==================== block 1
Figure 1. Metal 2 (block 1).
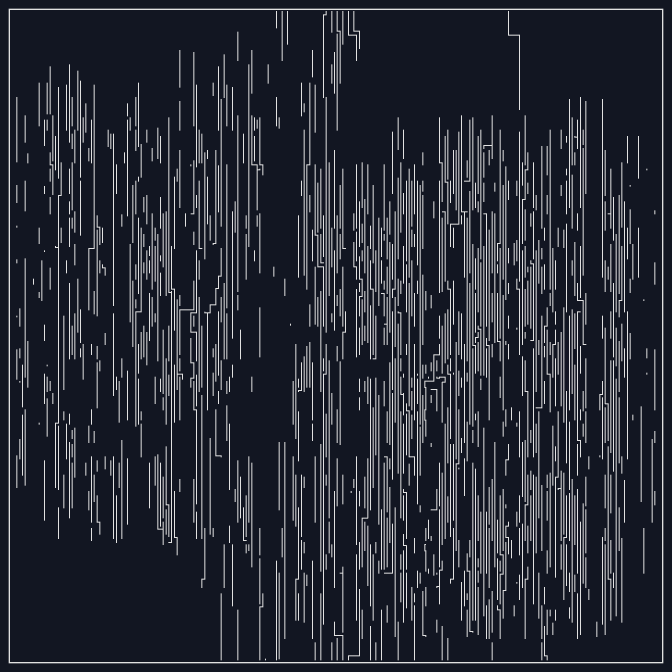

## config.mk

```make
export PLATFORM = sky130hd
export DESIGN_NAME = inst_fetch_bridge
export DESIGN_NICKNAME = d
export VERILOG_FILES = /design/src/rtl/inst_fetch_bridge.sv
export SDC_FILE = /design/constraint.sdc
export NUM_CORES = 1
export LEC_CHECK = 0
export CAP_MARGIN = 40
export CORE_MARGIN = 2
export CORE_UTILIZATION = 46
export DETAILED_ROUTE_END_ITERATION = 16
export PLACE_DENSITY = 0.88
export SLEW_MARGIN = 0
export SYNTH_ARGS = -nofsm -noshare
export SYNTH_HDL_FRONTEND = slang
export SYNTH_SLANG_ARGS = --single-unit
```

## constraint.sdc

```tcl
create_clock -name clk -period 2.05 [get_ports clk]
set_input_delay 0.205 -clock clk [delete_from_list [all_inputs] [get_ports clk]]
set_output_delay 0.205 -clock clk [all_outputs]
set_load 0.01 [all_outputs]
```

## src/rtl/inst_fetch_bridge.sv

```systemverilog
// Instruction fetch bridge: assembles a 32-bit word from two 16-bit async SRAM reads.
// A one-word buffer serves a held PC with no SRAM traffic.
module inst_fetch_bridge #(
    parameter int WAIT_CYCLES = 1,
    parameter int SRAM_AW     = 20
) (
    input  logic               clk,
    input  logic               rst,
    input  logic               romEnable_i,
    input  logic [31:0]        romAddr_i,
    output logic [31:0]        romData_o,
    output logic               stall_o,
    output logic [SRAM_AW-1:0] sramAddr_o,
    output logic               sramCe_n_o,
    output logic               sramOe_n_o,
    input  logic [15:0]        sramData_i
);

    localparam int WAW = SRAM_AW - 1;
    localparam int CW  = (WAIT_CYCLES > 0) ? $clog2(WAIT_CYCLES + 1) : 1;
    localparam logic [CW-1:0] WAIT_LD = CW'(WAIT_CYCLES);

    typedef enum logic [1:0] {IDLE, RD_LO, RD_HI} state_t;

    state_t         state;
    logic [WAW-1:0] req_addr;
    logic [WAW-1:0] buf_addr;
    logic [31:0]    buf_data;
    logic           buf_valid;
    logic [15:0]    lo_half;
    logic [CW-1:0]  wait_cnt;

    logic [WAW-1:0] wa;
    logic           hit;

    // Upper address bits alias onto the SRAM; byte offset is irrelevant.
    assign wa  = romAddr_i[SRAM_AW:2];
    assign hit = buf_valid && (buf_addr == wa);

    logic unused_addr_bits;
    assign unused_addr_bits = ^{romAddr_i[31:SRAM_AW+1], romAddr_i[1:0]};

    assign romData_o = romEnable_i ? buf_data : 32'h0;
    assign stall_o   = romEnable_i && !hit;

    always_ff @(posedge clk) begin
        if (rst) begin
            state      <= IDLE;
            req_addr   <= '0;
            buf_addr   <= '0;
            buf_data   <= '0;
            buf_valid  <= 1'b0;
            lo_half    <= '0;
            wait_cnt   <= '0;
            sramAddr_o <= '0;
            sramCe_n_o <= 1'b1;
            sramOe_n_o <= 1'b1;
        end else begin
            case (state)
                IDLE: begin
                    sramCe_n_o <= 1'b1;
                    sramOe_n_o <= 1'b1;
                    if (romEnable_i && !hit) begin
                        req_addr   <= wa;
                        wait_cnt   <= WAIT_LD;
                        sramAddr_o <= {wa, 1'b0};
                        sramCe_n_o <= 1'b0;
                        sramOe_n_o <= 1'b0;
                        state      <= RD_LO;
                    end
                end
                RD_LO, RD_HI: begin
                    if (!romEnable_i || hit) begin
                        state      <= IDLE;
                        sramCe_n_o <= 1'b1;
                        sramOe_n_o <= 1'b1;
                    end else if (wa != req_addr) begin
                        // PC moved mid-fetch: drop the partial word and restart.
                        req_addr   <= wa;
                        wait_cnt   <= WAIT_LD;
                        sramAddr_o <= {wa, 1'b0};
                        state      <= RD_LO;
                    end else if (wait_cnt != '0) begin
                        wait_cnt <= wait_cnt - 1'b1;
                    end else if (state == RD_LO) begin
                        lo_half    <= sramData_i;
                        wait_cnt   <= WAIT_LD;
                        sramAddr_o <= {req_addr, 1'b1};
                        state      <= RD_HI;
                    end else begin
                        buf_data   <= {sramData_i, lo_half};
                        buf_addr   <= req_addr;
                        buf_valid  <= 1'b1;
                        sramCe_n_o <= 1'b1;
                        sramOe_n_o <= 1'b1;
                        state      <= IDLE;
                    end
                end
                default: begin
                    state      <= IDLE;
                    sramCe_n_o <= 1'b1;
                    sramOe_n_o <= 1'b1;
                end
            endcase
        end
    end

endmodule

```

==================== block 2
## src/rtl/ext.sv

```systemverilog
// Immediate extender: sign/zero-extend or upper-load form of a 16-bit field,
// registered with one cycle of latency and a qualifying valid flag.
module ext (
    input  logic        clk,
    input  logic        rst_n,
    input  logic [15:0] imm,
    input  logic        ext_op,
    input  logic        ext_result,
    input  logic        in_valid,
    output logic [31:0] out,
    output logic        out_valid
);

    logic [31:0] next_out;

    // Upper-load form wins over the extension kind.
    always_comb begin
        next_out = {16'h0000, imm};
        if (ext_result) begin
            next_out = {imm, 16'h0000};
        end else if (ext_op) begin
            next_out = {{16{imm[15]}}, imm};
        end
    end

    always_ff @(posedge clk) begin
        if (!rst_n) begin
            out       <= 32'h0000_0000;
            out_valid <= 1'b0;
        end else begin
            out_valid <= in_valid;
            if (in_valid) begin
                out <= next_out;
            end
        end
    end

endmodule

```

## config.mk

```make
export PLATFORM = sky130hd
export DESIGN_NAME = ext
export DESIGN_NICKNAME = d
export VERILOG_FILES = /design/src/rtl/ext.sv
export SDC_FILE = /design/constraint.sdc
export NUM_CORES = 1
export LEC_CHECK = 0
export CORE_ASPECT_RATIO = 1.25
export CORE_UTILIZATION = 47
export CTS_CLUSTER_DIAMETER = 50
export DETAILED_ROUTE_END_ITERATION = 8
export PLACE_DENSITY = 0.84
export SLEW_MARGIN = 20
export SYNTH_ARGS = -nofsm -noshare
export SYNTH_HDL_FRONTEND = slang
export SYNTH_SLANG_ARGS = --single-unit
```

## constraint.sdc

```tcl
create_clock -name clk -period 1.15 [get_ports clk]
set_input_delay 0.23 -clock clk [delete_from_list [all_inputs] [get_ports clk]]
set_output_delay 0.23 -clock clk [all_outputs]
set_load 0.05 [all_outputs]
```

==================== block 3
$ cat src/rtl/orga_pkg.sv
// orga_pkg: definitions shared by the OrgaSmall instruction decoder and the
// program loader. It holds the instruction field widths, the format
// enumeration and the bit positions of each field inside the 16-bit word.
package orga_pkg;

  localparam int unsigned INST_SIZE     = 16;
  localparam int unsigned OPCODE_BITS   = 5;
  localparam int unsigned REGISTER_BITS = 3;
  localparam int unsigned IMM_BITS      = 8;

  typedef enum logic {
    FMT_REG = 1'b0,
    FMT_IMM = 1'b1
  } fmt_e;

  // Field positions inside the instruction word.
  localparam int unsigned OPCODE_MSB = 15;
  localparam int unsigned OPCODE_LSB = 11;
  localparam int unsigned RX_MSB     = 10;
  localparam int unsigned RX_LSB     = 8;
  localparam int unsigned RY_MSB     = 7;
  localparam int unsigned RY_LSB     = 5;
  localparam int unsigned IMM_MSB    = 7;
  localparam int unsigned IMM_LSB    = 0;

endpackage

$ cat src/rtl/program_loader_inst_encoder.sv
// inst_encoder: purely combinational packer that turns instruction fields
// into a 16-bit OrgaSmall instruction word. It is the inverse of the decoder.
// Ports:
//   fmt_i    : 0 = register format {opcode, rx, ry, 5'b0}
//              1 = immediate format {opcode, rx, imm}
//   opcode_i : opcode field
//   rx_i     : destination register
//   ry_i     : source register (register format only)
//   imm_i    : immediate (immediate format only)
//   word_o   : packed instruction word
module inst_encoder
  import orga_pkg::*;
(
  input  logic                     fmt_i,
  input  logic [OPCODE_BITS-1:0]   opcode_i,
  input  logic [REGISTER_BITS-1:0] rx_i,
  input  logic [REGISTER_BITS-1:0] ry_i,
  input  logic [IMM_BITS-1:0]      imm_i,
  output logic [INST_SIZE-1:0]     word_o
);

  always_comb begin
    word_o = '0;
    word_o[OPCODE_MSB:OPCODE_LSB] = opcode_i;
    word_o[RX_MSB:RX_LSB]         = rx_i;
    if (fmt_e'(fmt_i) == FMT_IMM) begin
      word_o[IMM_MSB:IMM_LSB] = imm_i;
    end else begin
      word_o[RY_MSB:RY_LSB] = ry_i;
    end
  end

endmodule

$ cat src/rtl/program_loader.sv
// program_loader: accepts instruction fields over a valid/ready handshake,
// packs them into a 16-bit word and writes it as two bytes (high byte first)
// into byte-wide program memory at an auto-incrementing address.
// Ports:
//   clk, rst_n        : clock, asynchronous active-low reset
//   start             : restart loading at BASE_ADDR; clears count/overflow
//   in_valid/in_ready : instruction handshake
//   in_fmt, in_opcode, in_rx, in_ry, in_imm : instruction fields
//   mem_we/mem_ready  : byte write request / memory accept
//   mem_addr, mem_wdata : byte address and data
//   inst_count        : instructions fully written since reset/start
//   overflow          : sticky; address pointer wrapped past all-ones
//   checksum          : (LOADER_CHECKSUM_EN only) mod-256 sum of committed bytes
// Optional feature macro: LOADER_CHECKSUM_EN
module program_loader
  import orga_pkg::*;
#(
  parameter int unsigned           ADDR_BITS = 8,
  parameter logic [ADDR_BITS-1:0]  BASE_ADDR = '0
) (
  input  logic                     clk,
  input  logic                     rst_n,
  input  logic                     start,
  input  logic                     in_valid,
  output logic                     in_ready,
  input  logic                     in_fmt,
  input  logic [OPCODE_BITS-1:0]   in_opcode,
  input  logic [REGISTER_BITS-1:0] in_rx,
  input  logic [REGISTER_BITS-1:0] in_ry,
  input  logic [IMM_BITS-1:0]      in_imm,
  output logic                     mem_we,
  input  logic                     mem_ready,
  output logic [ADDR_BITS-1:0]     mem_addr,
  output logic [7:0]               mem_wdata,
  output logic [ADDR_BITS-1:0]     inst_count,
`ifdef LOADER_CHECKSUM_EN
  output logic [7:0]               checksum,
`endif
  output logic                     overflow
);

  typedef enum logic [1:0] {
    IDLE = 2'd0,
    HI   = 2'd1,
    LO   = 2'd2
  } state_e;

  state_e                 state_q;
  logic [ADDR_BITS-1:0]   ptr_q;
  logic [ADDR_BITS-1:0]   ptr_d;
  logic                   wrap_d;
  logic [INST_SIZE-1:0]   word_q;
  logic [INST_SIZE-1:0]   word_d;
  logic [ADDR_BITS-1:0]   count_q;
  logic                   ovf_q;
`ifdef LOADER_CHECKSUM_EN
  logic [7:0]             sum_q;
`endif

  inst_encoder u_enc (
    .fmt_i    (in_fmt),
    .opcode_i (in_opcode),
    .rx_i     (in_rx),
    .ry_i     (in_ry),
    .imm_i    (in_imm),
    .word_o   (word_d)
  );

  assign ptr_d  = ptr_q + ADDR_BITS'(1);
  assign wrap_d = &ptr_q;

  // Outputs depend only on registered state, never directly on inputs.
  assign mem_we     = (state_q != IDLE);
  assign mem_addr   = ptr_q;
  assign mem_wdata  = (state_q == LO) ? word_q[7:0] : word_q[INST_SIZE-1:8];
  assign in_ready   = (state_q == IDLE) && !ovf_q;
  assign inst_count = count_q;
  assign overflow   = ovf_q;
`ifdef LOADER_CHECKSUM_EN
  assign checksum   = sum_q;
`endif

  always_ff @(posedge clk or negedge rst_n) begin
    if (!rst_n) begin
      state_q <= IDLE;
      ptr_q   <= BASE_ADDR;
      word_q  <= '0;
      count_q <= '0;
      ovf_q   <= 1'b0;
`ifdef LOADER_CHECKSUM_EN
      sum_q   <= '0;
`endif
    end else if (start) begin
      // start wins over any handshake or pending byte write this cycle.
      state_q <= IDLE;
      ptr_q   <= BASE_ADDR;
      count_q <= '0;
      ovf_q   <= 1'b0;
`ifdef LOADER_CHECKSUM_EN
      sum_q   <= '0;
`endif
    end else begin
`ifdef LOADER_CHECKSUM_EN
      if (mem_we && mem_ready) begin
        sum_q <= sum_q + mem_wdata;
      end
`endif
      unique case (state_q)
        IDLE: begin
          if (in_valid && !ovf_q) begin
            word_q  <= word_d;
            state_q <= HI;
          end
        end
        HI: begin
          if (mem_ready) begin
            ptr_q   <= ptr_d;
            ovf_q   <= ovf_q | wrap_d;
            state_q <= LO;
          end
        end
        LO: begin
          if (mem_ready) begin
            ptr_q   <= ptr_d;
            ovf_q   <= ovf_q | wrap_d;
            count_q <= count_q + ADDR_BITS'(1);
            state_q <= IDLE;
          end
        end
        default: state_q <= IDLE;
      endcase
    end
  end

endmodule

$ cat config.mk
export PLATFORM = sky130hd
export DESIGN_NAME = program_loader
export DESIGN_NICKNAME = d
export VERILOG_FILES = /design/src/rtl/orga_pkg.sv /design/src/rtl/program_loader_inst_encoder.sv /design/src/rtl/program_loader.sv
export SDC_FILE = /design/constraint.sdc
export NUM_CORES = 1
export LEC_CHECK = 0
export CORE_MARGIN = 3
export CORE_UTILIZATION = 44
export CTS_BUF_LIST = sky130_fd_sc_hd__clkbuf_8
export DETAILED_ROUTE_END_ITERATION = 12
export PLACE_DENSITY = 0.77
export SYNTH_ARGS = -nofsm -noshare
export SYNTH_HDL_FRONTEND = slang
export SYNTH_SLANG_ARGS = --single-unit
$ cat constraint.sdc
create_clock -name clk -period 1.76 [get_ports clk]
set_clock_uncertainty 0.15 [all_clocks]
set_input_delay 0.176 -clock clk [delete_from_list [all_inputs] [get_ports clk]]
set_output_delay 0.176 -clock clk [all_outputs]
set_load 0.02 [all_outputs]
==================== block 4
**src/rtl/mc_ctrl_pkg.sv**
```systemverilog
// Shared encodings for the multi-cycle RISC-V main controller:
// opcodes, FSM states, datapath mux selects and ALU control codes.
package mc_ctrl_pkg;

  localparam logic [6:0] OP_R    = 7'b0110011;
  localparam logic [6:0] OP_I    = 7'b0010011;
  localparam logic [6:0] OP_LW   = 7'b0000011;
  localparam logic [6:0] OP_SW   = 7'b0100011;
  localparam logic [6:0] OP_B    = 7'b1100011;
  localparam logic [6:0] OP_JAL  = 7'b1101111;
  localparam logic [6:0] OP_JALR = 7'b1100111;
  localparam logic [6:0] OP_LUI  = 7'b0110111;

  typedef enum logic [3:0] {
    S_FETCH, S_DECODE, S_MEMADR, S_MEMREAD, S_MEMWB, S_MEMWRITE, S_EXECR, S_EXECI,
    S_ALUWB, S_BRANCH, S_JAL, S_JALR, S_JALR_PC, S_LUI, S_HALT
  } state_t;

  localparam logic [1:0] RES_ALUOUT = 2'b00;
  localparam logic [1:0] RES_MEM    = 2'b01;
  localparam logic [1:0] RES_ALU    = 2'b10;
  localparam logic [1:0] RES_IMM    = 2'b11;

  localparam logic [1:0] SRCA_PC    = 2'b00;
  localparam logic [1:0] SRCA_OLDPC = 2'b01;
  localparam logic [1:0] SRCA_REG   = 2'b10;

  localparam logic [1:0] SRCB_REG  = 2'b00;
  localparam logic [1:0] SRCB_IMM  = 2'b01;
  localparam logic [1:0] SRCB_FOUR = 2'b10;

  localparam logic [2:0] ALU_ADD = 3'b000;
  localparam logic [2:0] ALU_SUB = 3'b001;
  localparam logic [2:0] ALU_AND = 3'b010;
  localparam logic [2:0] ALU_OR  = 3'b011;
  localparam logic [2:0] ALU_SLT = 3'b101;

  localparam logic [2:0] IMM_I = 3'b000;
  localparam logic [2:0] IMM_S = 3'b001;
  localparam logic [2:0] IMM_B = 3'b010;
  localparam logic [2:0] IMM_J = 3'b011;
  localparam logic [2:0] IMM_U = 3'b100;

  localparam logic [1:0] ALUOP_ADD   = 2'b00;
  localparam logic [1:0] ALUOP_SUB   = 2'b01;
  localparam logic [1:0] ALUOP_FUNCT = 2'b10;

endpackage

```
**src/rtl/mc_alu_decoder.sv**
```systemverilog
// Combinational ALU control decode from the FSM's ALU op class and the
// instruction funct fields.
module mc_alu_decoder
  import mc_ctrl_pkg::*;
(
  input  logic [1:0] i_alu_op,
  input  logic [2:0] i_func3,
  input  logic       i_func7b5,
  input  logic       i_op5,
  output logic [2:0] o_alu_ctrl
);

  always_comb begin
    o_alu_ctrl = ALU_ADD;
    case (i_alu_op)
      ALUOP_SUB:   o_alu_ctrl = ALU_SUB;
      ALUOP_FUNCT: begin
        case (i_func3)
          // op5 separates R-type from I-type: addi never subtracts.
          3'b000:  o_alu_ctrl = (i_op5 && i_func7b5) ? ALU_SUB : ALU_ADD;
          3'b111:  o_alu_ctrl = ALU_AND;
          3'b110:  o_alu_ctrl = ALU_OR;
          3'b010:  o_alu_ctrl = ALU_SLT;
          default: o_alu_ctrl = ALU_ADD;
        endcase
      end
      default:     o_alu_ctrl = ALU_ADD;
    endcase
  end

endmodule

```
**src/rtl/mc_main_controller.sv**
```systemverilog
// Main control FSM of the multi-cycle RISC-V core: sequences each instruction
// and drives the datapath enables and mux selects.
module mc_main_controller
  import mc_ctrl_pkg::*;
#(
  parameter bit ILLEGAL_HALT = 1'b0
) (
  input  logic       clk,
  input  logic       rst,
  input  logic [6:0] opcode,
  input  logic [2:0] func3,
  input  logic       func7b5,
  input  logic       zero,
  input  logic       lt,
  output logic       pc_write,
  output logic       adr_src,
  output logic       mem_write,
  output logic       ir_write,
  output logic [1:0] result_src,
  output logic [1:0] alu_src_a,
  output logic [1:0] alu_src_b,
  output logic [2:0] alu_ctrl,
  output logic [2:0] imm_src,
  output logic       reg_write,
  output logic       instr_done,
  output logic       halted
);

  state_t     r_state;
  state_t     w_next;
  logic [1:0] w_alu_op;
  logic       w_taken;
  logic       w_pc_write, w_mem_write, w_ir_write, w_reg_write, w_done, w_halted;

  always_ff @(posedge clk or posedge rst) begin
    if (rst) r_state <= S_FETCH;
    else     r_state <= w_next;
  end

  always_comb begin
    case (func3)
      3'b000:  w_taken = zero;
      3'b001:  w_taken = ~zero;
      3'b100:  w_taken = lt;
      3'b101:  w_taken = ~lt;
      default: w_taken = 1'b0;
    endcase
  end

  always_comb begin
    case (opcode)
      OP_SW:   imm_src = IMM_S;
      OP_B:    imm_src = IMM_B;
      OP_JAL:  imm_src = IMM_J;
      OP_LUI:  imm_src = IMM_U;
      default: imm_src = IMM_I;
    endcase
  end

  always_comb begin
    w_next      = r_state;
    w_pc_write  = 1'b0;
    adr_src     = 1'b0;
    w_mem_write = 1'b0;
    w_ir_write  = 1'b0;
    result_src  = RES_ALUOUT;
    alu_src_a   = SRCA_PC;
    alu_src_b   = SRCB_REG;
    w_alu_op    = ALUOP_ADD;
    w_reg_write = 1'b0;
    w_done      = 1'b0;
    w_halted    = 1'b0;
    case (r_state)
      S_FETCH: begin
        w_ir_write = 1'b1;
        alu_src_b  = SRCB_FOUR;
        result_src = RES_ALU;
        w_pc_write = 1'b1;
        w_next     = S_DECODE;
      end
      S_DECODE: begin
        alu_src_a = SRCA_OLDPC;
        alu_src_b = SRCB_IMM;
        case (opcode)
          OP_LW, OP_SW: w_next = S_MEMADR;
          OP_R:         w_next = S_EXECR;
          OP_I:         w_next = S_EXECI;
          OP_B:         w_next = S_BRANCH;
          OP_JAL:       w_next = S_JAL;
          OP_JALR:      w_next = S_JALR;
          OP_LUI:       w_next = S_LUI;
          default: begin
            if (ILLEGAL_HALT) begin
              w_next = S_HALT;
            end else begin
              w_next = S_FETCH;
              w_done = 1'b1;
            end
          end
        endcase
      end
      S_MEMADR: begin
        alu_src_a = SRCA_REG;
        alu_src_b = SRCB_IMM;
        w_next    = (opcode == OP_SW) ? S_MEMWRITE : S_MEMREAD;
      end
      S_MEMREAD: begin
        adr_src = 1'b1;
        w_next  = S_MEMWB;
      end
      S_MEMWB: begin
        result_src  = RES_MEM;
        w_reg_write = 1'b1;
        w_done      = 1'b1;
        w_next      = S_FETCH;
      end
      S_MEMWRITE: begin
        adr_src     = 1'b1;
        w_mem_write = 1'b1;
        w_done      = 1'b1;
        w_next      = S_FETCH;
      end
      S_EXECR: begin
        alu_src_a = SRCA_REG;
        w_alu_op  = ALUOP_FUNCT;
        w_next    = S_ALUWB;
      end
      S_EXECI: begin
        alu_src_a = SRCA_REG;
        alu_src_b = SRCB_IMM;
        w_alu_op  = ALUOP_FUNCT;
        w_next    = S_ALUWB;
      end
      S_ALUWB: begin
        w_reg_write = 1'b1;
        w_done      = 1'b1;
        w_next      = S_FETCH;
      end
      S_BRANCH: begin
        alu_src_a  = SRCA_REG;
        w_alu_op   = ALUOP_SUB;
        w_pc_write = w_taken;
        w_done     = 1'b1;
        w_next     = S_FETCH;
      end
      // JAL and JALR_PC both redirect the PC and leave OldPc+4 in ALUOut for rd.
      S_JAL, S_JALR_PC: begin
        alu_src_a  = SRCA_OLDPC;
        alu_src_b  = SRCB_FOUR;
        w_pc_write = 1'b1;
        w_next     = S_ALUWB;
      end
      S_JALR: begin
        alu_src_a = SRCA_REG;
        alu_src_b = SRCB_IMM;
        w_next    = S_JALR_PC;
      end
      S_LUI: begin
        result_src  = RES_IMM;
        w_reg_write = 1'b1;
        w_done      = 1'b1;
        w_next      = S_FETCH;
      end
      S_HALT: begin
        w_halted = 1'b1;
        w_next   = S_HALT;
      end
      default: w_next = S_FETCH;
    endcase
  end

  mc_alu_decoder u_alu_decoder (
    .i_alu_op   (w_alu_op),
    .i_func3    (func3),
    .i_func7b5  (func7b5),
    .i_op5      (opcode[5]),
    .o_alu_ctrl (alu_ctrl)
  );

  // The state already sits at FETCH during reset; only the enables need masking.
  assign pc_write   = w_pc_write  & ~rst;
  assign mem_write  = w_mem_write & ~rst;
  assign ir_write   = w_ir_write  & ~rst;
  assign reg_write  = w_reg_write & ~rst;
  assign instr_done = w_done      & ~rst;
  assign halted     = w_halted    & ~rst;

endmodule

```
**config.mk**
```make
export PLATFORM = sky130hd
export DESIGN_NAME = mc_main_controller
export DESIGN_NICKNAME = d
export VERILOG_FILES = /design/src/rtl/mc_ctrl_pkg.sv /design/src/rtl/mc_alu_decoder.sv /design/src/rtl/mc_main_controller.sv
export SDC_FILE = /design/constraint.sdc
export NUM_CORES = 1
export LEC_CHECK = 0
export CAP_MARGIN = 25
export CORE_MARGIN = 2
export CORE_UTILIZATION = 30
export CTS_BUF_LIST = sky130_fd_sc_hd__clkbuf_8 sky130_fd_sc_hd__clkbuf_16
export CTS_CLUSTER_SIZE = 8
export DETAILED_ROUTE_END_ITERATION = 8
export PLACE_DENSITY_LB_ADDON = 0.3
export SLEW_MARGIN = 10
export SYNTH_ARGS = -nofsm -noshare
export SYNTH_HDL_FRONTEND = slang
export SYNTH_SLANG_ARGS = --single-unit
```
**constraint.sdc**
```tcl
create_clock -name clk -period 1.7 [get_ports clk]
set_clock_uncertainty 0.1 [all_clocks]
set_input_delay 0.255 -clock clk [delete_from_list [all_inputs] [get_ports clk]]
set_output_delay 0.255 -clock clk [all_outputs]
set_load 0.02 [all_outputs]
```
Figure 2. Metal layers overlaid (block 2).
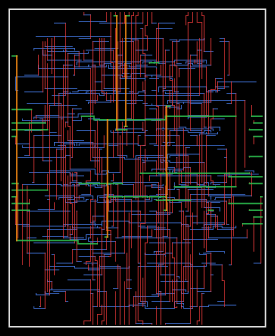
met1: drawn in blue, wire length 1,440 um. met3: drawn in green, wire length 188 um. met4: drawn in orange, wire length 128 um. met2: drawn in red, wire length 2,060 um.
DR vias: 1,264
DRT Wirelength: 3820 um
Avg WL per Cell: 16.4 um
global router's overall resource usage: 0.254

==> run summary, block 2 <==
run metrics: global routing met1 resource utilization 0.280, GR Overflow Total 0, max reg flops 32, n_taps 36, number of global-route vias before repair 1,278, crit end category output pin, yosys adder share 0, met3 GRT Util 0.0738, RR Startpoint out[21]$_SDFFE_PN0P_, Largest Pwr Group sequential cells, Final Worst Setup Slack 0.0335 ns, crit path DAT 0.89 ns, Non-CTS buffers 58, Core ar. 0.00295 mm^2, top post-synthesis cells by count dfxtp_1 (33), a21boi_1 (17), nand2b_1 (17), # fillers 164, PD cells 1120 mW/mm^2, post-synthesis instance total 145, routability cong. 0.691, total chip power 2690 uW, met2 usage 0.432, clock buffer depth 2, HPWL after DPL 2600 um, run status completed, antenna-violating nets left 0, area leader, netlist dfxtp_1
Figure 3. Routing congestion map (block 3).
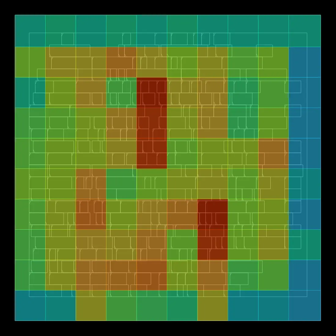
gr busiest metal: met2
Layout Utilization: 0.750
global routing met1 resource utilization: 0.215

Figure 4. Gate-type map (block 3).
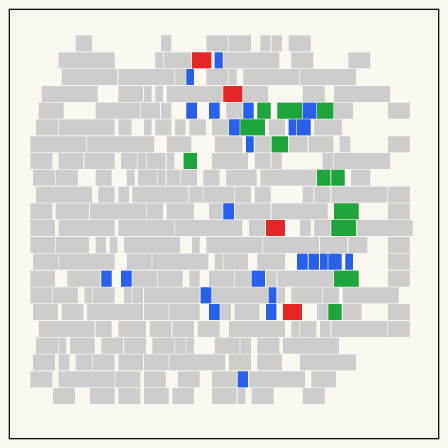
AND and OR gates: drawn in green, cells 12. NAND gates: drawn in blue, cells 24. XOR/XNOR gates: drawn in red, cells 4.
most frequent logic cell in the layout: clkdlybuf4s50_1
combinational share of cell area: 0.330
post-route insts no fill: 297

==> run summary, block 3 <==
run metrics: run status complete, but fails checks, failing checks negative setup slack, Top area cell types dfrtp_1 (50%), mux2_2 (7.7%), a21oi_1 (4.8%), Int Pwr 2050 uW, die area 0.00481 mm^2, sequential cell count 35, # clock sinks 35, ys flop type dfrtp_1, clock buffer count 5, Clock Power 878 uW, final setup violation count 18, DRT Wirelength 4470 um, Max Cap Viol 0, Initial Util 0.468, largest register by flop count word_q, clock buffer depth 2, xor/xnor share 0.0198, Reg2Reg Setup Slack -0.06 ns, global router's overall resource usage 0.179, initial DRC count 81, met1 wire length 1910 um, n_taps 48, H-tree depth 2, top sig layer met4, CTS tree built, routability cong. 0.876, flip-flops with a built-in enable 0, Core ar. 0.00377 mm^2, post-route cell area 0.00283 mm^2, Reg power frac 0.352, # Cells Yosys 170, layout cells sized above 1 0.333, asr flop ratio synth 1.00, placed cells 284, Syn Nets 201, Synth flops 35, Non-CTS buffers 80, total area of sequential cells 876 um^2, Insertion Delay late pin 0.29 ns, Avg WL per Cell 15.0 um, PortBufs 51, Top Layout Cells clkdlybuf4s50_1 (40), dfrtp_1 (35), buf_4 (19), PD cells 1020 mW/mm^2, num rows 22, Mux area share 0.119, Final Worst Setup Slack -0.0806 ns, # Post-CTS Setup Buffers 2, Leakage 0.00120 uW, Reg2Reg Depth 7, CTS resizes 67, Synth-to-Final Area Change 60.2%, die y size 69.3 um, Top cell area share 0.496, Hold Slack 0.147 ns, Die Wd 69.3 um, Num CTS Buffers 5, max reg flops 16, # fillers 264, Setup CP Type reg2out
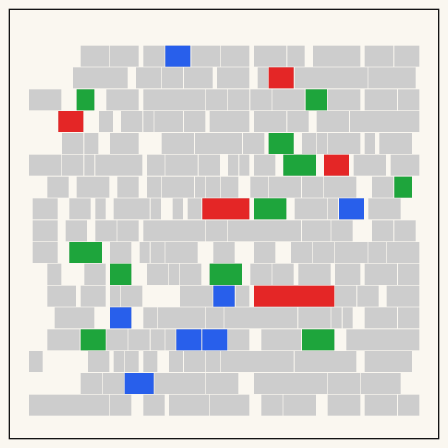
Figure 5: block 4, gate-type map.
AND and OR gates: drawn in green, cells 11. XOR/XNOR gates: drawn in red, cells 5. AND-OR and OR-AND gates: drawn in blue, cells 7.
most frequent logic cell in the layout: buf_4
post-route insts no fill: 224

==> run summary, block 4 <==
run metrics: run status complete, but fails checks, failing checks negative setup slack, largest net degree at the start of global routing 12, startpoint types register, setup TNS -3.45 ns, Worst Tran Pin Value 0.287 ns, WP data required 1.34 ns, clk cell area share 0.0215, met1 wire length 1640 um, and+or+nand+nor area frac 0.337, CTS tree built, DR vias 1,242, NonClk Buf Share 0.453, final setup violation count 15, slew margin rel. 0.808, Top class by area non-clock buffers, H-tree depth 1, antenna-violating nets left 0, PortBufs 33, Max Cap Viol 0, Final Worst Setup Slack -0.435 ns, Clock Power 205 uW, # Cells Yosys 102, Psw 677 uW, CP Depth 6, setup slack at placement -0.708 ns, Reg2Reg Setup Slack -0.01 ns, Int Pwr 934 uW, Yosys warnings 0, yosys stat area 731 um^2, Flop+latch power 133 uW, antenna violations before repair 0
Figure 6. Metal layers overlaid (block 1).
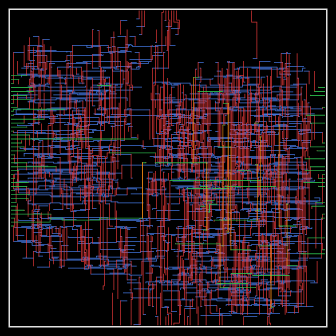
met3: drawn in green, wire length 579 um. met2: drawn in red, wire length 7,130 um. met1: drawn in blue, wire length 5,610 um. met4: drawn in orange, wire length 328 um.
DRT Wirelength: 13,700 um
DR vias: 4,037
Avg WL per Cell: 17.4 um

Notes on Figure 1 above:
The layer holds 52% of the routed length. The layer carries 7,130 um of wire. The longest straight run is 41.8 um. 624 nets have wire on it. The wires run mostly vertical.
met2 usage: 0.384

==> run summary, block 1 <==
run metrics: run status complete, but fails checks, failing checks negative setup slack, Top class by area combinational gates, NonClk Buf Share 0.235, Largest Pwr Group sequential cells, sw frac 0.269, setup TNS -14.07 ns, die y size 109 um, Psw 1190 uW, crit end category register, slew margin rel. 0.684, cts hold-fix bufs 0, area of placed instances 0.00646 mm^2, CP Depth 8, total area of sequential cells 0.00224 mm^2, Insertion Delay late pin 0.37 ns, Slew Limit Fails 0, # fillers 791, initial DRC count 168, post-route insts no fill 784, Mux area share 0.213, Top Layout Cells mux2i_1 (102), dfxtp_1 (97), clkdlybuf4s50_1 (79), global router's overall resource usage 0.219, antenna-violating nets left 0, Reg2Reg Depth 8, final setup violation count 97, Clock Power 1420 uW, largest net degree at the start of global routing 65, Hold Slack 0.218 ns, sequential cell count 111, count of non-CTS inverters in the layout 5, post-synthesis instance total 502, PD cells 621 mW/mm^2, and+or+nand+nor area frac 0.211, Final Worst Setup Slack -0.246 ns, post-route cell area 0.00715 mm^2, combinational share of power 0.165, Num CTS Buffers 9, die area 0.0118 mm^2, met2 wire len 7130 um, Reg2Reg Setup Slack -0.25 ns

==================== block 5
Figure 7. Gate-type map (block 5).
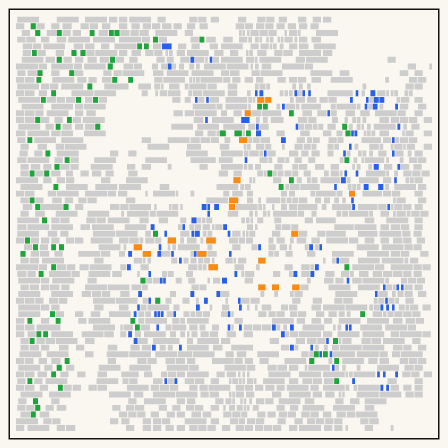

`src/rtl/mem_access_pkg.sv`:
```
// Shared types and default widths for the data-side load/store path.
// Size encoding matches the req_size_in field; state encoding is exposed for debug.
package mem_access_pkg;

    localparam int DEF_ADDR_WIDTH      = 64;
    localparam int DEF_DATA_WIDTH      = 64;
    localparam int DEF_WORD_BYTES_2POW = 3;

    typedef enum logic [1:0] {
        SIZE_B = 2'b00,
        SIZE_H = 2'b01,
        SIZE_W = 2'b10,
        SIZE_D = 2'b11
    } size_e;

    typedef enum logic [1:0] {
        ST_IDLE  = 2'b00,
        ST_READ  = 2'b01,
        ST_WRITE = 2'b10,
        ST_RESP  = 2'b11
    } lsc_state_e;

endpackage

```
`src/rtl/load_store_controller_if.sv`:
```
// Execute-side request/response handshake plus data memory port, named from the controller's view.
// req: transfer when req_valid_in && req_ready_out; resp_valid_out is a one-cycle pulse with no backpressure.
interface load_store_controller_if #(
    parameter int ADDR_WIDTH = 64,
    parameter int DATA_WIDTH = 64
);
    logic                  req_valid_in;
    logic                  req_ready_out;
    logic                  req_write_in;
    logic [1:0]            req_size_in;
    logic                  req_unsigned_in;
    logic [ADDR_WIDTH-1:0] req_addr_in;
    logic [DATA_WIDTH-1:0] req_wdata_in;
    logic                  resp_valid_out;
    logic [DATA_WIDTH-1:0] resp_rdata_out;
    logic                  resp_error_out;
    logic [ADDR_WIDTH-1:0] mem_addr_out;
    logic [DATA_WIDTH-1:0] mem_wdata_out;
    logic                  mem_we_out;
    logic                  mem_re_out;
    logic [DATA_WIDTH-1:0] mem_rdata_in;

    modport slave (
        input  req_valid_in, req_write_in, req_size_in, req_unsigned_in,
               req_addr_in, req_wdata_in, mem_rdata_in,
        output req_ready_out, resp_valid_out, resp_rdata_out, resp_error_out,
               mem_addr_out, mem_wdata_out, mem_we_out, mem_re_out
    );

    modport master (
        output req_valid_in, req_write_in, req_size_in, req_unsigned_in,
               req_addr_in, req_wdata_in, mem_rdata_in,
        input  req_ready_out, resp_valid_out, resp_rdata_out, resp_error_out,
               mem_addr_out, mem_wdata_out, mem_we_out, mem_re_out
    );

endinterface

```
`src/rtl/lsu_byte_lane.sv`:
```
// Combinational little-endian lane logic: load extract/extend and sub-word store merge.
// Offsets are assumed naturally aligned for the size; misaligned requests never reach here.
module lsu_byte_lane
    import mem_access_pkg::*;
#(
    parameter int DATA_WIDTH      = DEF_DATA_WIDTH,
    parameter int WORD_BYTES_2POW = DEF_WORD_BYTES_2POW
) (
    input  logic [DATA_WIDTH-1:0]      word_in,
    input  logic [WORD_BYTES_2POW-1:0] offset_in,
    input  logic [1:0]                 size_in,
    input  logic                       unsigned_in,
    input  logic [DATA_WIDTH-1:0]      wdata_in,
    output logic [DATA_WIDTH-1:0]      load_out,
    output logic [DATA_WIDTH-1:0]      merged_out
);
    localparam int NBYTES = DATA_WIDTH / 8;

    logic [DATA_WIDTH-1:0] w_shifted;
    logic [DATA_WIDTH-1:0] w_bit_mask;
    logic [NBYTES-1:0]     w_lane_base;
    logic [NBYTES-1:0]     w_lane_sel;
    logic                  w_sign;

    assign w_shifted = word_in >> {offset_in, 3'b000};

    always_comb begin
        w_sign   = 1'b0;
        load_out = w_shifted;
        case (size_in)
            SIZE_B: begin
                w_sign   = w_shifted[7] & ~unsigned_in;
                load_out = {{(DATA_WIDTH-8){w_sign}}, w_shifted[7:0]};
            end
            SIZE_H: begin
                w_sign   = w_shifted[15] & ~unsigned_in;
                load_out = {{(DATA_WIDTH-16){w_sign}}, w_shifted[15:0]};
            end
            SIZE_W: begin
                w_sign   = w_shifted[31] & ~unsigned_in;
                load_out = {{(DATA_WIDTH-32){w_sign}}, w_shifted[31:0]};
            end
            default: load_out = w_shifted;
        endcase
    end

    always_comb begin
        case (size_in)
            SIZE_B:  w_lane_base = NBYTES'(1);
            SIZE_H:  w_lane_base = NBYTES'(3);
            SIZE_W:  w_lane_base = NBYTES'(15);
            default: w_lane_base = '1;
        endcase
    end

    assign w_lane_sel = w_lane_base << offset_in;

    // Expand the per-byte lane select into a per-bit write mask.
    always_comb begin
        w_bit_mask = '0;
        for (int i = 0; i < NBYTES; i++) begin
            w_bit_mask[8*i +: 8] = {8{w_lane_sel[i]}};
        end
    end

    assign merged_out = (word_in & ~w_bit_mask) | ((wdata_in << {offset_in, 3'b000}) & w_bit_mask);

endmodule

```
`src/rtl/load_store_controller.sv`:
```
// Data-side load/store sequencer: one outstanding access, read-modify-write for sub-word stores.
// Misaligned requests skip memory entirely and go straight to an error response.
module load_store_controller
    import mem_access_pkg::*;
#(
    parameter int ADDR_WIDTH      = DEF_ADDR_WIDTH,
    parameter int DATA_WIDTH      = DEF_DATA_WIDTH,
    parameter int WORD_BYTES_2POW = DEF_WORD_BYTES_2POW
) (
    input  logic                         clk_in,
    input  logic                         rst_in,
    load_store_controller_if.slave       bus,
    output logic [1:0]                   state_dbg_out
);
    localparam logic [1:0] S_IDLE  = ST_IDLE;
    localparam logic [1:0] S_READ  = ST_READ;
    localparam logic [1:0] S_WRITE = ST_WRITE;
    localparam logic [1:0] S_RESP  = ST_RESP;

    logic [1:0]            r_state;
    logic                  r_write;
    logic [1:0]            r_size;
    logic                  r_unsigned;
    logic                  r_err;
    logic [ADDR_WIDTH-1:0] r_addr;
    logic [DATA_WIDTH-1:0] r_wdata;
    logic [DATA_WIDTH-1:0] r_word;

    logic [WORD_BYTES_2POW-1:0] w_align_mask;
    logic                       w_misaligned;
    logic [DATA_WIDTH-1:0]      w_load;
    logic [DATA_WIDTH-1:0]      w_merged;

    assign w_align_mask = WORD_BYTES_2POW'((32'd1 << bus.req_size_in) - 32'd1);
    assign w_misaligned = |(bus.req_addr_in[WORD_BYTES_2POW-1:0] & w_align_mask);

    lsu_byte_lane #(
        .DATA_WIDTH      (DATA_WIDTH),
        .WORD_BYTES_2POW (WORD_BYTES_2POW)
    ) u_lane (
        .word_in     (r_word),
        .offset_in   (r_addr[WORD_BYTES_2POW-1:0]),
        .size_in     (r_size),
        .unsigned_in (r_unsigned),
        .wdata_in    (r_wdata),
        .load_out    (w_load),
        .merged_out  (w_merged)
    );

    always_ff @(posedge clk_in or posedge rst_in) begin
        if (rst_in) begin
            r_state    <= S_IDLE;
            r_write    <= 1'b0;
            r_size     <= 2'b00;
            r_unsigned <= 1'b0;
            r_err      <= 1'b0;
            r_addr     <= '0;
            r_wdata    <= '0;
            r_word     <= '0;
        end else begin
            case (r_state)
                S_IDLE: begin
                    if (bus.req_valid_in) begin
                        r_write    <= bus.req_write_in;
                        r_size     <= bus.req_size_in;
                        r_unsigned <= bus.req_unsigned_in;
                        r_addr     <= bus.req_addr_in;
                        r_wdata    <= bus.req_wdata_in;
                        r_err      <= w_misaligned;
                        // Full-word stores need no old data, so they skip the read.
                        if (w_misaligned)
                            r_state <= S_RESP;
                        else if (bus.req_write_in && bus.req_size_in == SIZE_D)
                            r_state <= S_WRITE;
                        else
                            r_state <= S_READ;
                    end
                end
                S_READ: begin
                    r_word  <= bus.mem_rdata_in;
                    r_state <= r_write ? S_WRITE : S_RESP;
                end
                S_WRITE: r_state <= S_RESP;
                default: r_state <= S_IDLE;
            endcase
        end
    end

    assign state_dbg_out      = r_state;
    assign bus.req_ready_out  = (r_state == S_IDLE);
    assign bus.resp_valid_out = (r_state == S_RESP);
    assign bus.resp_error_out = (r_state == S_RESP) && r_err;
    assign bus.resp_rdata_out = ((r_state == S_RESP) && !r_write && !r_err) ? w_load : '0;
    assign bus.mem_re_out     = (r_state == S_READ);
    assign bus.mem_we_out     = (r_state == S_WRITE);
    assign bus.mem_addr_out   = (r_state == S_READ || r_state == S_WRITE)
                              ? {r_addr[ADDR_WIDTH-1:WORD_BYTES_2POW], {WORD_BYTES_2POW{1'b0}}}
                              : '0;
    assign bus.mem_wdata_out  = (r_state != S_WRITE) ? '0
                              : (r_size == SIZE_D) ? r_wdata : w_merged;

endmodule

```
`src/flat_wrapper.sv`:
```
// flat-port wrapper written by rule: the top's interface ports become plain ports
module load_store_controller_flat import mem_access_pkg::*;
#(
    parameter int ADDR_WIDTH      = DEF_ADDR_WIDTH,
    parameter int DATA_WIDTH      = DEF_DATA_WIDTH,
    parameter int WORD_BYTES_2POW = DEF_WORD_BYTES_2POW
)
  (clk_in, rst_in, state_dbg_out, bus_req_valid_in, bus_req_write_in, bus_req_size_in, bus_req_unsigned_in, bus_req_addr_in, bus_req_wdata_in, bus_mem_rdata_in, bus_req_ready_out, bus_resp_valid_out, bus_resp_rdata_out, bus_resp_error_out, bus_mem_addr_out, bus_mem_wdata_out, bus_mem_we_out, bus_mem_re_out);
  load_store_controller_if #(.ADDR_WIDTH(ADDR_WIDTH), .DATA_WIDTH(DATA_WIDTH)) bus_i ();
  input  logic clk_in;
  input  logic rst_in;
  output logic [1:0] state_dbg_out;
  input wire logic [$bits(bus_i.req_valid_in)-1:0] bus_req_valid_in;
  input wire logic [$bits(bus_i.req_write_in)-1:0] bus_req_write_in;
  input wire logic [$bits(bus_i.req_size_in)-1:0] bus_req_size_in;
  input wire logic [$bits(bus_i.req_unsigned_in)-1:0] bus_req_unsigned_in;
  input wire logic [$bits(bus_i.req_addr_in)-1:0] bus_req_addr_in;
  input wire logic [$bits(bus_i.req_wdata_in)-1:0] bus_req_wdata_in;
  input wire logic [$bits(bus_i.mem_rdata_in)-1:0] bus_mem_rdata_in;
  output wire logic [$bits(bus_i.req_ready_out)-1:0] bus_req_ready_out;
  output wire logic [$bits(bus_i.resp_valid_out)-1:0] bus_resp_valid_out;
  output wire logic [$bits(bus_i.resp_rdata_out)-1:0] bus_resp_rdata_out;
  output wire logic [$bits(bus_i.resp_error_out)-1:0] bus_resp_error_out;
  output wire logic [$bits(bus_i.mem_addr_out)-1:0] bus_mem_addr_out;
  output wire logic [$bits(bus_i.mem_wdata_out)-1:0] bus_mem_wdata_out;
  output wire logic [$bits(bus_i.mem_we_out)-1:0] bus_mem_we_out;
  output wire logic [$bits(bus_i.mem_re_out)-1:0] bus_mem_re_out;
  assign bus_i.req_valid_in = bus_req_valid_in;
  assign bus_i.req_write_in = bus_req_write_in;
  assign bus_i.req_size_in = bus_req_size_in;
  assign bus_i.req_unsigned_in = bus_req_unsigned_in;
  assign bus_i.req_addr_in = bus_req_addr_in;
  assign bus_i.req_wdata_in = bus_req_wdata_in;
  assign bus_i.mem_rdata_in = bus_mem_rdata_in;
  assign bus_req_ready_out = bus_i.req_ready_out;
  assign bus_resp_valid_out = bus_i.resp_valid_out;
  assign bus_resp_rdata_out = bus_i.resp_rdata_out;
  assign bus_resp_error_out = bus_i.resp_error_out;
  assign bus_mem_addr_out = bus_i.mem_addr_out;
  assign bus_mem_wdata_out = bus_i.mem_wdata_out;
  assign bus_mem_we_out = bus_i.mem_we_out;
  assign bus_mem_re_out = bus_i.mem_re_out;
  load_store_controller #(.ADDR_WIDTH(ADDR_WIDTH), .DATA_WIDTH(DATA_WIDTH), .WORD_BYTES_2POW(WORD_BYTES_2POW)) u_core (.clk_in(clk_in), .rst_in(rst_in), .bus(bus_i), .state_dbg_out(state_dbg_out));
endmodule
```
`config.mk`:
```
export PLATFORM = sky130hd
export DESIGN_NAME = load_store_controller_flat
export DESIGN_NICKNAME = d
export VERILOG_FILES = /design/src/rtl/mem_access_pkg.sv /design/src/rtl/load_store_controller_if.sv /design/src/rtl/lsu_byte_lane.sv /design/src/rtl/load_store_controller.sv /design/src/flat_wrapper.sv
export SDC_FILE = /design/constraint.sdc
export NUM_CORES = 1
export LEC_CHECK = 0
export ABC_CLOCK_PERIOD_IN_PS = 18600
export CAP_MARGIN = 30
export CORE_MARGIN = 2
export CORE_UTILIZATION = 45
export DETAILED_ROUTE_END_ITERATION = 12
export HOLD_SLACK_MARGIN = 0.1
export PLACE_DENSITY = 0.77
export SLEW_MARGIN = 20
export SYNTH_ARGS = -nofsm -noshare
export SYNTH_HDL_FRONTEND = slang
export SYNTH_SLANG_ARGS = --single-unit
```
`constraint.sdc`:
```
create_clock -name clk_in -period 18.6 [get_ports clk_in]
set_clock_uncertainty 0.15 [all_clocks]
set_input_delay 2.79 -clock clk_in [delete_from_list [all_inputs] [get_ports clk_in]]
set_output_delay 2.79 -clock clk_in [all_outputs]
set_load 0.1 [all_outputs]
```
==================== block 6
File: src/rtl/lsu_pkg.sv
// Shared definitions for the load/store memory port.
// Holds the funct3 size codes, RAM flag encodings, the FSM state type and
// small decode helpers used when a request is accepted.
package lsu_pkg;

  // RV32I funct3 size/sign codes
  localparam logic [2:0] F3_B  = 3'd0;
  localparam logic [2:0] F3_H  = 3'd1;
  localparam logic [2:0] F3_W  = 3'd2;
  localparam logic [2:0] F3_BU = 3'd4;
  localparam logic [2:0] F3_HU = 3'd5;

  // RAM interface flag encodings (only NONE and WORD are ever driven)
  localparam logic [2:0] RD_NONE = 3'b000;
  localparam logic [2:0] RD_WORD = 3'b001;
  localparam logic [1:0] WR_NONE = 2'b00;
  localparam logic [1:0] WR_WORD = 2'b01;

  typedef enum logic [1:0] {
    ST_IDLE   = 2'd0,
    ST_ACCESS = 2'd1,
    ST_WRITE  = 2'd2
  } lsu_state_e;

  // Loads accept B/H/W/BU/HU, stores only B/H/W.
  function automatic logic funct3_illegal(input logic is_store, input logic [2:0] f3);
    if (is_store) return (f3 > F3_W);
    return (f3 == 3'd3) || (f3 == 3'd6) || (f3 == 3'd7);
  endfunction

  // Halfwords need an even offset, words need offset 0.
  function automatic logic is_misaligned(input logic [2:0] f3, input logic [1:0] off);
    case (f3)
      F3_H, F3_HU: return off[0];
      F3_W:        return (off != 2'b00);
      default:     return 1'b0;
    endcase
  endfunction

  // Drop the low address bits that a misaligned access would otherwise use.
  function automatic logic [1:0] align_offset(input logic [2:0] f3, input logic [1:0] off);
    case (f3)
      F3_H, F3_HU: return {off[1], 1'b0};
      F3_W:        return 2'b00;
      default:     return off;
    endcase
  endfunction

endpackage

File: src/rtl/lsu_lane_align.sv
// Combinational byte-lane logic for the load/store port.
// load_val: selected lane(s) of word, sign- or zero-extended by funct3.
// merged_word: word with the addressed lane(s) replaced by store data.
module lsu_lane_align
  import lsu_pkg::*;
(
  input  logic [31:0] word,
  input  logic [1:0]  offset,
  input  logic [2:0]  funct3,
  input  logic [31:0] wdata,
  output logic [31:0] load_val,
  output logic [31:0] merged_word
);

  logic [7:0]  sel_byte;
  logic [15:0] sel_half;
  logic [3:0]  lane_sel;

  // Pick the addressed byte/halfword and extend it to 32 bits
  always_comb begin
    sel_byte = word[{offset, 3'b000} +: 8];
    sel_half = offset[1] ? word[31:16] : word[15:0];
    case (funct3)
      F3_B:    load_val = {{24{sel_byte[7]}}, sel_byte};
      F3_BU:   load_val = {24'd0, sel_byte};
      F3_H:    load_val = {{16{sel_half[15]}}, sel_half};
      F3_HU:   load_val = {16'd0, sel_half};
      default: load_val = word;
    endcase
  end

  // Which byte lanes the store overwrites
  always_comb begin
    case (funct3)
      F3_B:    lane_sel = 4'b0001 << offset;
      F3_H:    lane_sel = offset[1] ? 4'b1100 : 4'b0011;
      default: lane_sel = 4'b1111;
    endcase
  end

  // Per-lane merge: store bytes are right-justified in wdata, so a byte
  // store always sources wdata[7:0] and a halfword store wdata[15:0].
  genvar gi;
  generate
    for (gi = 0; gi < 4; gi++) begin : g_lane
      logic [7:0] lane_src;
      // Source byte for this lane if it is overwritten
      always_comb begin
        case (funct3)
          F3_B:    lane_src = wdata[7:0];
          F3_H:    lane_src = wdata[8*(gi%2) +: 8];
          default: lane_src = wdata[8*gi +: 8];
        endcase
      end
      assign merged_word[8*gi +: 8] = lane_sel[gi] ? lane_src : word[8*gi +: 8];
    end
  endgenerate

endmodule

File: src/rtl/lsu_mem_port.sv
// Load/store requester for a word-indexed data RAM.
// Turns RV32I byte-addressed loads/stores into whole-word RAM accesses,
// extracting lanes for loads and doing read-modify-write for SB/SH.
// Optional build macro LSU_MISALIGN_TRAP_EN: misaligned H/W accesses are
// rejected with resp_err; without it the offending low bits are masked.
module lsu_mem_port
  import lsu_pkg::*;
#(
  parameter int DEPTH = 128,
  parameter int IDX_W = 7
) (
  input  logic        clk,
  input  logic        rst,
  input  logic        req_valid,
  output logic        req_ready,
  input  logic        req_is_store,
  input  logic [2:0]  req_funct3,
  input  logic [31:0] req_addr,
  input  logic [31:0] req_wdata,
  input  logic [4:0]  req_rd,
  output logic        resp_valid,
  output logic [31:0] resp_data,
  output logic [4:0]  resp_rd,
  output logic        resp_err,
  output logic [31:0] ram_addr,
  output logic [31:0] write_ram_data,
  output logic [1:0]  write_ram_flag,
  output logic [2:0]  read_ram_flag,
  input  logic [31:0] ram_out
);

  localparam logic [29:0] DEPTH_W = 30'(DEPTH);

  lsu_state_e       state_reg;
  logic             is_store_reg;
  logic [2:0]       funct3_reg;
  logic [1:0]       off_reg;
  logic [IDX_W-1:0] idx_reg;
  logic [31:0]      wdata_reg;
  logic [4:0]       rd_reg;
  logic             err_reg;
  logic [31:0]      merged_reg;

  logic             resp_valid_reg;
  logic [31:0]      resp_data_reg;
  logic [4:0]       resp_rd_reg;
  logic             resp_err_reg;

  logic             misalign_err;
  logic [1:0]       req_off;
  logic             req_err;
  logic             is_full_store;
  logic [31:0]      load_val;
  logic [31:0]      merged_word;

`ifdef LSU_MISALIGN_TRAP_EN
  assign misalign_err = is_misaligned(req_funct3, req_addr[1:0]);
  assign req_off      = req_addr[1:0];
`else
  assign misalign_err = 1'b0;
  assign req_off      = align_offset(req_funct3, req_addr[1:0]);
`endif

  // Range check uses the full word address so high address bits cannot alias
  assign req_err = funct3_illegal(req_is_store, req_funct3)
                 || (req_addr[31:2] >= DEPTH_W)
                 || misalign_err;

  assign is_full_store = is_store_reg && (funct3_reg == F3_W);
  assign req_ready     = (state_reg == ST_IDLE);

  assign resp_valid = resp_valid_reg;
  assign resp_data  = resp_data_reg;
  assign resp_rd    = resp_rd_reg;
  assign resp_err   = resp_err_reg;

  lsu_lane_align u_align (
    .word        (ram_out),
    .offset      (off_reg),
    .funct3      (funct3_reg),
    .wdata       (wdata_reg),
    .load_val    (load_val),
    .merged_word (merged_word)
  );

  // Drive the RAM port from the current state; rst masks every flag so no
  // write can land on a reset edge
  always_comb begin
    ram_addr       = '0;
    write_ram_data = '0;
    write_ram_flag = WR_NONE;
    read_ram_flag  = RD_NONE;
    if (!rst) begin
      case (state_reg)
        ST_ACCESS: begin
          if (!err_reg) begin
            ram_addr = {{(32-IDX_W){1'b0}}, idx_reg};
            if (is_full_store) begin
              write_ram_flag = WR_WORD;
              write_ram_data = wdata_reg;
            end else begin
              read_ram_flag = RD_WORD;
            end
          end
        end
        ST_WRITE: begin
          ram_addr       = {{(32-IDX_W){1'b0}}, idx_reg};
          write_ram_flag = WR_WORD;
          write_ram_data = merged_reg;
        end
        default: ;
      endcase
    end
  end

  // Request latch, access sequencing and the registered response
  always_ff @(posedge clk) begin
    if (rst) begin
      state_reg      <= ST_IDLE;
      is_store_reg   <= 1'b0;
      funct3_reg     <= '0;
      off_reg        <= '0;
      idx_reg        <= '0;
      wdata_reg      <= '0;
      rd_reg         <= '0;
      err_reg        <= 1'b0;
      merged_reg     <= '0;
      resp_valid_reg <= 1'b0;
      resp_data_reg  <= '0;
      resp_rd_reg    <= '0;
      resp_err_reg   <= 1'b0;
    end else begin
      resp_valid_reg <= 1'b0;
      case (state_reg)
        ST_IDLE: begin
          if (req_valid) begin
            is_store_reg <= req_is_store;
            funct3_reg   <= req_funct3;
            off_reg      <= req_off;
            idx_reg      <= req_addr[IDX_W+1:2];
            wdata_reg    <= req_wdata;
            rd_reg       <= req_rd;
            err_reg      <= req_err;
            state_reg    <= ST_ACCESS;
          end
        end
        ST_ACCESS: begin
          if (err_reg) begin
            resp_valid_reg <= 1'b1;
            resp_data_reg  <= '0;
            resp_rd_reg    <= '0;
            resp_err_reg   <= 1'b1;
            state_reg      <= ST_IDLE;
          end else if (!is_store_reg) begin
            resp_valid_reg <= 1'b1;
            resp_data_reg  <= load_val;
            resp_rd_reg    <= rd_reg;
            resp_err_reg   <= 1'b0;
            state_reg      <= ST_IDLE;
          end else if (is_full_store) begin
            resp_valid_reg <= 1'b1;
            resp_data_reg  <= '0;
            resp_rd_reg    <= '0;
            resp_err_reg   <= 1'b0;
            state_reg      <= ST_IDLE;
          end else begin
            merged_reg <= merged_word;
            state_reg  <= ST_WRITE;
          end
        end
        ST_WRITE: begin
          resp_valid_reg <= 1'b1;
          resp_data_reg  <= '0;
          resp_rd_reg    <= '0;
          resp_err_reg   <= 1'b0;
          state_reg      <= ST_IDLE;
        end
        default: state_reg <= ST_IDLE;
      endcase
    end
  end

endmodule

File: config.mk
export PLATFORM = sky130hd
export DESIGN_NAME = lsu_mem_port
export DESIGN_NICKNAME = d
export VERILOG_FILES = /design/src/rtl/lsu_pkg.sv /design/src/rtl/lsu_lane_align.sv /design/src/rtl/lsu_mem_port.sv
export SDC_FILE = /design/constraint.sdc
export NUM_CORES = 1
export LEC_CHECK = 0
export CORE_MARGIN = 5
export CORE_UTILIZATION = 46
export DETAILED_ROUTE_END_ITERATION = 7
export GPL_TIMING_DRIVEN = 0
export PLACE_DENSITY = 0.84
export SYNTH_ARGS = -nofsm -noshare
export SYNTH_HDL_FRONTEND = slang
export SYNTH_SLANG_ARGS = --single-unit
File: constraint.sdc
create_clock -name clk -period 2.9 [get_ports clk]
set_clock_uncertainty 0.2 [all_clocks]
set_input_delay 0.87 -clock clk [delete_from_list [all_inputs] [get_ports clk]]
set_output_delay 0.87 -clock clk [all_outputs]
set_load 0.005 [all_outputs]
Figure 8. Gate-type map (block 6).
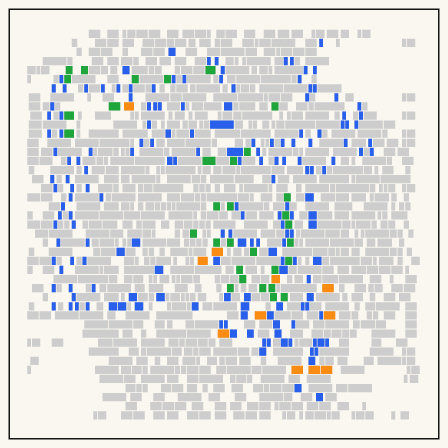
AND and OR gates: drawn in green, cells 32. AND-OR and OR-AND gates: drawn in orange, cells 11. NAND gates: drawn in blue, cells 171.
post-route insts no fill: 1,247
most frequent logic cell in the layout: clkdlybuf4s50_1
combinational share of cell area: 0.387

Figure 9. Metal layers overlaid (block 6).
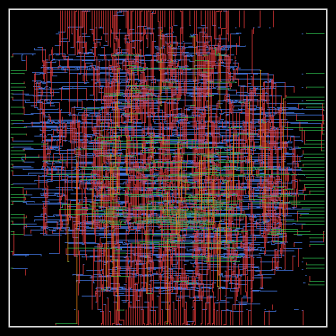
met2: drawn in red, wire length 11,800 um. met3: drawn in green, wire length 2,360 um. met1: drawn in blue, wire length 9,240 um. met4: drawn in orange, wire length 1,040 um.
Avg WL per Cell: 19.6 um
global router's overall resource usage: 0.288

==> run summary, block 6 <==
run metrics: failing checks negative setup slack, Worst Tran Pin Value 1.03 ns, total area of sequential cells 0.00249 mm^2, and+or+nand+nor area frac 0.232, hold path endpoint idx_reg[6]$_SDFFE_PP0P_, Layout Utilization 0.712, OpenROAD warning count 30, Yosys warnings 0, met2 usage 0.483, Final Worst Setup Slack -0.216 ns, DR vias/cell 5.73, Die Wd 128 um, die area 0.0164 mm^2, routability cong. 0.938, run status complete, but fails checks, clock buffer depth 2, worst setup path startpoint state_reg[1]$_SDFFE_PP0P_, final setup violation count 33, Syn Area/Cell 8.03 um^2, Insertion Delay late pin 0.42 ns, # fillers 1,030
Figure 10. Cell area per tile (block 5).
The die is cut into 17 by 17 equal tiles; white is low, dark blue is high, 0 to 100% covered.
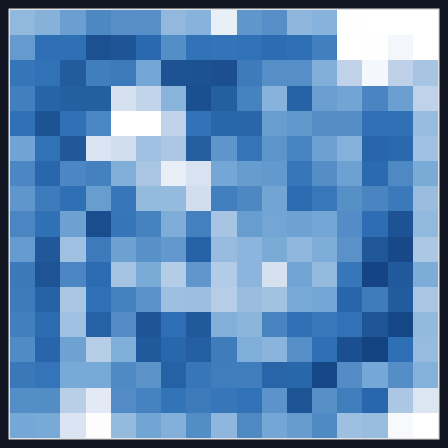
The mean over all tiles is 57%. 3.8% of the tiles are nearly empty. The emptiest ninth of the die: top right. The fullest tile reaches 92%. 20% of the tiles are over 75% full.
Core ar.: 0.0285 mm^2
Initial Util: 0.455
Layout Utilization: 0.620

Notes on Figure 7 above:
AND and OR gates: drawn in green, cells 87, where widely spread. AND-OR and OR-AND gates: drawn in orange, cells 19. NAND gates: drawn in blue, cells 131.
post-route insts no fill: 1,998
combinational share of cell area: 0.416
most frequent logic cell in the layout: clkdlybuf4s50_1

==> run summary, block 5 <==
run metrics: run status completed, die y size 174 um, Hold Violations, Final 0, Worst Path Max Fanout 69, startpoint types register, Mux area share 0.290, RR Startpoint u_core.state_dbg_out[0]$_DFFE_PP0P_, met1 wire length 19,400 um, Boundary Pins 398, Final Worst Setup Slack 10.41 ns, Non-CTS buffers 415, Logic Gate Count 951, synth unique cells 58, CP Depth 8, DRT Wirelength 50,100 um, and+or+nand+nor area frac 0.129, hold crit path type reg2reg, ys flop type dfrtp_1, area fraction in compound gates 0.142, Top area cell types dfrtp_1 (38%), mux2_2 (20%), mux2i_1 (5.9%), final net count 1,804, Top class by area combinational gates, clock root buffer clkbuf_16, Fmax 122 MHz, antenna violations before repair 0, Top cell area share 0.383, slew margin rel. 0.315, Top Layout Cells clkdlybuf4s50_1 (394), mux2_2 (227), dfrtp_1 (196), clock slew at reported path FFs 0.08 ns, Worst Tran Pin Value 1.02 ns, met2 wire len 23,500 um, worst hold start u_core.r_addr[28]$_DFFE_PP0P_, crit path DAT 5.25 ns, clock buffer depth 2, yosys stat area 0.0130 mm^2, Reg2Reg Capture Point u_core.r_wdata[7]$_DFFE_PP0P_, Slew Limit Fails 0, routed wl met3 5010 um, yosys adder share 0.00385, Insertion Delay late pin 0.44 ns, CP dominant cell by count buf_4, total iterations of the first detailed-routing run 5, first-pass GRT wire length 75,600 um, Worst setup endpoint bus_mem_wdata_out[51], PortBufs 394, met2 usage 0.533, initial DRC count 1,341, Num CTS Buffers 17, CTS resizes 0, num rows 62, crit path time final 8.19 ns, DR vias/cell 5.99, Reg2Reg Depth 6, NonClk Buf Share 0.237, CP Cell Sequence buf_4, nor2b_1, buf_4, o2bb2ai_1, nand2_1, and3_1, o31ai_1, clkdlybuf4s50_1, Max Cap Viol 0, routability cong. 0.958, Synth-to-Final Area Change 36.4%, area leader, netlist dfrtp_1, CTS tree built, clk cell area share 0.0350, placed cells 1,959, setup slack at placement 11.06 ns

==================== block 7
Figure 11. Metal 2 (block 7).
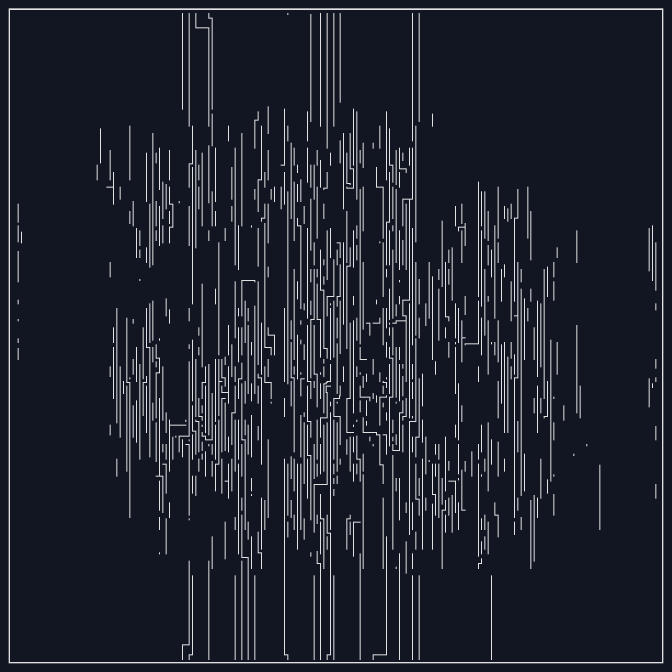

**config.mk**
```make
export PLATFORM = sky130hd
export DESIGN_NAME = adsr_env
export DESIGN_NICKNAME = d
export VERILOG_FILES = /design/src/rtl/adsr_env.sv
export SDC_FILE = /design/constraint.sdc
export NUM_CORES = 1
export LEC_CHECK = 0
export CORE_MARGIN = 10
export CORE_UTILIZATION = 52
export CTS_BUF_LIST = sky130_fd_sc_hd__clkbuf_16
export DETAILED_ROUTE_END_ITERATION = 8
export PLACE_DENSITY = 0.91
export SETUP_SLACK_MARGIN = 0.02
export SLEW_MARGIN = 25
export SYNTH_ARGS = -nofsm -noshare
export SYNTH_HDL_FRONTEND = slang
export SYNTH_SLANG_ARGS = --single-unit
```
**constraint.sdc**
```tcl
create_clock -name clk -period 5.36 [get_ports clk]
set_clock_uncertainty 0.05 [all_clocks]
set_input_delay 1.072 -clock clk [delete_from_list [all_inputs] [get_ports clk]]
set_output_delay 1.072 -clock clk [all_outputs]
set_load 0.02 [all_outputs]
```
**src/rtl/adsr_env.sv**
```systemverilog
// ADSR envelope generator with a free-running rate prescaler, saturating segment
// arithmetic, exact sustain clamping and legato or hard retriggering.
module adsr_env #(
    parameter int unsigned W  = 8,
    parameter int unsigned RW = 8,
    parameter int unsigned PW = 8
) (
    input  logic          clk,
    input  logic          rst,
    input  logic          trig,
    input  logic [RW-1:0] ai,
    input  logic [RW-1:0] di,
    input  logic [W-1:0]  s,
    input  logic [RW-1:0] ri,
    input  logic [PW-1:0] presc,
    input  logic          hard_retrig,
    output logic [W-1:0]  envelope,
    output logic [2:0]    state,
    output logic          active
);

    localparam logic [2:0] IDLE    = 3'd0;
    localparam logic [2:0] ATTACK  = 3'd1;
    localparam logic [2:0] DECAY   = 3'd2;
    localparam logic [2:0] SUSTAIN = 3'd3;
    localparam logic [2:0] RELEASE = 3'd4;

    localparam logic [W:0]   MAX_EXT = {1'b0, {W{1'b1}}};
    localparam logic [W-1:0] MAX     = {W{1'b1}};

    logic [PW-1:0] cnt;
    logic          trig_q;
    logic          tick;
    logic          rise;
    logic          gate_off;

    logic [W:0]    env_ext;
    logic [W:0]    ai_ext;
    logic [W:0]    di_ext;
    logic [W:0]    ri_ext;
    logic [W:0]    att_sum;
    logic [W:0]    dec_diff;
    logic [W:0]    rel_diff;

    logic [W-1:0]  env_nxt;
    logic [2:0]    state_nxt;

    assign tick     = (cnt == presc);
    assign rise     = trig & ~trig_q;
    assign gate_off = ~trig & ((state == ATTACK) | (state == DECAY) | (state == SUSTAIN));

    assign env_ext  = {1'b0, envelope};
    assign ai_ext   = {{(W + 1 - RW){1'b0}}, ai};
    assign di_ext   = {{(W + 1 - RW){1'b0}}, di};
    assign ri_ext   = {{(W + 1 - RW){1'b0}}, ri};

    // One spare bit: carry flags attack overflow, borrow flags decay/release underflow.
    assign att_sum  = env_ext + ai_ext;
    assign dec_diff = env_ext - di_ext;
    assign rel_diff = env_ext - ri_ext;

    assign active   = (state != IDLE);

    always_comb begin
        env_nxt   = envelope;
        state_nxt = state;
        if (rise) begin
            state_nxt = ATTACK;
            if (hard_retrig) begin
                env_nxt = '0;
            end
        end else if (gate_off) begin
            state_nxt = RELEASE;
        end else if (tick) begin
            case (state)
                IDLE: begin
                    env_nxt = envelope;
                end
                ATTACK: begin
                    if ((ai == '0) || (att_sum >= MAX_EXT)) begin
                        env_nxt   = MAX;
                        state_nxt = DECAY;
                    end else begin
                        env_nxt = att_sum[W-1:0];
                    end
                end
                DECAY: begin
                    if ((di == '0) || dec_diff[W] || (dec_diff[W-1:0] <= s)) begin
                        env_nxt   = s;
                        state_nxt = SUSTAIN;
                    end else begin
                        env_nxt = dec_diff[W-1:0];
                    end
                end
                SUSTAIN: begin
                    env_nxt = s;
                end
                RELEASE: begin
                    if ((ri == '0) || rel_diff[W] || (rel_diff[W-1:0] == '0)) begin
                        env_nxt   = '0;
                        state_nxt = IDLE;
                    end else begin
                        env_nxt = rel_diff[W-1:0];
                    end
                end
                default: begin
                    env_nxt   = '0;
                    state_nxt = IDLE;
                end
            endcase
        end
    end

    always_ff @(posedge clk) begin
        if (rst) begin
            envelope <= '0;
            state    <= IDLE;
            cnt      <= '0;
            // A gate already high through reset must not count as a note-on afterwards.
            trig_q   <= trig;
        end else begin
            envelope <= env_nxt;
            state    <= state_nxt;
            cnt      <= tick ? '0 : cnt + 1'b1;
            trig_q   <= trig;
        end
    end

endmodule

```
==================== block 8
**config.mk**
```make
export PLATFORM = sky130hd
export DESIGN_NAME = booth_vote_scheduler
export DESIGN_NICKNAME = d
export VERILOG_FILES = /design/src/rtl/booth_vote_scheduler.sv
export SDC_FILE = /design/constraint.sdc
export NUM_CORES = 1
export LEC_CHECK = 0
export CAP_MARGIN = 40
export CORE_MARGIN = 8
export CORE_UTILIZATION = 44
export DETAILED_ROUTE_END_ITERATION = 7
export GPL_TIMING_DRIVEN = 1
export PLACE_DENSITY = 0.87
export SETUP_SLACK_MARGIN = 0.3
export SYNTH_ARGS = -nofsm -noshare
export SYNTH_HDL_FRONTEND = slang
export SYNTH_SLANG_ARGS = --single-unit
```
**constraint.sdc**
```tcl
create_clock -name clk -period 1.81 [get_ports clk]
set_clock_uncertainty 0.15 [all_clocks]
set_input_delay 0.362 -clock clk [delete_from_list [all_inputs] [get_ports clk]]
set_output_delay 0.362 -clock clk [all_outputs]
set_load 0.01 [all_outputs]
```
**src/rtl/booth_vote_scheduler.sv**
```systemverilog
// rtl/booth_vote_scheduler.sv - session FSM and round-robin vote arbiter feeding one tally port
// Optional per-booth arm timeout is enabled by defining VOTE_TIMEOUT_EN.
module booth_vote_scheduler #(
    parameter int NUM_BOOTHS     = 4,
    parameter int NUM_CAND       = 3,
    parameter int CW             = 2,
    parameter int TIMEOUT_CYCLES = 1000
) (
    input  logic                          clk,
    input  logic                          rst,
    input  logic                          i_session_open,
    input  logic                          i_session_close,
    input  logic                          i_clear,
    input  logic [NUM_BOOTHS-1:0]         i_arm,
    input  logic [NUM_BOOTHS-1:0]         i_vote_req,
    input  logic [NUM_BOOTHS*CW-1:0]      i_vote_cand,
    input  logic                          i_vote_ready,
    output logic                          o_vote_valid,
    output logic [CW-1:0]                 o_vote_cand,
    output logic [$clog2(NUM_BOOTHS)-1:0] o_vote_booth,
    output logic [NUM_BOOTHS-1:0]         o_booth_armed,
    output logic [NUM_BOOTHS-1:0]         o_vote_ack,
    output logic [NUM_BOOTHS-1:0]         o_reject,
    output logic [NUM_BOOTHS-1:0]         o_timeout,
    output logic [1:0]                    o_state,
    output logic                          o_results_valid,
    output logic [15:0]                   o_total_votes
);
    localparam int BW = $clog2(NUM_BOOTHS);

    typedef enum logic [1:0] {S_IDLE = 2'd0, S_OPEN = 2'd1, S_DRAIN = 2'd2, S_CLOSED = 2'd3} state_t;

    state_t                state_q;
    logic [NUM_BOOTHS-1:0] armed_q, pending_q, ack_q, reject_q;
    logic [CW-1:0]         cand_q [NUM_BOOTHS];
    logic [BW-1:0]         ptr_q, vbooth_q;
    logic                  valid_q;
    logic [CW-1:0]         vcand_q;
    logic [15:0]           total_q;

`ifdef VOTE_TIMEOUT_EN
    localparam int TW = $clog2(TIMEOUT_CYCLES + 1);
    logic [TW-1:0]         tcnt_q [NUM_BOOTHS];
    logic [NUM_BOOTHS-1:0] timeout_q;
    assign o_timeout = timeout_q;
`else
    assign o_timeout = '0;
`endif

    // Round-robin pick among pending booths, skipping the one already on the output.
    logic [NUM_BOOTHS-1:0] elig;
    logic                  found;
    logic [BW-1:0]         win, idx;
    int                    s;
    always_comb begin
        elig = pending_q;
        if (valid_q) elig[vbooth_q] = 1'b0;
        found = 1'b0;
        win   = '0;
        idx   = '0;
        s     = 0;
        for (int k = 0; k < NUM_BOOTHS; k++) begin
            s = int'(ptr_q) + k;
            if (s >= NUM_BOOTHS) s = s - NUM_BOOTHS;
            idx = BW'(s);
            if (!found && elig[idx]) begin
                found = 1'b1;
                win   = idx;
            end
        end
    end

    logic handshake, slot_free;
    assign handshake = valid_q & i_vote_ready;
    assign slot_free = !valid_q || handshake;

    always_ff @(posedge clk) begin
        if (rst) begin
            state_q   <= S_IDLE;
            armed_q   <= '0;
            pending_q <= '0;
            ack_q     <= '0;
            reject_q  <= '0;
            ptr_q     <= '0;
            vbooth_q  <= '0;
            valid_q   <= 1'b0;
            vcand_q   <= '0;
            total_q   <= '0;
            for (int b = 0; b < NUM_BOOTHS; b++) cand_q[b] <= '0;
`ifdef VOTE_TIMEOUT_EN
            timeout_q <= '0;
            for (int b = 0; b < NUM_BOOTHS; b++) tcnt_q[b] <= '0;
`endif
        end else begin
            ack_q    <= '0;
            reject_q <= '0;
`ifdef VOTE_TIMEOUT_EN
            timeout_q <= '0;
`endif
            case (state_q)
                S_IDLE: if (i_session_open) begin
                    state_q <= S_OPEN;
                    total_q <= '0;
                end
                S_OPEN: if (i_session_close) begin
                    state_q <= S_DRAIN;
                    armed_q <= '0;
                end else begin
                    for (int b = 0; b < NUM_BOOTHS; b++) begin
                        if (armed_q[b]) begin
                            if (i_vote_req[b] && int'(i_vote_cand[b*CW +: CW]) < NUM_CAND) begin
                                cand_q[b]    <= i_vote_cand[b*CW +: CW];
                                pending_q[b] <= 1'b1;
                                armed_q[b]   <= 1'b0;
                            end else begin
                                if (i_vote_req[b]) reject_q[b] <= 1'b1;
`ifdef VOTE_TIMEOUT_EN
                                if (tcnt_q[b] == TW'(TIMEOUT_CYCLES - 1)) begin
                                    armed_q[b]   <= 1'b0;
                                    timeout_q[b] <= 1'b1;
                                end else begin
                                    tcnt_q[b] <= tcnt_q[b] + 1'b1;
                                end
`endif
                            end
                        end else if (i_arm[b] && !pending_q[b]) begin
                            armed_q[b] <= 1'b1;
`ifdef VOTE_TIMEOUT_EN
                            tcnt_q[b]  <= '0;
`endif
                        end
                    end
                end
                S_DRAIN: if (pending_q == '0 && !valid_q) state_q <= S_CLOSED;
                default: if (i_clear) state_q <= S_IDLE;
            endcase

            if (handshake) begin
                pending_q[vbooth_q] <= 1'b0;
                ack_q[vbooth_q]     <= 1'b1;
                if (total_q != 16'hFFFF) total_q <= total_q + 16'd1;
            end
            if (slot_free) begin
                valid_q <= found;
                if (found) begin
                    vcand_q  <= cand_q[win];
                    vbooth_q <= win;
                    ptr_q    <= (int'(win) == NUM_BOOTHS - 1) ? '0 : win + 1'b1;
                end
            end
        end
    end

    assign o_vote_valid    = valid_q;
    assign o_vote_cand     = vcand_q;
    assign o_vote_booth    = vbooth_q;
    assign o_booth_armed   = armed_q;
    assign o_vote_ack      = ack_q;
    assign o_reject        = reject_q;
    assign o_state         = state_q;
    assign o_results_valid = (state_q == S_CLOSED);
    assign o_total_votes   = total_q;
endmodule

```
==================== block 9
$ cat src/rtl/boost_pwm_ctrl.sv
// Closed-loop boost converter controller: fixed-frequency PWM with integral
// regulation from ADC samples, soft-start ramp, duty clamp and over-voltage latch.
module boost_pwm_ctrl #(
  parameter int CNT_W     = 12,
  parameter int PERIOD    = 2500,
  parameter int ADC_W     = 12,
  parameter int DUTY_MAX  = 2250,
  parameter int KI_SHIFT  = 4,
  parameter int SS_STEP   = 8,
  parameter int OVP_LIMIT = 3900
) (
  input  logic             clk,
  input  logic             rst_n,
  input  logic             enable,
  input  logic [ADC_W-1:0] vref,
  input  logic [ADC_W-1:0] adc_data,
  input  logic             adc_valid,
  output logic             adc_ready,
  output logic             period_start,
  output logic             pwm_out,
  output logic [CNT_W-1:0] duty,
  output logic [1:0]       state,
  output logic             fault
);

  localparam int ACC_W = CNT_W + KI_SHIFT;
  localparam int SUM_W = ACC_W + 2;
  localparam logic [ACC_W-1:0] ACC_MAX  = ACC_W'(DUTY_MAX * (2 ** KI_SHIFT));
  localparam logic [CNT_W-1:0] CNT_LAST = CNT_W'(PERIOD - 1);
  localparam logic [ADC_W-1:0] OVP_CODE = ADC_W'(OVP_LIMIT);

  typedef enum logic [1:0] {
    ST_IDLE      = 2'd0,
    ST_SOFTSTART = 2'd1,
    ST_RUN       = 2'd2,
    ST_FAULT     = 2'd3
  } state_t;

  state_t           state_r;
  logic [CNT_W-1:0] cnt_r;
  logic [CNT_W-1:0] duty_cmd_r;
  logic [CNT_W-1:0] duty_active_r;
  logic [ACC_W-1:0] acc_r;
  logic [ADC_W-1:0] ss_ref_r;
  logic             pwm_r;
  logic             period_start_r;
  logic             adc_ready_r;
  logic             fault_r;

  logic                    run_s;
  logic                    wrap_s;
  logic [CNT_W-1:0]        cnt_nxt_s;
  logic [CNT_W-1:0]        duty_nxt_s;
  logic                    accept_s;
  logic                    ovp_s;
  logic [ADC_W-1:0]        ref_eff_s;
  logic signed [ADC_W:0]   err_s;
  logic signed [SUM_W-1:0] sum_s;
  logic [ACC_W-1:0]        acc_sat_s;
  logic [ADC_W:0]          ss_sum_s;
  logic                    ss_hit_s;
  logic [ADC_W-1:0]        ss_next_s;

  // Next-period counter, integrator update with saturation and soft-start ramp step.
  always_comb begin
    run_s  = (state_r == ST_SOFTSTART) || (state_r == ST_RUN);
    wrap_s = run_s && (cnt_r == CNT_LAST);
    if (wrap_s) begin
      cnt_nxt_s  = CNT_W'(0);
      duty_nxt_s = duty_cmd_r;
    end else begin
      cnt_nxt_s  = cnt_r + CNT_W'(1);
      duty_nxt_s = duty_active_r;
    end
    accept_s = adc_valid && adc_ready_r;
    ovp_s    = accept_s && (adc_data > OVP_CODE);
    if (state_r == ST_SOFTSTART) begin
      ref_eff_s = ss_ref_r;
    end else begin
      ref_eff_s = vref;
    end
    err_s = $signed({1'b0, ref_eff_s}) - $signed({1'b0, adc_data});
    sum_s = $signed({2'b00, acc_r}) + SUM_W'(err_s);
    if (sum_s[SUM_W-1]) begin
      acc_sat_s = ACC_W'(0);
    end else if (sum_s > $signed({2'b00, ACC_MAX})) begin
      acc_sat_s = ACC_MAX;
    end else begin
      acc_sat_s = sum_s[ACC_W-1:0];
    end
    ss_sum_s = {1'b0, ss_ref_r} + (ADC_W+1)'(SS_STEP);
    ss_hit_s = (ss_sum_s >= {1'b0, vref});
    if (ss_hit_s) begin
      ss_next_s = vref;
    end else begin
      ss_next_s = ss_sum_s[ADC_W-1:0];
    end
  end

  // Controller FSM; outputs are registered from next-cycle values so they line up with cnt_r.
  always_ff @(posedge clk or negedge rst_n) begin
    if (!rst_n) begin
      state_r        <= ST_IDLE;
      cnt_r          <= CNT_W'(0);
      duty_cmd_r     <= CNT_W'(0);
      duty_active_r  <= CNT_W'(0);
      acc_r          <= ACC_W'(0);
      ss_ref_r       <= ADC_W'(0);
      pwm_r          <= 1'b0;
      period_start_r <= 1'b0;
      adc_ready_r    <= 1'b0;
      fault_r        <= 1'b0;
    end else begin
      case (state_r)
        ST_IDLE: begin
          cnt_r         <= CNT_W'(0);
          duty_cmd_r    <= CNT_W'(0);
          duty_active_r <= CNT_W'(0);
          acc_r         <= ACC_W'(0);
          ss_ref_r      <= ADC_W'(0);
          pwm_r         <= 1'b0;
          fault_r       <= 1'b0;
          if (enable) begin
            state_r        <= ST_SOFTSTART;
            period_start_r <= 1'b1;
            adc_ready_r    <= 1'b1;
          end else begin
            period_start_r <= 1'b0;
            adc_ready_r    <= 1'b0;
          end
        end
        ST_SOFTSTART, ST_RUN: begin
          if (ovp_s) begin
            // Over-voltage beats both the integrator update and a simultaneous disable.
            state_r        <= ST_FAULT;
            fault_r        <= 1'b1;
            acc_r          <= ACC_W'(0);
            cnt_r          <= CNT_W'(0);
            duty_cmd_r     <= CNT_W'(0);
            duty_active_r  <= CNT_W'(0);
            pwm_r          <= 1'b0;
            period_start_r <= 1'b0;
            adc_ready_r    <= 1'b0;
          end else if (!enable) begin
            state_r        <= ST_IDLE;
            cnt_r          <= CNT_W'(0);
            duty_cmd_r     <= CNT_W'(0);
            duty_active_r  <= CNT_W'(0);
            pwm_r          <= 1'b0;
            period_start_r <= 1'b0;
            adc_ready_r    <= 1'b0;
          end else begin
            cnt_r          <= cnt_nxt_s;
            duty_active_r  <= duty_nxt_s;
            pwm_r          <= (cnt_nxt_s < duty_nxt_s);
            period_start_r <= (cnt_nxt_s == CNT_W'(0));
            adc_ready_r    <= 1'b1;
            if (accept_s) begin
              acc_r      <= acc_sat_s;
              duty_cmd_r <= CNT_W'(acc_sat_s >> KI_SHIFT);
            end
            if (wrap_s && (state_r == ST_SOFTSTART)) begin
              ss_ref_r <= ss_next_s;
              if (ss_hit_s) begin
                state_r <= ST_RUN;
              end
            end
          end
        end
        ST_FAULT: begin
          cnt_r          <= CNT_W'(0);
          acc_r          <= ACC_W'(0);
          pwm_r          <= 1'b0;
          period_start_r <= 1'b0;
          adc_ready_r    <= 1'b0;
          if (!enable) begin
            state_r <= ST_IDLE;
            fault_r <= 1'b0;
          end else begin
            fault_r <= 1'b1;
          end
        end
        default: begin
          state_r        <= ST_IDLE;
          pwm_r          <= 1'b0;
          period_start_r <= 1'b0;
          adc_ready_r    <= 1'b0;
          fault_r        <= 1'b0;
        end
      endcase
    end
  end

  assign adc_ready    = adc_ready_r;
  assign period_start = period_start_r;
  assign pwm_out      = pwm_r;
  assign duty         = duty_active_r;
  assign state        = state_r;
  assign fault        = fault_r;

endmodule
$ cat config.mk
export PLATFORM = sky130hd
export DESIGN_NAME = boost_pwm_ctrl
export DESIGN_NICKNAME = d
export VERILOG_FILES = /design/src/rtl/boost_pwm_ctrl.sv
export SDC_FILE = /design/constraint.sdc
export NUM_CORES = 1
export LEC_CHECK = 0
export ABC_AREA = 1
export CAP_MARGIN = 20
export CORE_MARGIN = 8
export CORE_UTILIZATION = 65
export DETAILED_ROUTE_END_ITERATION = 12
export GPL_ROUTABILITY_DRIVEN = 0
export HOLD_SLACK_MARGIN = 0.08
export PLACE_DENSITY_LB_ADDON = 0.05
export SLEW_MARGIN = 20
export SYNTH_ARGS = -nofsm -noshare
export SYNTH_HDL_FRONTEND = slang
export SYNTH_SLANG_ARGS = --single-unit
export TNS_END_PERCENT = 20
$ cat constraint.sdc
create_clock -name clk -period 7.8 [get_ports clk]
set_input_delay 1.56 -clock clk [delete_from_list [all_inputs] [get_ports clk]]
set_output_delay 1.56 -clock clk [all_outputs]
set_load 0.03 [all_outputs]
==================== block 10
### src/rtl/countdown_sequencer_if.sv
`default_nettype none
// ============================================================================
// Module      : countdown_sequencer_if
// Description : Control and status bundle for countdown_sequencer.
//               master : driver of start/load_val/pause/abort/auto_reload,
//                        observer of the status outputs.
//               slave  : the sequencer itself.
//   start       request to load load_val and begin counting
//   load_val    start value / reload period (WIDTH bits)
//   pause       level, hold the count while high
//   abort       level, cancel the current countdown
//   auto_reload level, restart from the stored period on expiry
//   count_out   current down-counter value
//   state_out   0 IDLE, 1 RUN, 2 HOLD, 3 DONE
//   busy        RUN or HOLD
//   done        high for the single DONE cycle of each expiry
//   err         one-cycle pulse after a rejected start
//   periods     expiries since reset / last accepted start, saturating
// Revision    : 1.0 - initial release
// ============================================================================
interface countdown_sequencer_if #(
    parameter int WIDTH = 8
);
    logic             start;
    logic [WIDTH-1:0] load_val;
    logic             pause;
    logic             abort;
    logic             auto_reload;
    logic [WIDTH-1:0] count_out;
    logic [1:0]       state_out;
    logic             busy;
    logic             done;
    logic             err;
    logic [7:0]       periods;

    modport master (
        output start, load_val, pause, abort, auto_reload,
        input  count_out, state_out, busy, done, err, periods
    );

    modport slave (
        input  start, load_val, pause, abort, auto_reload,
        output count_out, state_out, busy, done, err, periods
    );
endinterface
`default_nettype wire

### src/rtl/countdown_sequencer.sv
`default_nettype none
// ============================================================================
// Module      : countdown_sequencer
// Description : Loadable down-counter with pause, abort, auto-reload and an
//               expiry counter. Every status output is a register or a
//               decode of the state register.
//   clock  rising-edge clock
//   reset  synchronous active-high reset
//   bus    countdown_sequencer_if.slave (control in, status out)
// Revision    : 1.0 - initial release
// ============================================================================
module countdown_sequencer #(
    parameter int WIDTH = 8
) (
    input  wire                   clock,
    input  wire                   reset,
    countdown_sequencer_if.slave  bus
);
    localparam logic [1:0] S_IDLE = 2'd0;
    localparam logic [1:0] S_RUN  = 2'd1;
    localparam logic [1:0] S_HOLD = 2'd2;
    localparam logic [1:0] S_DONE = 2'd3;

    localparam logic [WIDTH-1:0] c_one     = WIDTH'(1);
    localparam logic [7:0]       c_per_max = 8'hFF;

    logic [1:0]       r_state;
    logic [1:0]       w_next_state;
    logic [WIDTH-1:0] r_count;
    logic [WIDTH-1:0] r_period;
    logic [7:0]       r_periods;
    logic             r_err;

    logic w_start_ok;
    logic w_accept;
    logic w_reject;
    logic w_abort;
    logic w_reload;
    logic w_expire;
    logic w_dec;
    logic w_busy;
    logic w_done;

    assign w_start_ok = bus.start && (bus.load_val != '0);

    // State register
    always_ff @(posedge clock) begin
        if (reset) begin
            r_state <= S_IDLE;
        end else begin
            r_state <= w_next_state;
        end
    end

    // Next-state and datapath-action decode. Abort in an active state wins
    // over everything, so a start arriving with it is neither taken nor
    // flagged.
    always_comb begin
        w_next_state = r_state;
        w_accept     = 1'b0;
        w_reject     = 1'b0;
        w_abort      = 1'b0;
        w_reload     = 1'b0;
        w_expire     = 1'b0;
        w_dec        = 1'b0;
        case (r_state)
            S_IDLE: begin
                if (w_start_ok) begin
                    w_accept     = 1'b1;
                    w_next_state = S_RUN;
                end else if (bus.start) begin
                    w_reject = 1'b1;
                end
            end
            S_RUN: begin
                if (bus.abort) begin
                    w_abort      = 1'b1;
                    w_next_state = S_IDLE;
                end else begin
                    w_reject = bus.start;
                    if (bus.pause) begin
                        w_next_state = S_HOLD;
                    end else if (r_count <= c_one) begin
                        // <= rather than == keeps a zero count from wrapping
                        w_expire     = 1'b1;
                        w_next_state = S_DONE;
                    end else begin
                        w_dec = 1'b1;
                    end
                end
            end
            S_HOLD: begin
                if (bus.abort) begin
                    w_abort      = 1'b1;
                    w_next_state = S_IDLE;
                end else begin
                    w_reject = bus.start;
                    // Leaving HOLD costs one edge with no decrement.
                    if (!bus.pause) begin
                        w_next_state = S_RUN;
                    end
                end
            end
            default: begin // S_DONE
                if (bus.abort) begin
                    w_abort      = 1'b1;
                    w_next_state = S_IDLE;
                end else if (w_start_ok) begin
                    w_accept     = 1'b1;
                    w_next_state = S_RUN;
                end else begin
                    w_reject = bus.start;
                    if (bus.auto_reload) begin
                        w_reload     = 1'b1;
                        w_next_state = S_RUN;
                    end else begin
                        w_next_state = S_IDLE;
                    end
                end
            end
        endcase
    end

    // Output decode from the state register
    always_comb begin
        w_busy = 1'b0;
        w_done = 1'b0;
        case (r_state)
            S_RUN,
            S_HOLD:  w_busy = 1'b1;
            S_DONE:  w_done = 1'b1;
            default: ;
        endcase
    end

    // Datapath registers
    always_ff @(posedge clock) begin
        if (reset) begin
            r_count   <= '0;
            r_period  <= '0;
            r_periods <= '0;
            r_err     <= 1'b0;
        end else begin
            r_err <= w_reject;
            if (w_abort) begin
                r_count <= '0;
            end else if (w_accept) begin
                r_count   <= bus.load_val;
                r_period  <= bus.load_val;
                r_periods <= '0;
            end else if (w_reload) begin
                r_count <= r_period;
            end else if (w_expire) begin
                r_count <= '0;
                if (r_periods != c_per_max) begin
                    r_periods <= r_periods + 8'd1;
                end
            end else if (w_dec) begin
                r_count <= r_count - c_one;
            end
        end
    end

    assign bus.count_out = r_count;
    assign bus.state_out = r_state;
    assign bus.busy      = w_busy;
    assign bus.done      = w_done;
    assign bus.err       = r_err;
    assign bus.periods   = r_periods;

endmodule
`default_nettype wire
### src/flat_wrapper.sv
// flat-port wrapper written by rule: the top's interface ports become plain ports
module countdown_sequencer_flat 
#(
    parameter int WIDTH = 8
)
  (clock, reset, bus_start, bus_load_val, bus_pause, bus_abort, bus_auto_reload, bus_count_out, bus_state_out, bus_busy, bus_done, bus_err, bus_periods);
  countdown_sequencer_if #(.WIDTH(WIDTH)) bus_i ();
  input  wire clock;
  input  wire reset;
  input wire logic [$bits(bus_i.start)-1:0] bus_start;
  input wire logic [$bits(bus_i.load_val)-1:0] bus_load_val;
  input wire logic [$bits(bus_i.pause)-1:0] bus_pause;
  input wire logic [$bits(bus_i.abort)-1:0] bus_abort;
  input wire logic [$bits(bus_i.auto_reload)-1:0] bus_auto_reload;
  output wire logic [$bits(bus_i.count_out)-1:0] bus_count_out;
  output wire logic [$bits(bus_i.state_out)-1:0] bus_state_out;
  output wire logic [$bits(bus_i.busy)-1:0] bus_busy;
  output wire logic [$bits(bus_i.done)-1:0] bus_done;
  output wire logic [$bits(bus_i.err)-1:0] bus_err;
  output wire logic [$bits(bus_i.periods)-1:0] bus_periods;
  assign bus_i.start = bus_start;
  assign bus_i.load_val = bus_load_val;
  assign bus_i.pause = bus_pause;
  assign bus_i.abort = bus_abort;
  assign bus_i.auto_reload = bus_auto_reload;
  assign bus_count_out = bus_i.count_out;
  assign bus_state_out = bus_i.state_out;
  assign bus_busy = bus_i.busy;
  assign bus_done = bus_i.done;
  assign bus_err = bus_i.err;
  assign bus_periods = bus_i.periods;
  countdown_sequencer #(.WIDTH(WIDTH)) u_core (.clock(clock), .reset(reset), .bus(bus_i));
endmodule
### config.mk
export PLATFORM = sky130hd
export DESIGN_NAME = countdown_sequencer_flat
export DESIGN_NICKNAME = d
export VERILOG_FILES = /design/src/rtl/countdown_sequencer_if.sv /design/src/rtl/countdown_sequencer.sv /design/src/flat_wrapper.sv
export SDC_FILE = /design/constraint.sdc
export NUM_CORES = 1
export LEC_CHECK = 0
export CAP_MARGIN = 5
export CORE_ASPECT_RATIO = 0.5
export CORE_MARGIN = 2
export CORE_UTILIZATION = 54
export CTS_CLUSTER_DIAMETER = 30
export CTS_CLUSTER_SIZE = 8
export DETAILED_ROUTE_END_ITERATION = 8
export PLACE_DENSITY = 0.84
export SYNTH_ARGS = -nofsm -noshare
export SYNTH_HDL_FRONTEND = slang
export SYNTH_SLANG_ARGS = --single-unit
### constraint.sdc
create_clock -name clock -period 5.58 [get_ports clock]
set_input_delay 1.116 -clock clock [delete_from_list [all_inputs] [get_ports clock]]
set_output_delay 1.116 -clock clock [all_outputs]
set_load 0.03 [all_outputs]
Figure 12. Cell area per tile (block 9).
The die is cut into 11 by 11 equal tiles; white is low, dark blue is high, 0 to 100% covered.
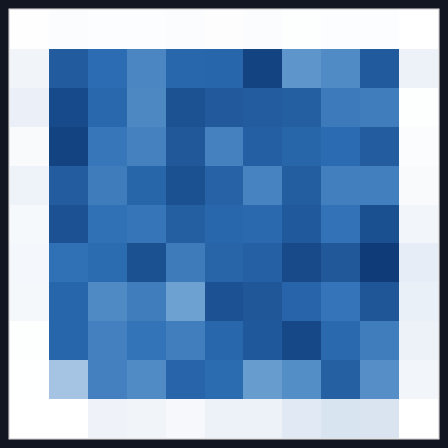
13% of the tiles are nearly empty. 41% of the tiles are over 75% full. The densest ninth of the die: middle. The mean over all tiles is 52%.
Core ar.: 0.00924 mm^2
Initial Util: 0.668
Layout Utilization: 0.747

==> run summary, block 9 <==
run metrics: run status completed, CTS resizes 0, Cell Area, Synth 0.00617 mm^2, startpoint types input pin, post-route insts no fill 1,101, Yosys warnings 0, post-route cell area 0.00690 mm^2, RR Startpoint state[1]$_DFFE_PN0P_, Non-CTS buffers 46, Setup CP Type in2reg, Worst Path Max Fanout 23, clock slew at reported path FFs 0.09 ns, yosys stat area 0.00617 mm^2, Leakage 0.00388 uW, sequential cell area share 0.254, Hold Violations, Final 0, Reg2Reg Capture Point acc_r[11]$_DFFE_PN0P_, clock root buffer clkbuf_8, cts hold-fix bufs 0, Top area cell types dfrtp_1 (28%), nand2_1 (18%), ha_1 (12%), global router's overall resource usage 0.252, Int Pwr 973 uW, Num CTS Buffers 9, Logic Gate Count 677, worst hold start duty_cmd_r[6]$_DFFE_PN0P_, worst setup path startpoint vref[2], # fillers 771, met2 wire len 7570 um, crit share post-route 0.748, crit end category register, Insertion Delay late pin 0.36 ns, CTS tree built, DR vias 6,093, DR vias/cell 5.53, largest net degree at the start of global routing 71, CP bufs+invs 4, Largest Pwr Group combinational logic, sw frac 0.535, Hold Slack 0.486 ns, Worst setup endpoint acc_r[11]$_DFFE_PN0P_, xor/xnor share 0.0326, top post-synthesis cells by count nand2_1 (294), inv_1 (159), dfrtp_1 (70), Worst Tran Pin Value 0.897 ns, Fmax 172 MHz, Syn Area/Cell 6.67 um^2, die y size 113 um, first-pass GRT wire length 26,600 um, DRT Wirelength 16,100 um, final net count 1,056, ys flop type dfrtp_1, n_diodes 0
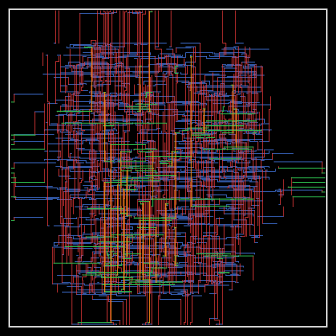
Figure 13: block 8, metal layers overlaid.
met1: drawn in blue, wire length 3,940 um. met2: drawn in red, wire length 5,170 um. met3: drawn in green, wire length 704 um. met4: drawn in orange, wire length 484 um.
Avg WL per Cell: 21.7 um
DR vias: 2,866
DRT Wirelength: 10,300 um
global router's overall resource usage: 0.199

==> run summary, block 8 <==
run metrics: final setup violation count 21, sequential cell area share 0.257, GR Overflow Total 0, initial DRC count 245, Core ar. 0.00544 mm^2, post-synthesis instance total 270, Reg2Reg Setup Slack -0.24 ns, num rows 27, failing checks negative setup slack, Final Worst Setup Slack -0.238 ns, clock buffer depth 2, clock slew at reported path FFs 0.10 ns, DRC 0, PD cells 622 mW/mm^2, run status complete, but fails checks, asr flop ratio synth 0, hold path endpoint ptr_q[1]$_SDFFE_PP0P_, # clock sinks 49, Synth Seq Share 0.433, Synth-to-Final Area Change 76.6%, met1 wire length 3940 um, max incr delay on CP 0.39 ns, placed cells 447, combinational share of cell area 0.427, met3 GRT Util 0.0399, Syn Area/Cell 9.07 um^2, CTS resizes 156, antenna-violating nets left 0, Max Cap Viol 0, Num CTS Buffers 5, Psw 844 uW
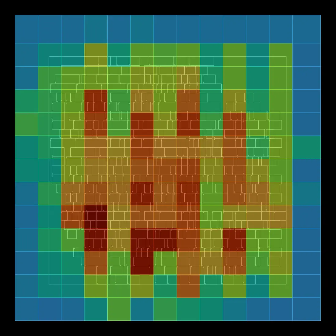
Figure 14: block 7, routing congestion map.
gr busiest metal: met2
global routing met1 resource utilization: 0.201
Avg WL per Cell: 16.0 um
met3 GRT Util: 0.0379

Figure 15. Metal layers overlaid (block 7).
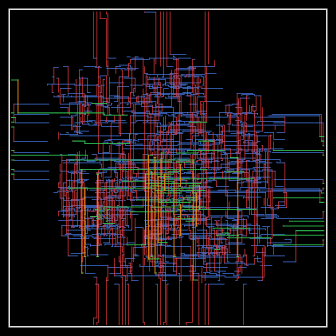
met2: drawn in red, wire length 3,480 um. met1: drawn in blue, wire length 3,190 um. met3: drawn in green, wire length 593 um. met4: drawn in orange, wire length 358 um.
global router's overall resource usage: 0.172
DRT Wirelength: 7620 um
DR vias: 2,859

About Figure 11:
The layer carries 3,480 um of wire. The layer holds 46% of the routed length. The wires run mostly vertical. 436 nets have wire on it.
met2 usage: 0.295

==> run summary, block 7 <==
run metrics: Worst VDD drop 0.193 mV, CTS tree built, crit path time final 4.66 ns, met2 wire len 3480 um, Reg2Reg Setup Slack 1.44 ns, Syn Area/Cell 7.44 um^2, Slew Limit Fails 0, num rows 25, Top area cell types ha_1 (16%), dfxtp_1 (15%), xor2_1 (6.3%), final setup violation count 0, # Cells Yosys 355, run status completed, Largest Pwr Group clock, Psw 133 uW, Reg power frac 0.312, worst setup path startpoint di[0]
Figure 16. Metal 2 (block 10).
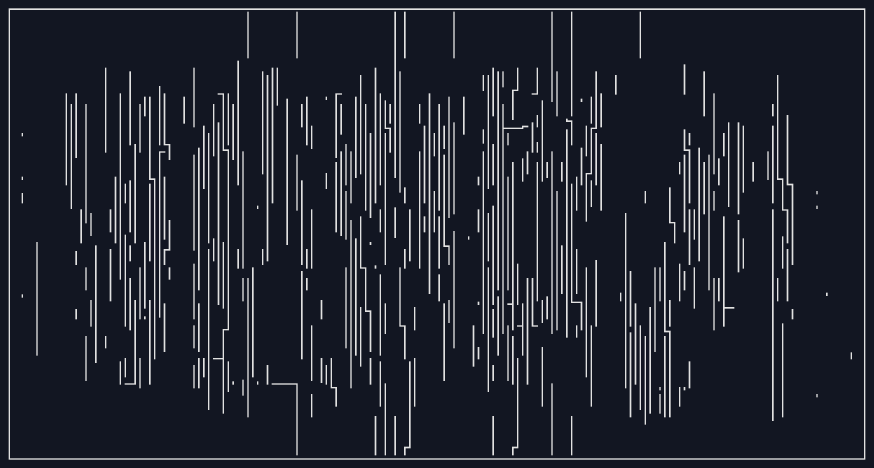
The longest straight run is 21.4 um. The layer holds 47% of the routed length. The wires run mostly vertical. The layer carries 1,750 um of wire. 200 nets have wire on it.
met2 usage: 0.420
DR vias: 1,447
DRT Wirelength: 3760 um

Figure 17. Wires at chosen ports, followed through buffers (block 10).
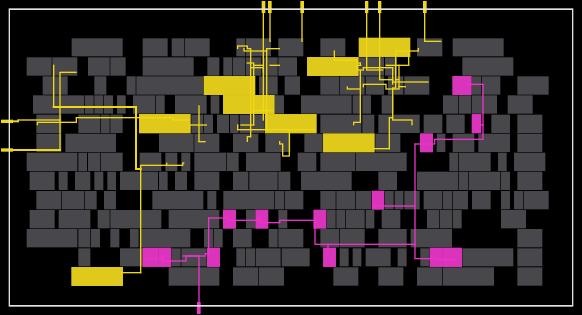
`bus_count_out`: drawn in yellow, bits 8, direction output, edge 6 top, 2 left, end cells 8, buffers 8, wire 307 um. `reset`: drawn in magenta, bits 1, direction input, edge bottom, end cells 13, buffers 1, wire 113 um.
PortBufs: 34
Boundary Pins: 35

==> run summary, block 10 <==
run metrics: Hold Violations, Final 0, GR Overflow Total 0, DRC 0, met2 wire len 1750 um, WP data required 5.75 ns, sw frac 0.393, Avg WL per Cell 14.7 um, largest net degree at the start of global routing 17, Final Worst Setup Slack 2.15 ns, routed wl met3 183 um, Reg2Reg Depth 7, Synth-to-Final Area Change 26.1%, Fmax 292 MHz, run status completed, sequential cell count 27, HPWL after DPL 2750 um, H-tree depth 1, clock buffer count 3, Core ar. 0.00267 mm^2, initial DRC count 115, Mux area share 0.00641, Setup CP Type in2reg, placed cells 251, n_diodes 0, delay-heaviest family, CP simple AND/OR/NAND/NOR gates, area of placed instances 0.00192 mm^2, met3 GRT Util 0.0582, Top Layout Cells clkdlybuf4s50_1 (34), nand2_1 (28), dfxtp_1 (27), # Post-CTS Setup Buffers 0, clock slew at reported path FFs 0.10 ns, Layout Utilization 0.739, global routing met1 resource utilization 0.305, Reg2Reg Capture Point u_core.bus.count_out[7]$_SDFFE_PP0P_, sequential cell area share 0.274, yosys stat area 0.00156 mm^2, Largest Pwr Group combinational logic, post-route cell area 0.00197 mm^2, Worst Tran Pin Value 0.684 ns, synth unique cells 39, Logic Gate Count 143, ys flop type dfxtp_1, WHS Path Cells 2, worst setup path startpoint bus_load_val[7], num rows 13, Insertion Delay late pin 0.28 ns, Worst VDD drop 0.200 mV, Num CTS Buffers 3, post-synthesis instance total 186, # clock sinks 27, most frequent logic cell in the layout clkdlybuf4s50_1, total area of sequential cells 541 um^2, DR vias/cell 5.67


==> gallery <==
Routing congestion map.
(a)
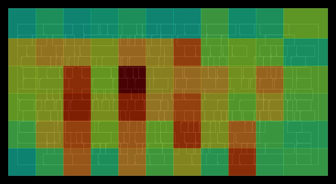
(b)
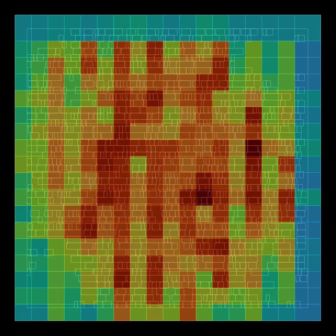
(c)
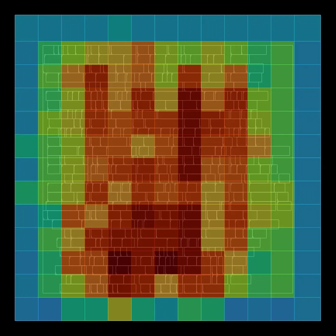
(d)
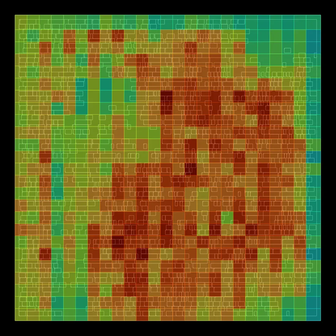
(e)
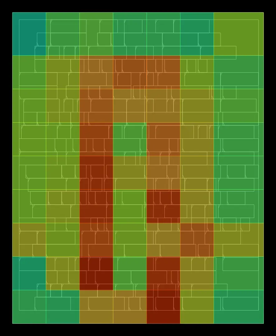
(f)
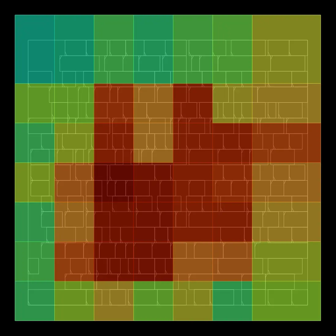
For block 10, see (a).
For block 8, see (c).
For block 6, see (b).
For block 4, see (f).
For block 5, see (d).
For block 2, see (e).


## Gallery

Metal layers overlaid.
Plate I
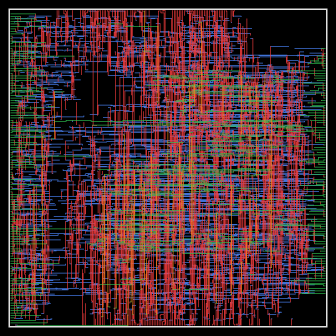
Plate II
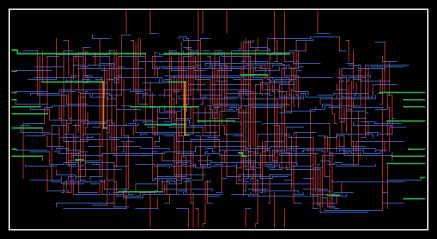
Plate III
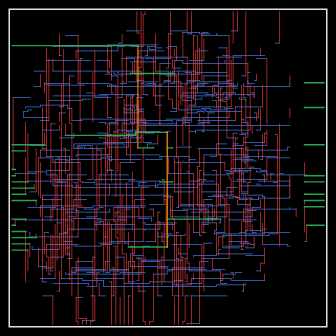
Plate IV
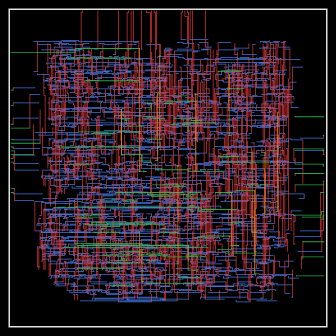
Plate V
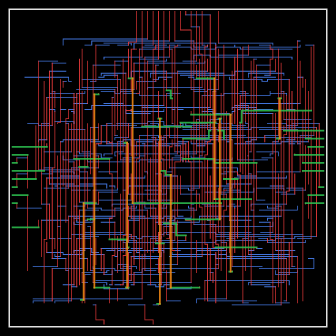
Plate I -> block 5
Plate V -> block 4
Plate II -> block 10
Plate III -> block 3
Plate IV -> block 9

Key to Plate II:
met2: drawn in red, wire length 1,750 um. met3: drawn in green, wire length 184 um. met4: drawn in orange, wire length 19.0 um. met1: drawn in blue, wire length 1,810 um.

No activity file was given, so power comes from the tool's default toggle rates.
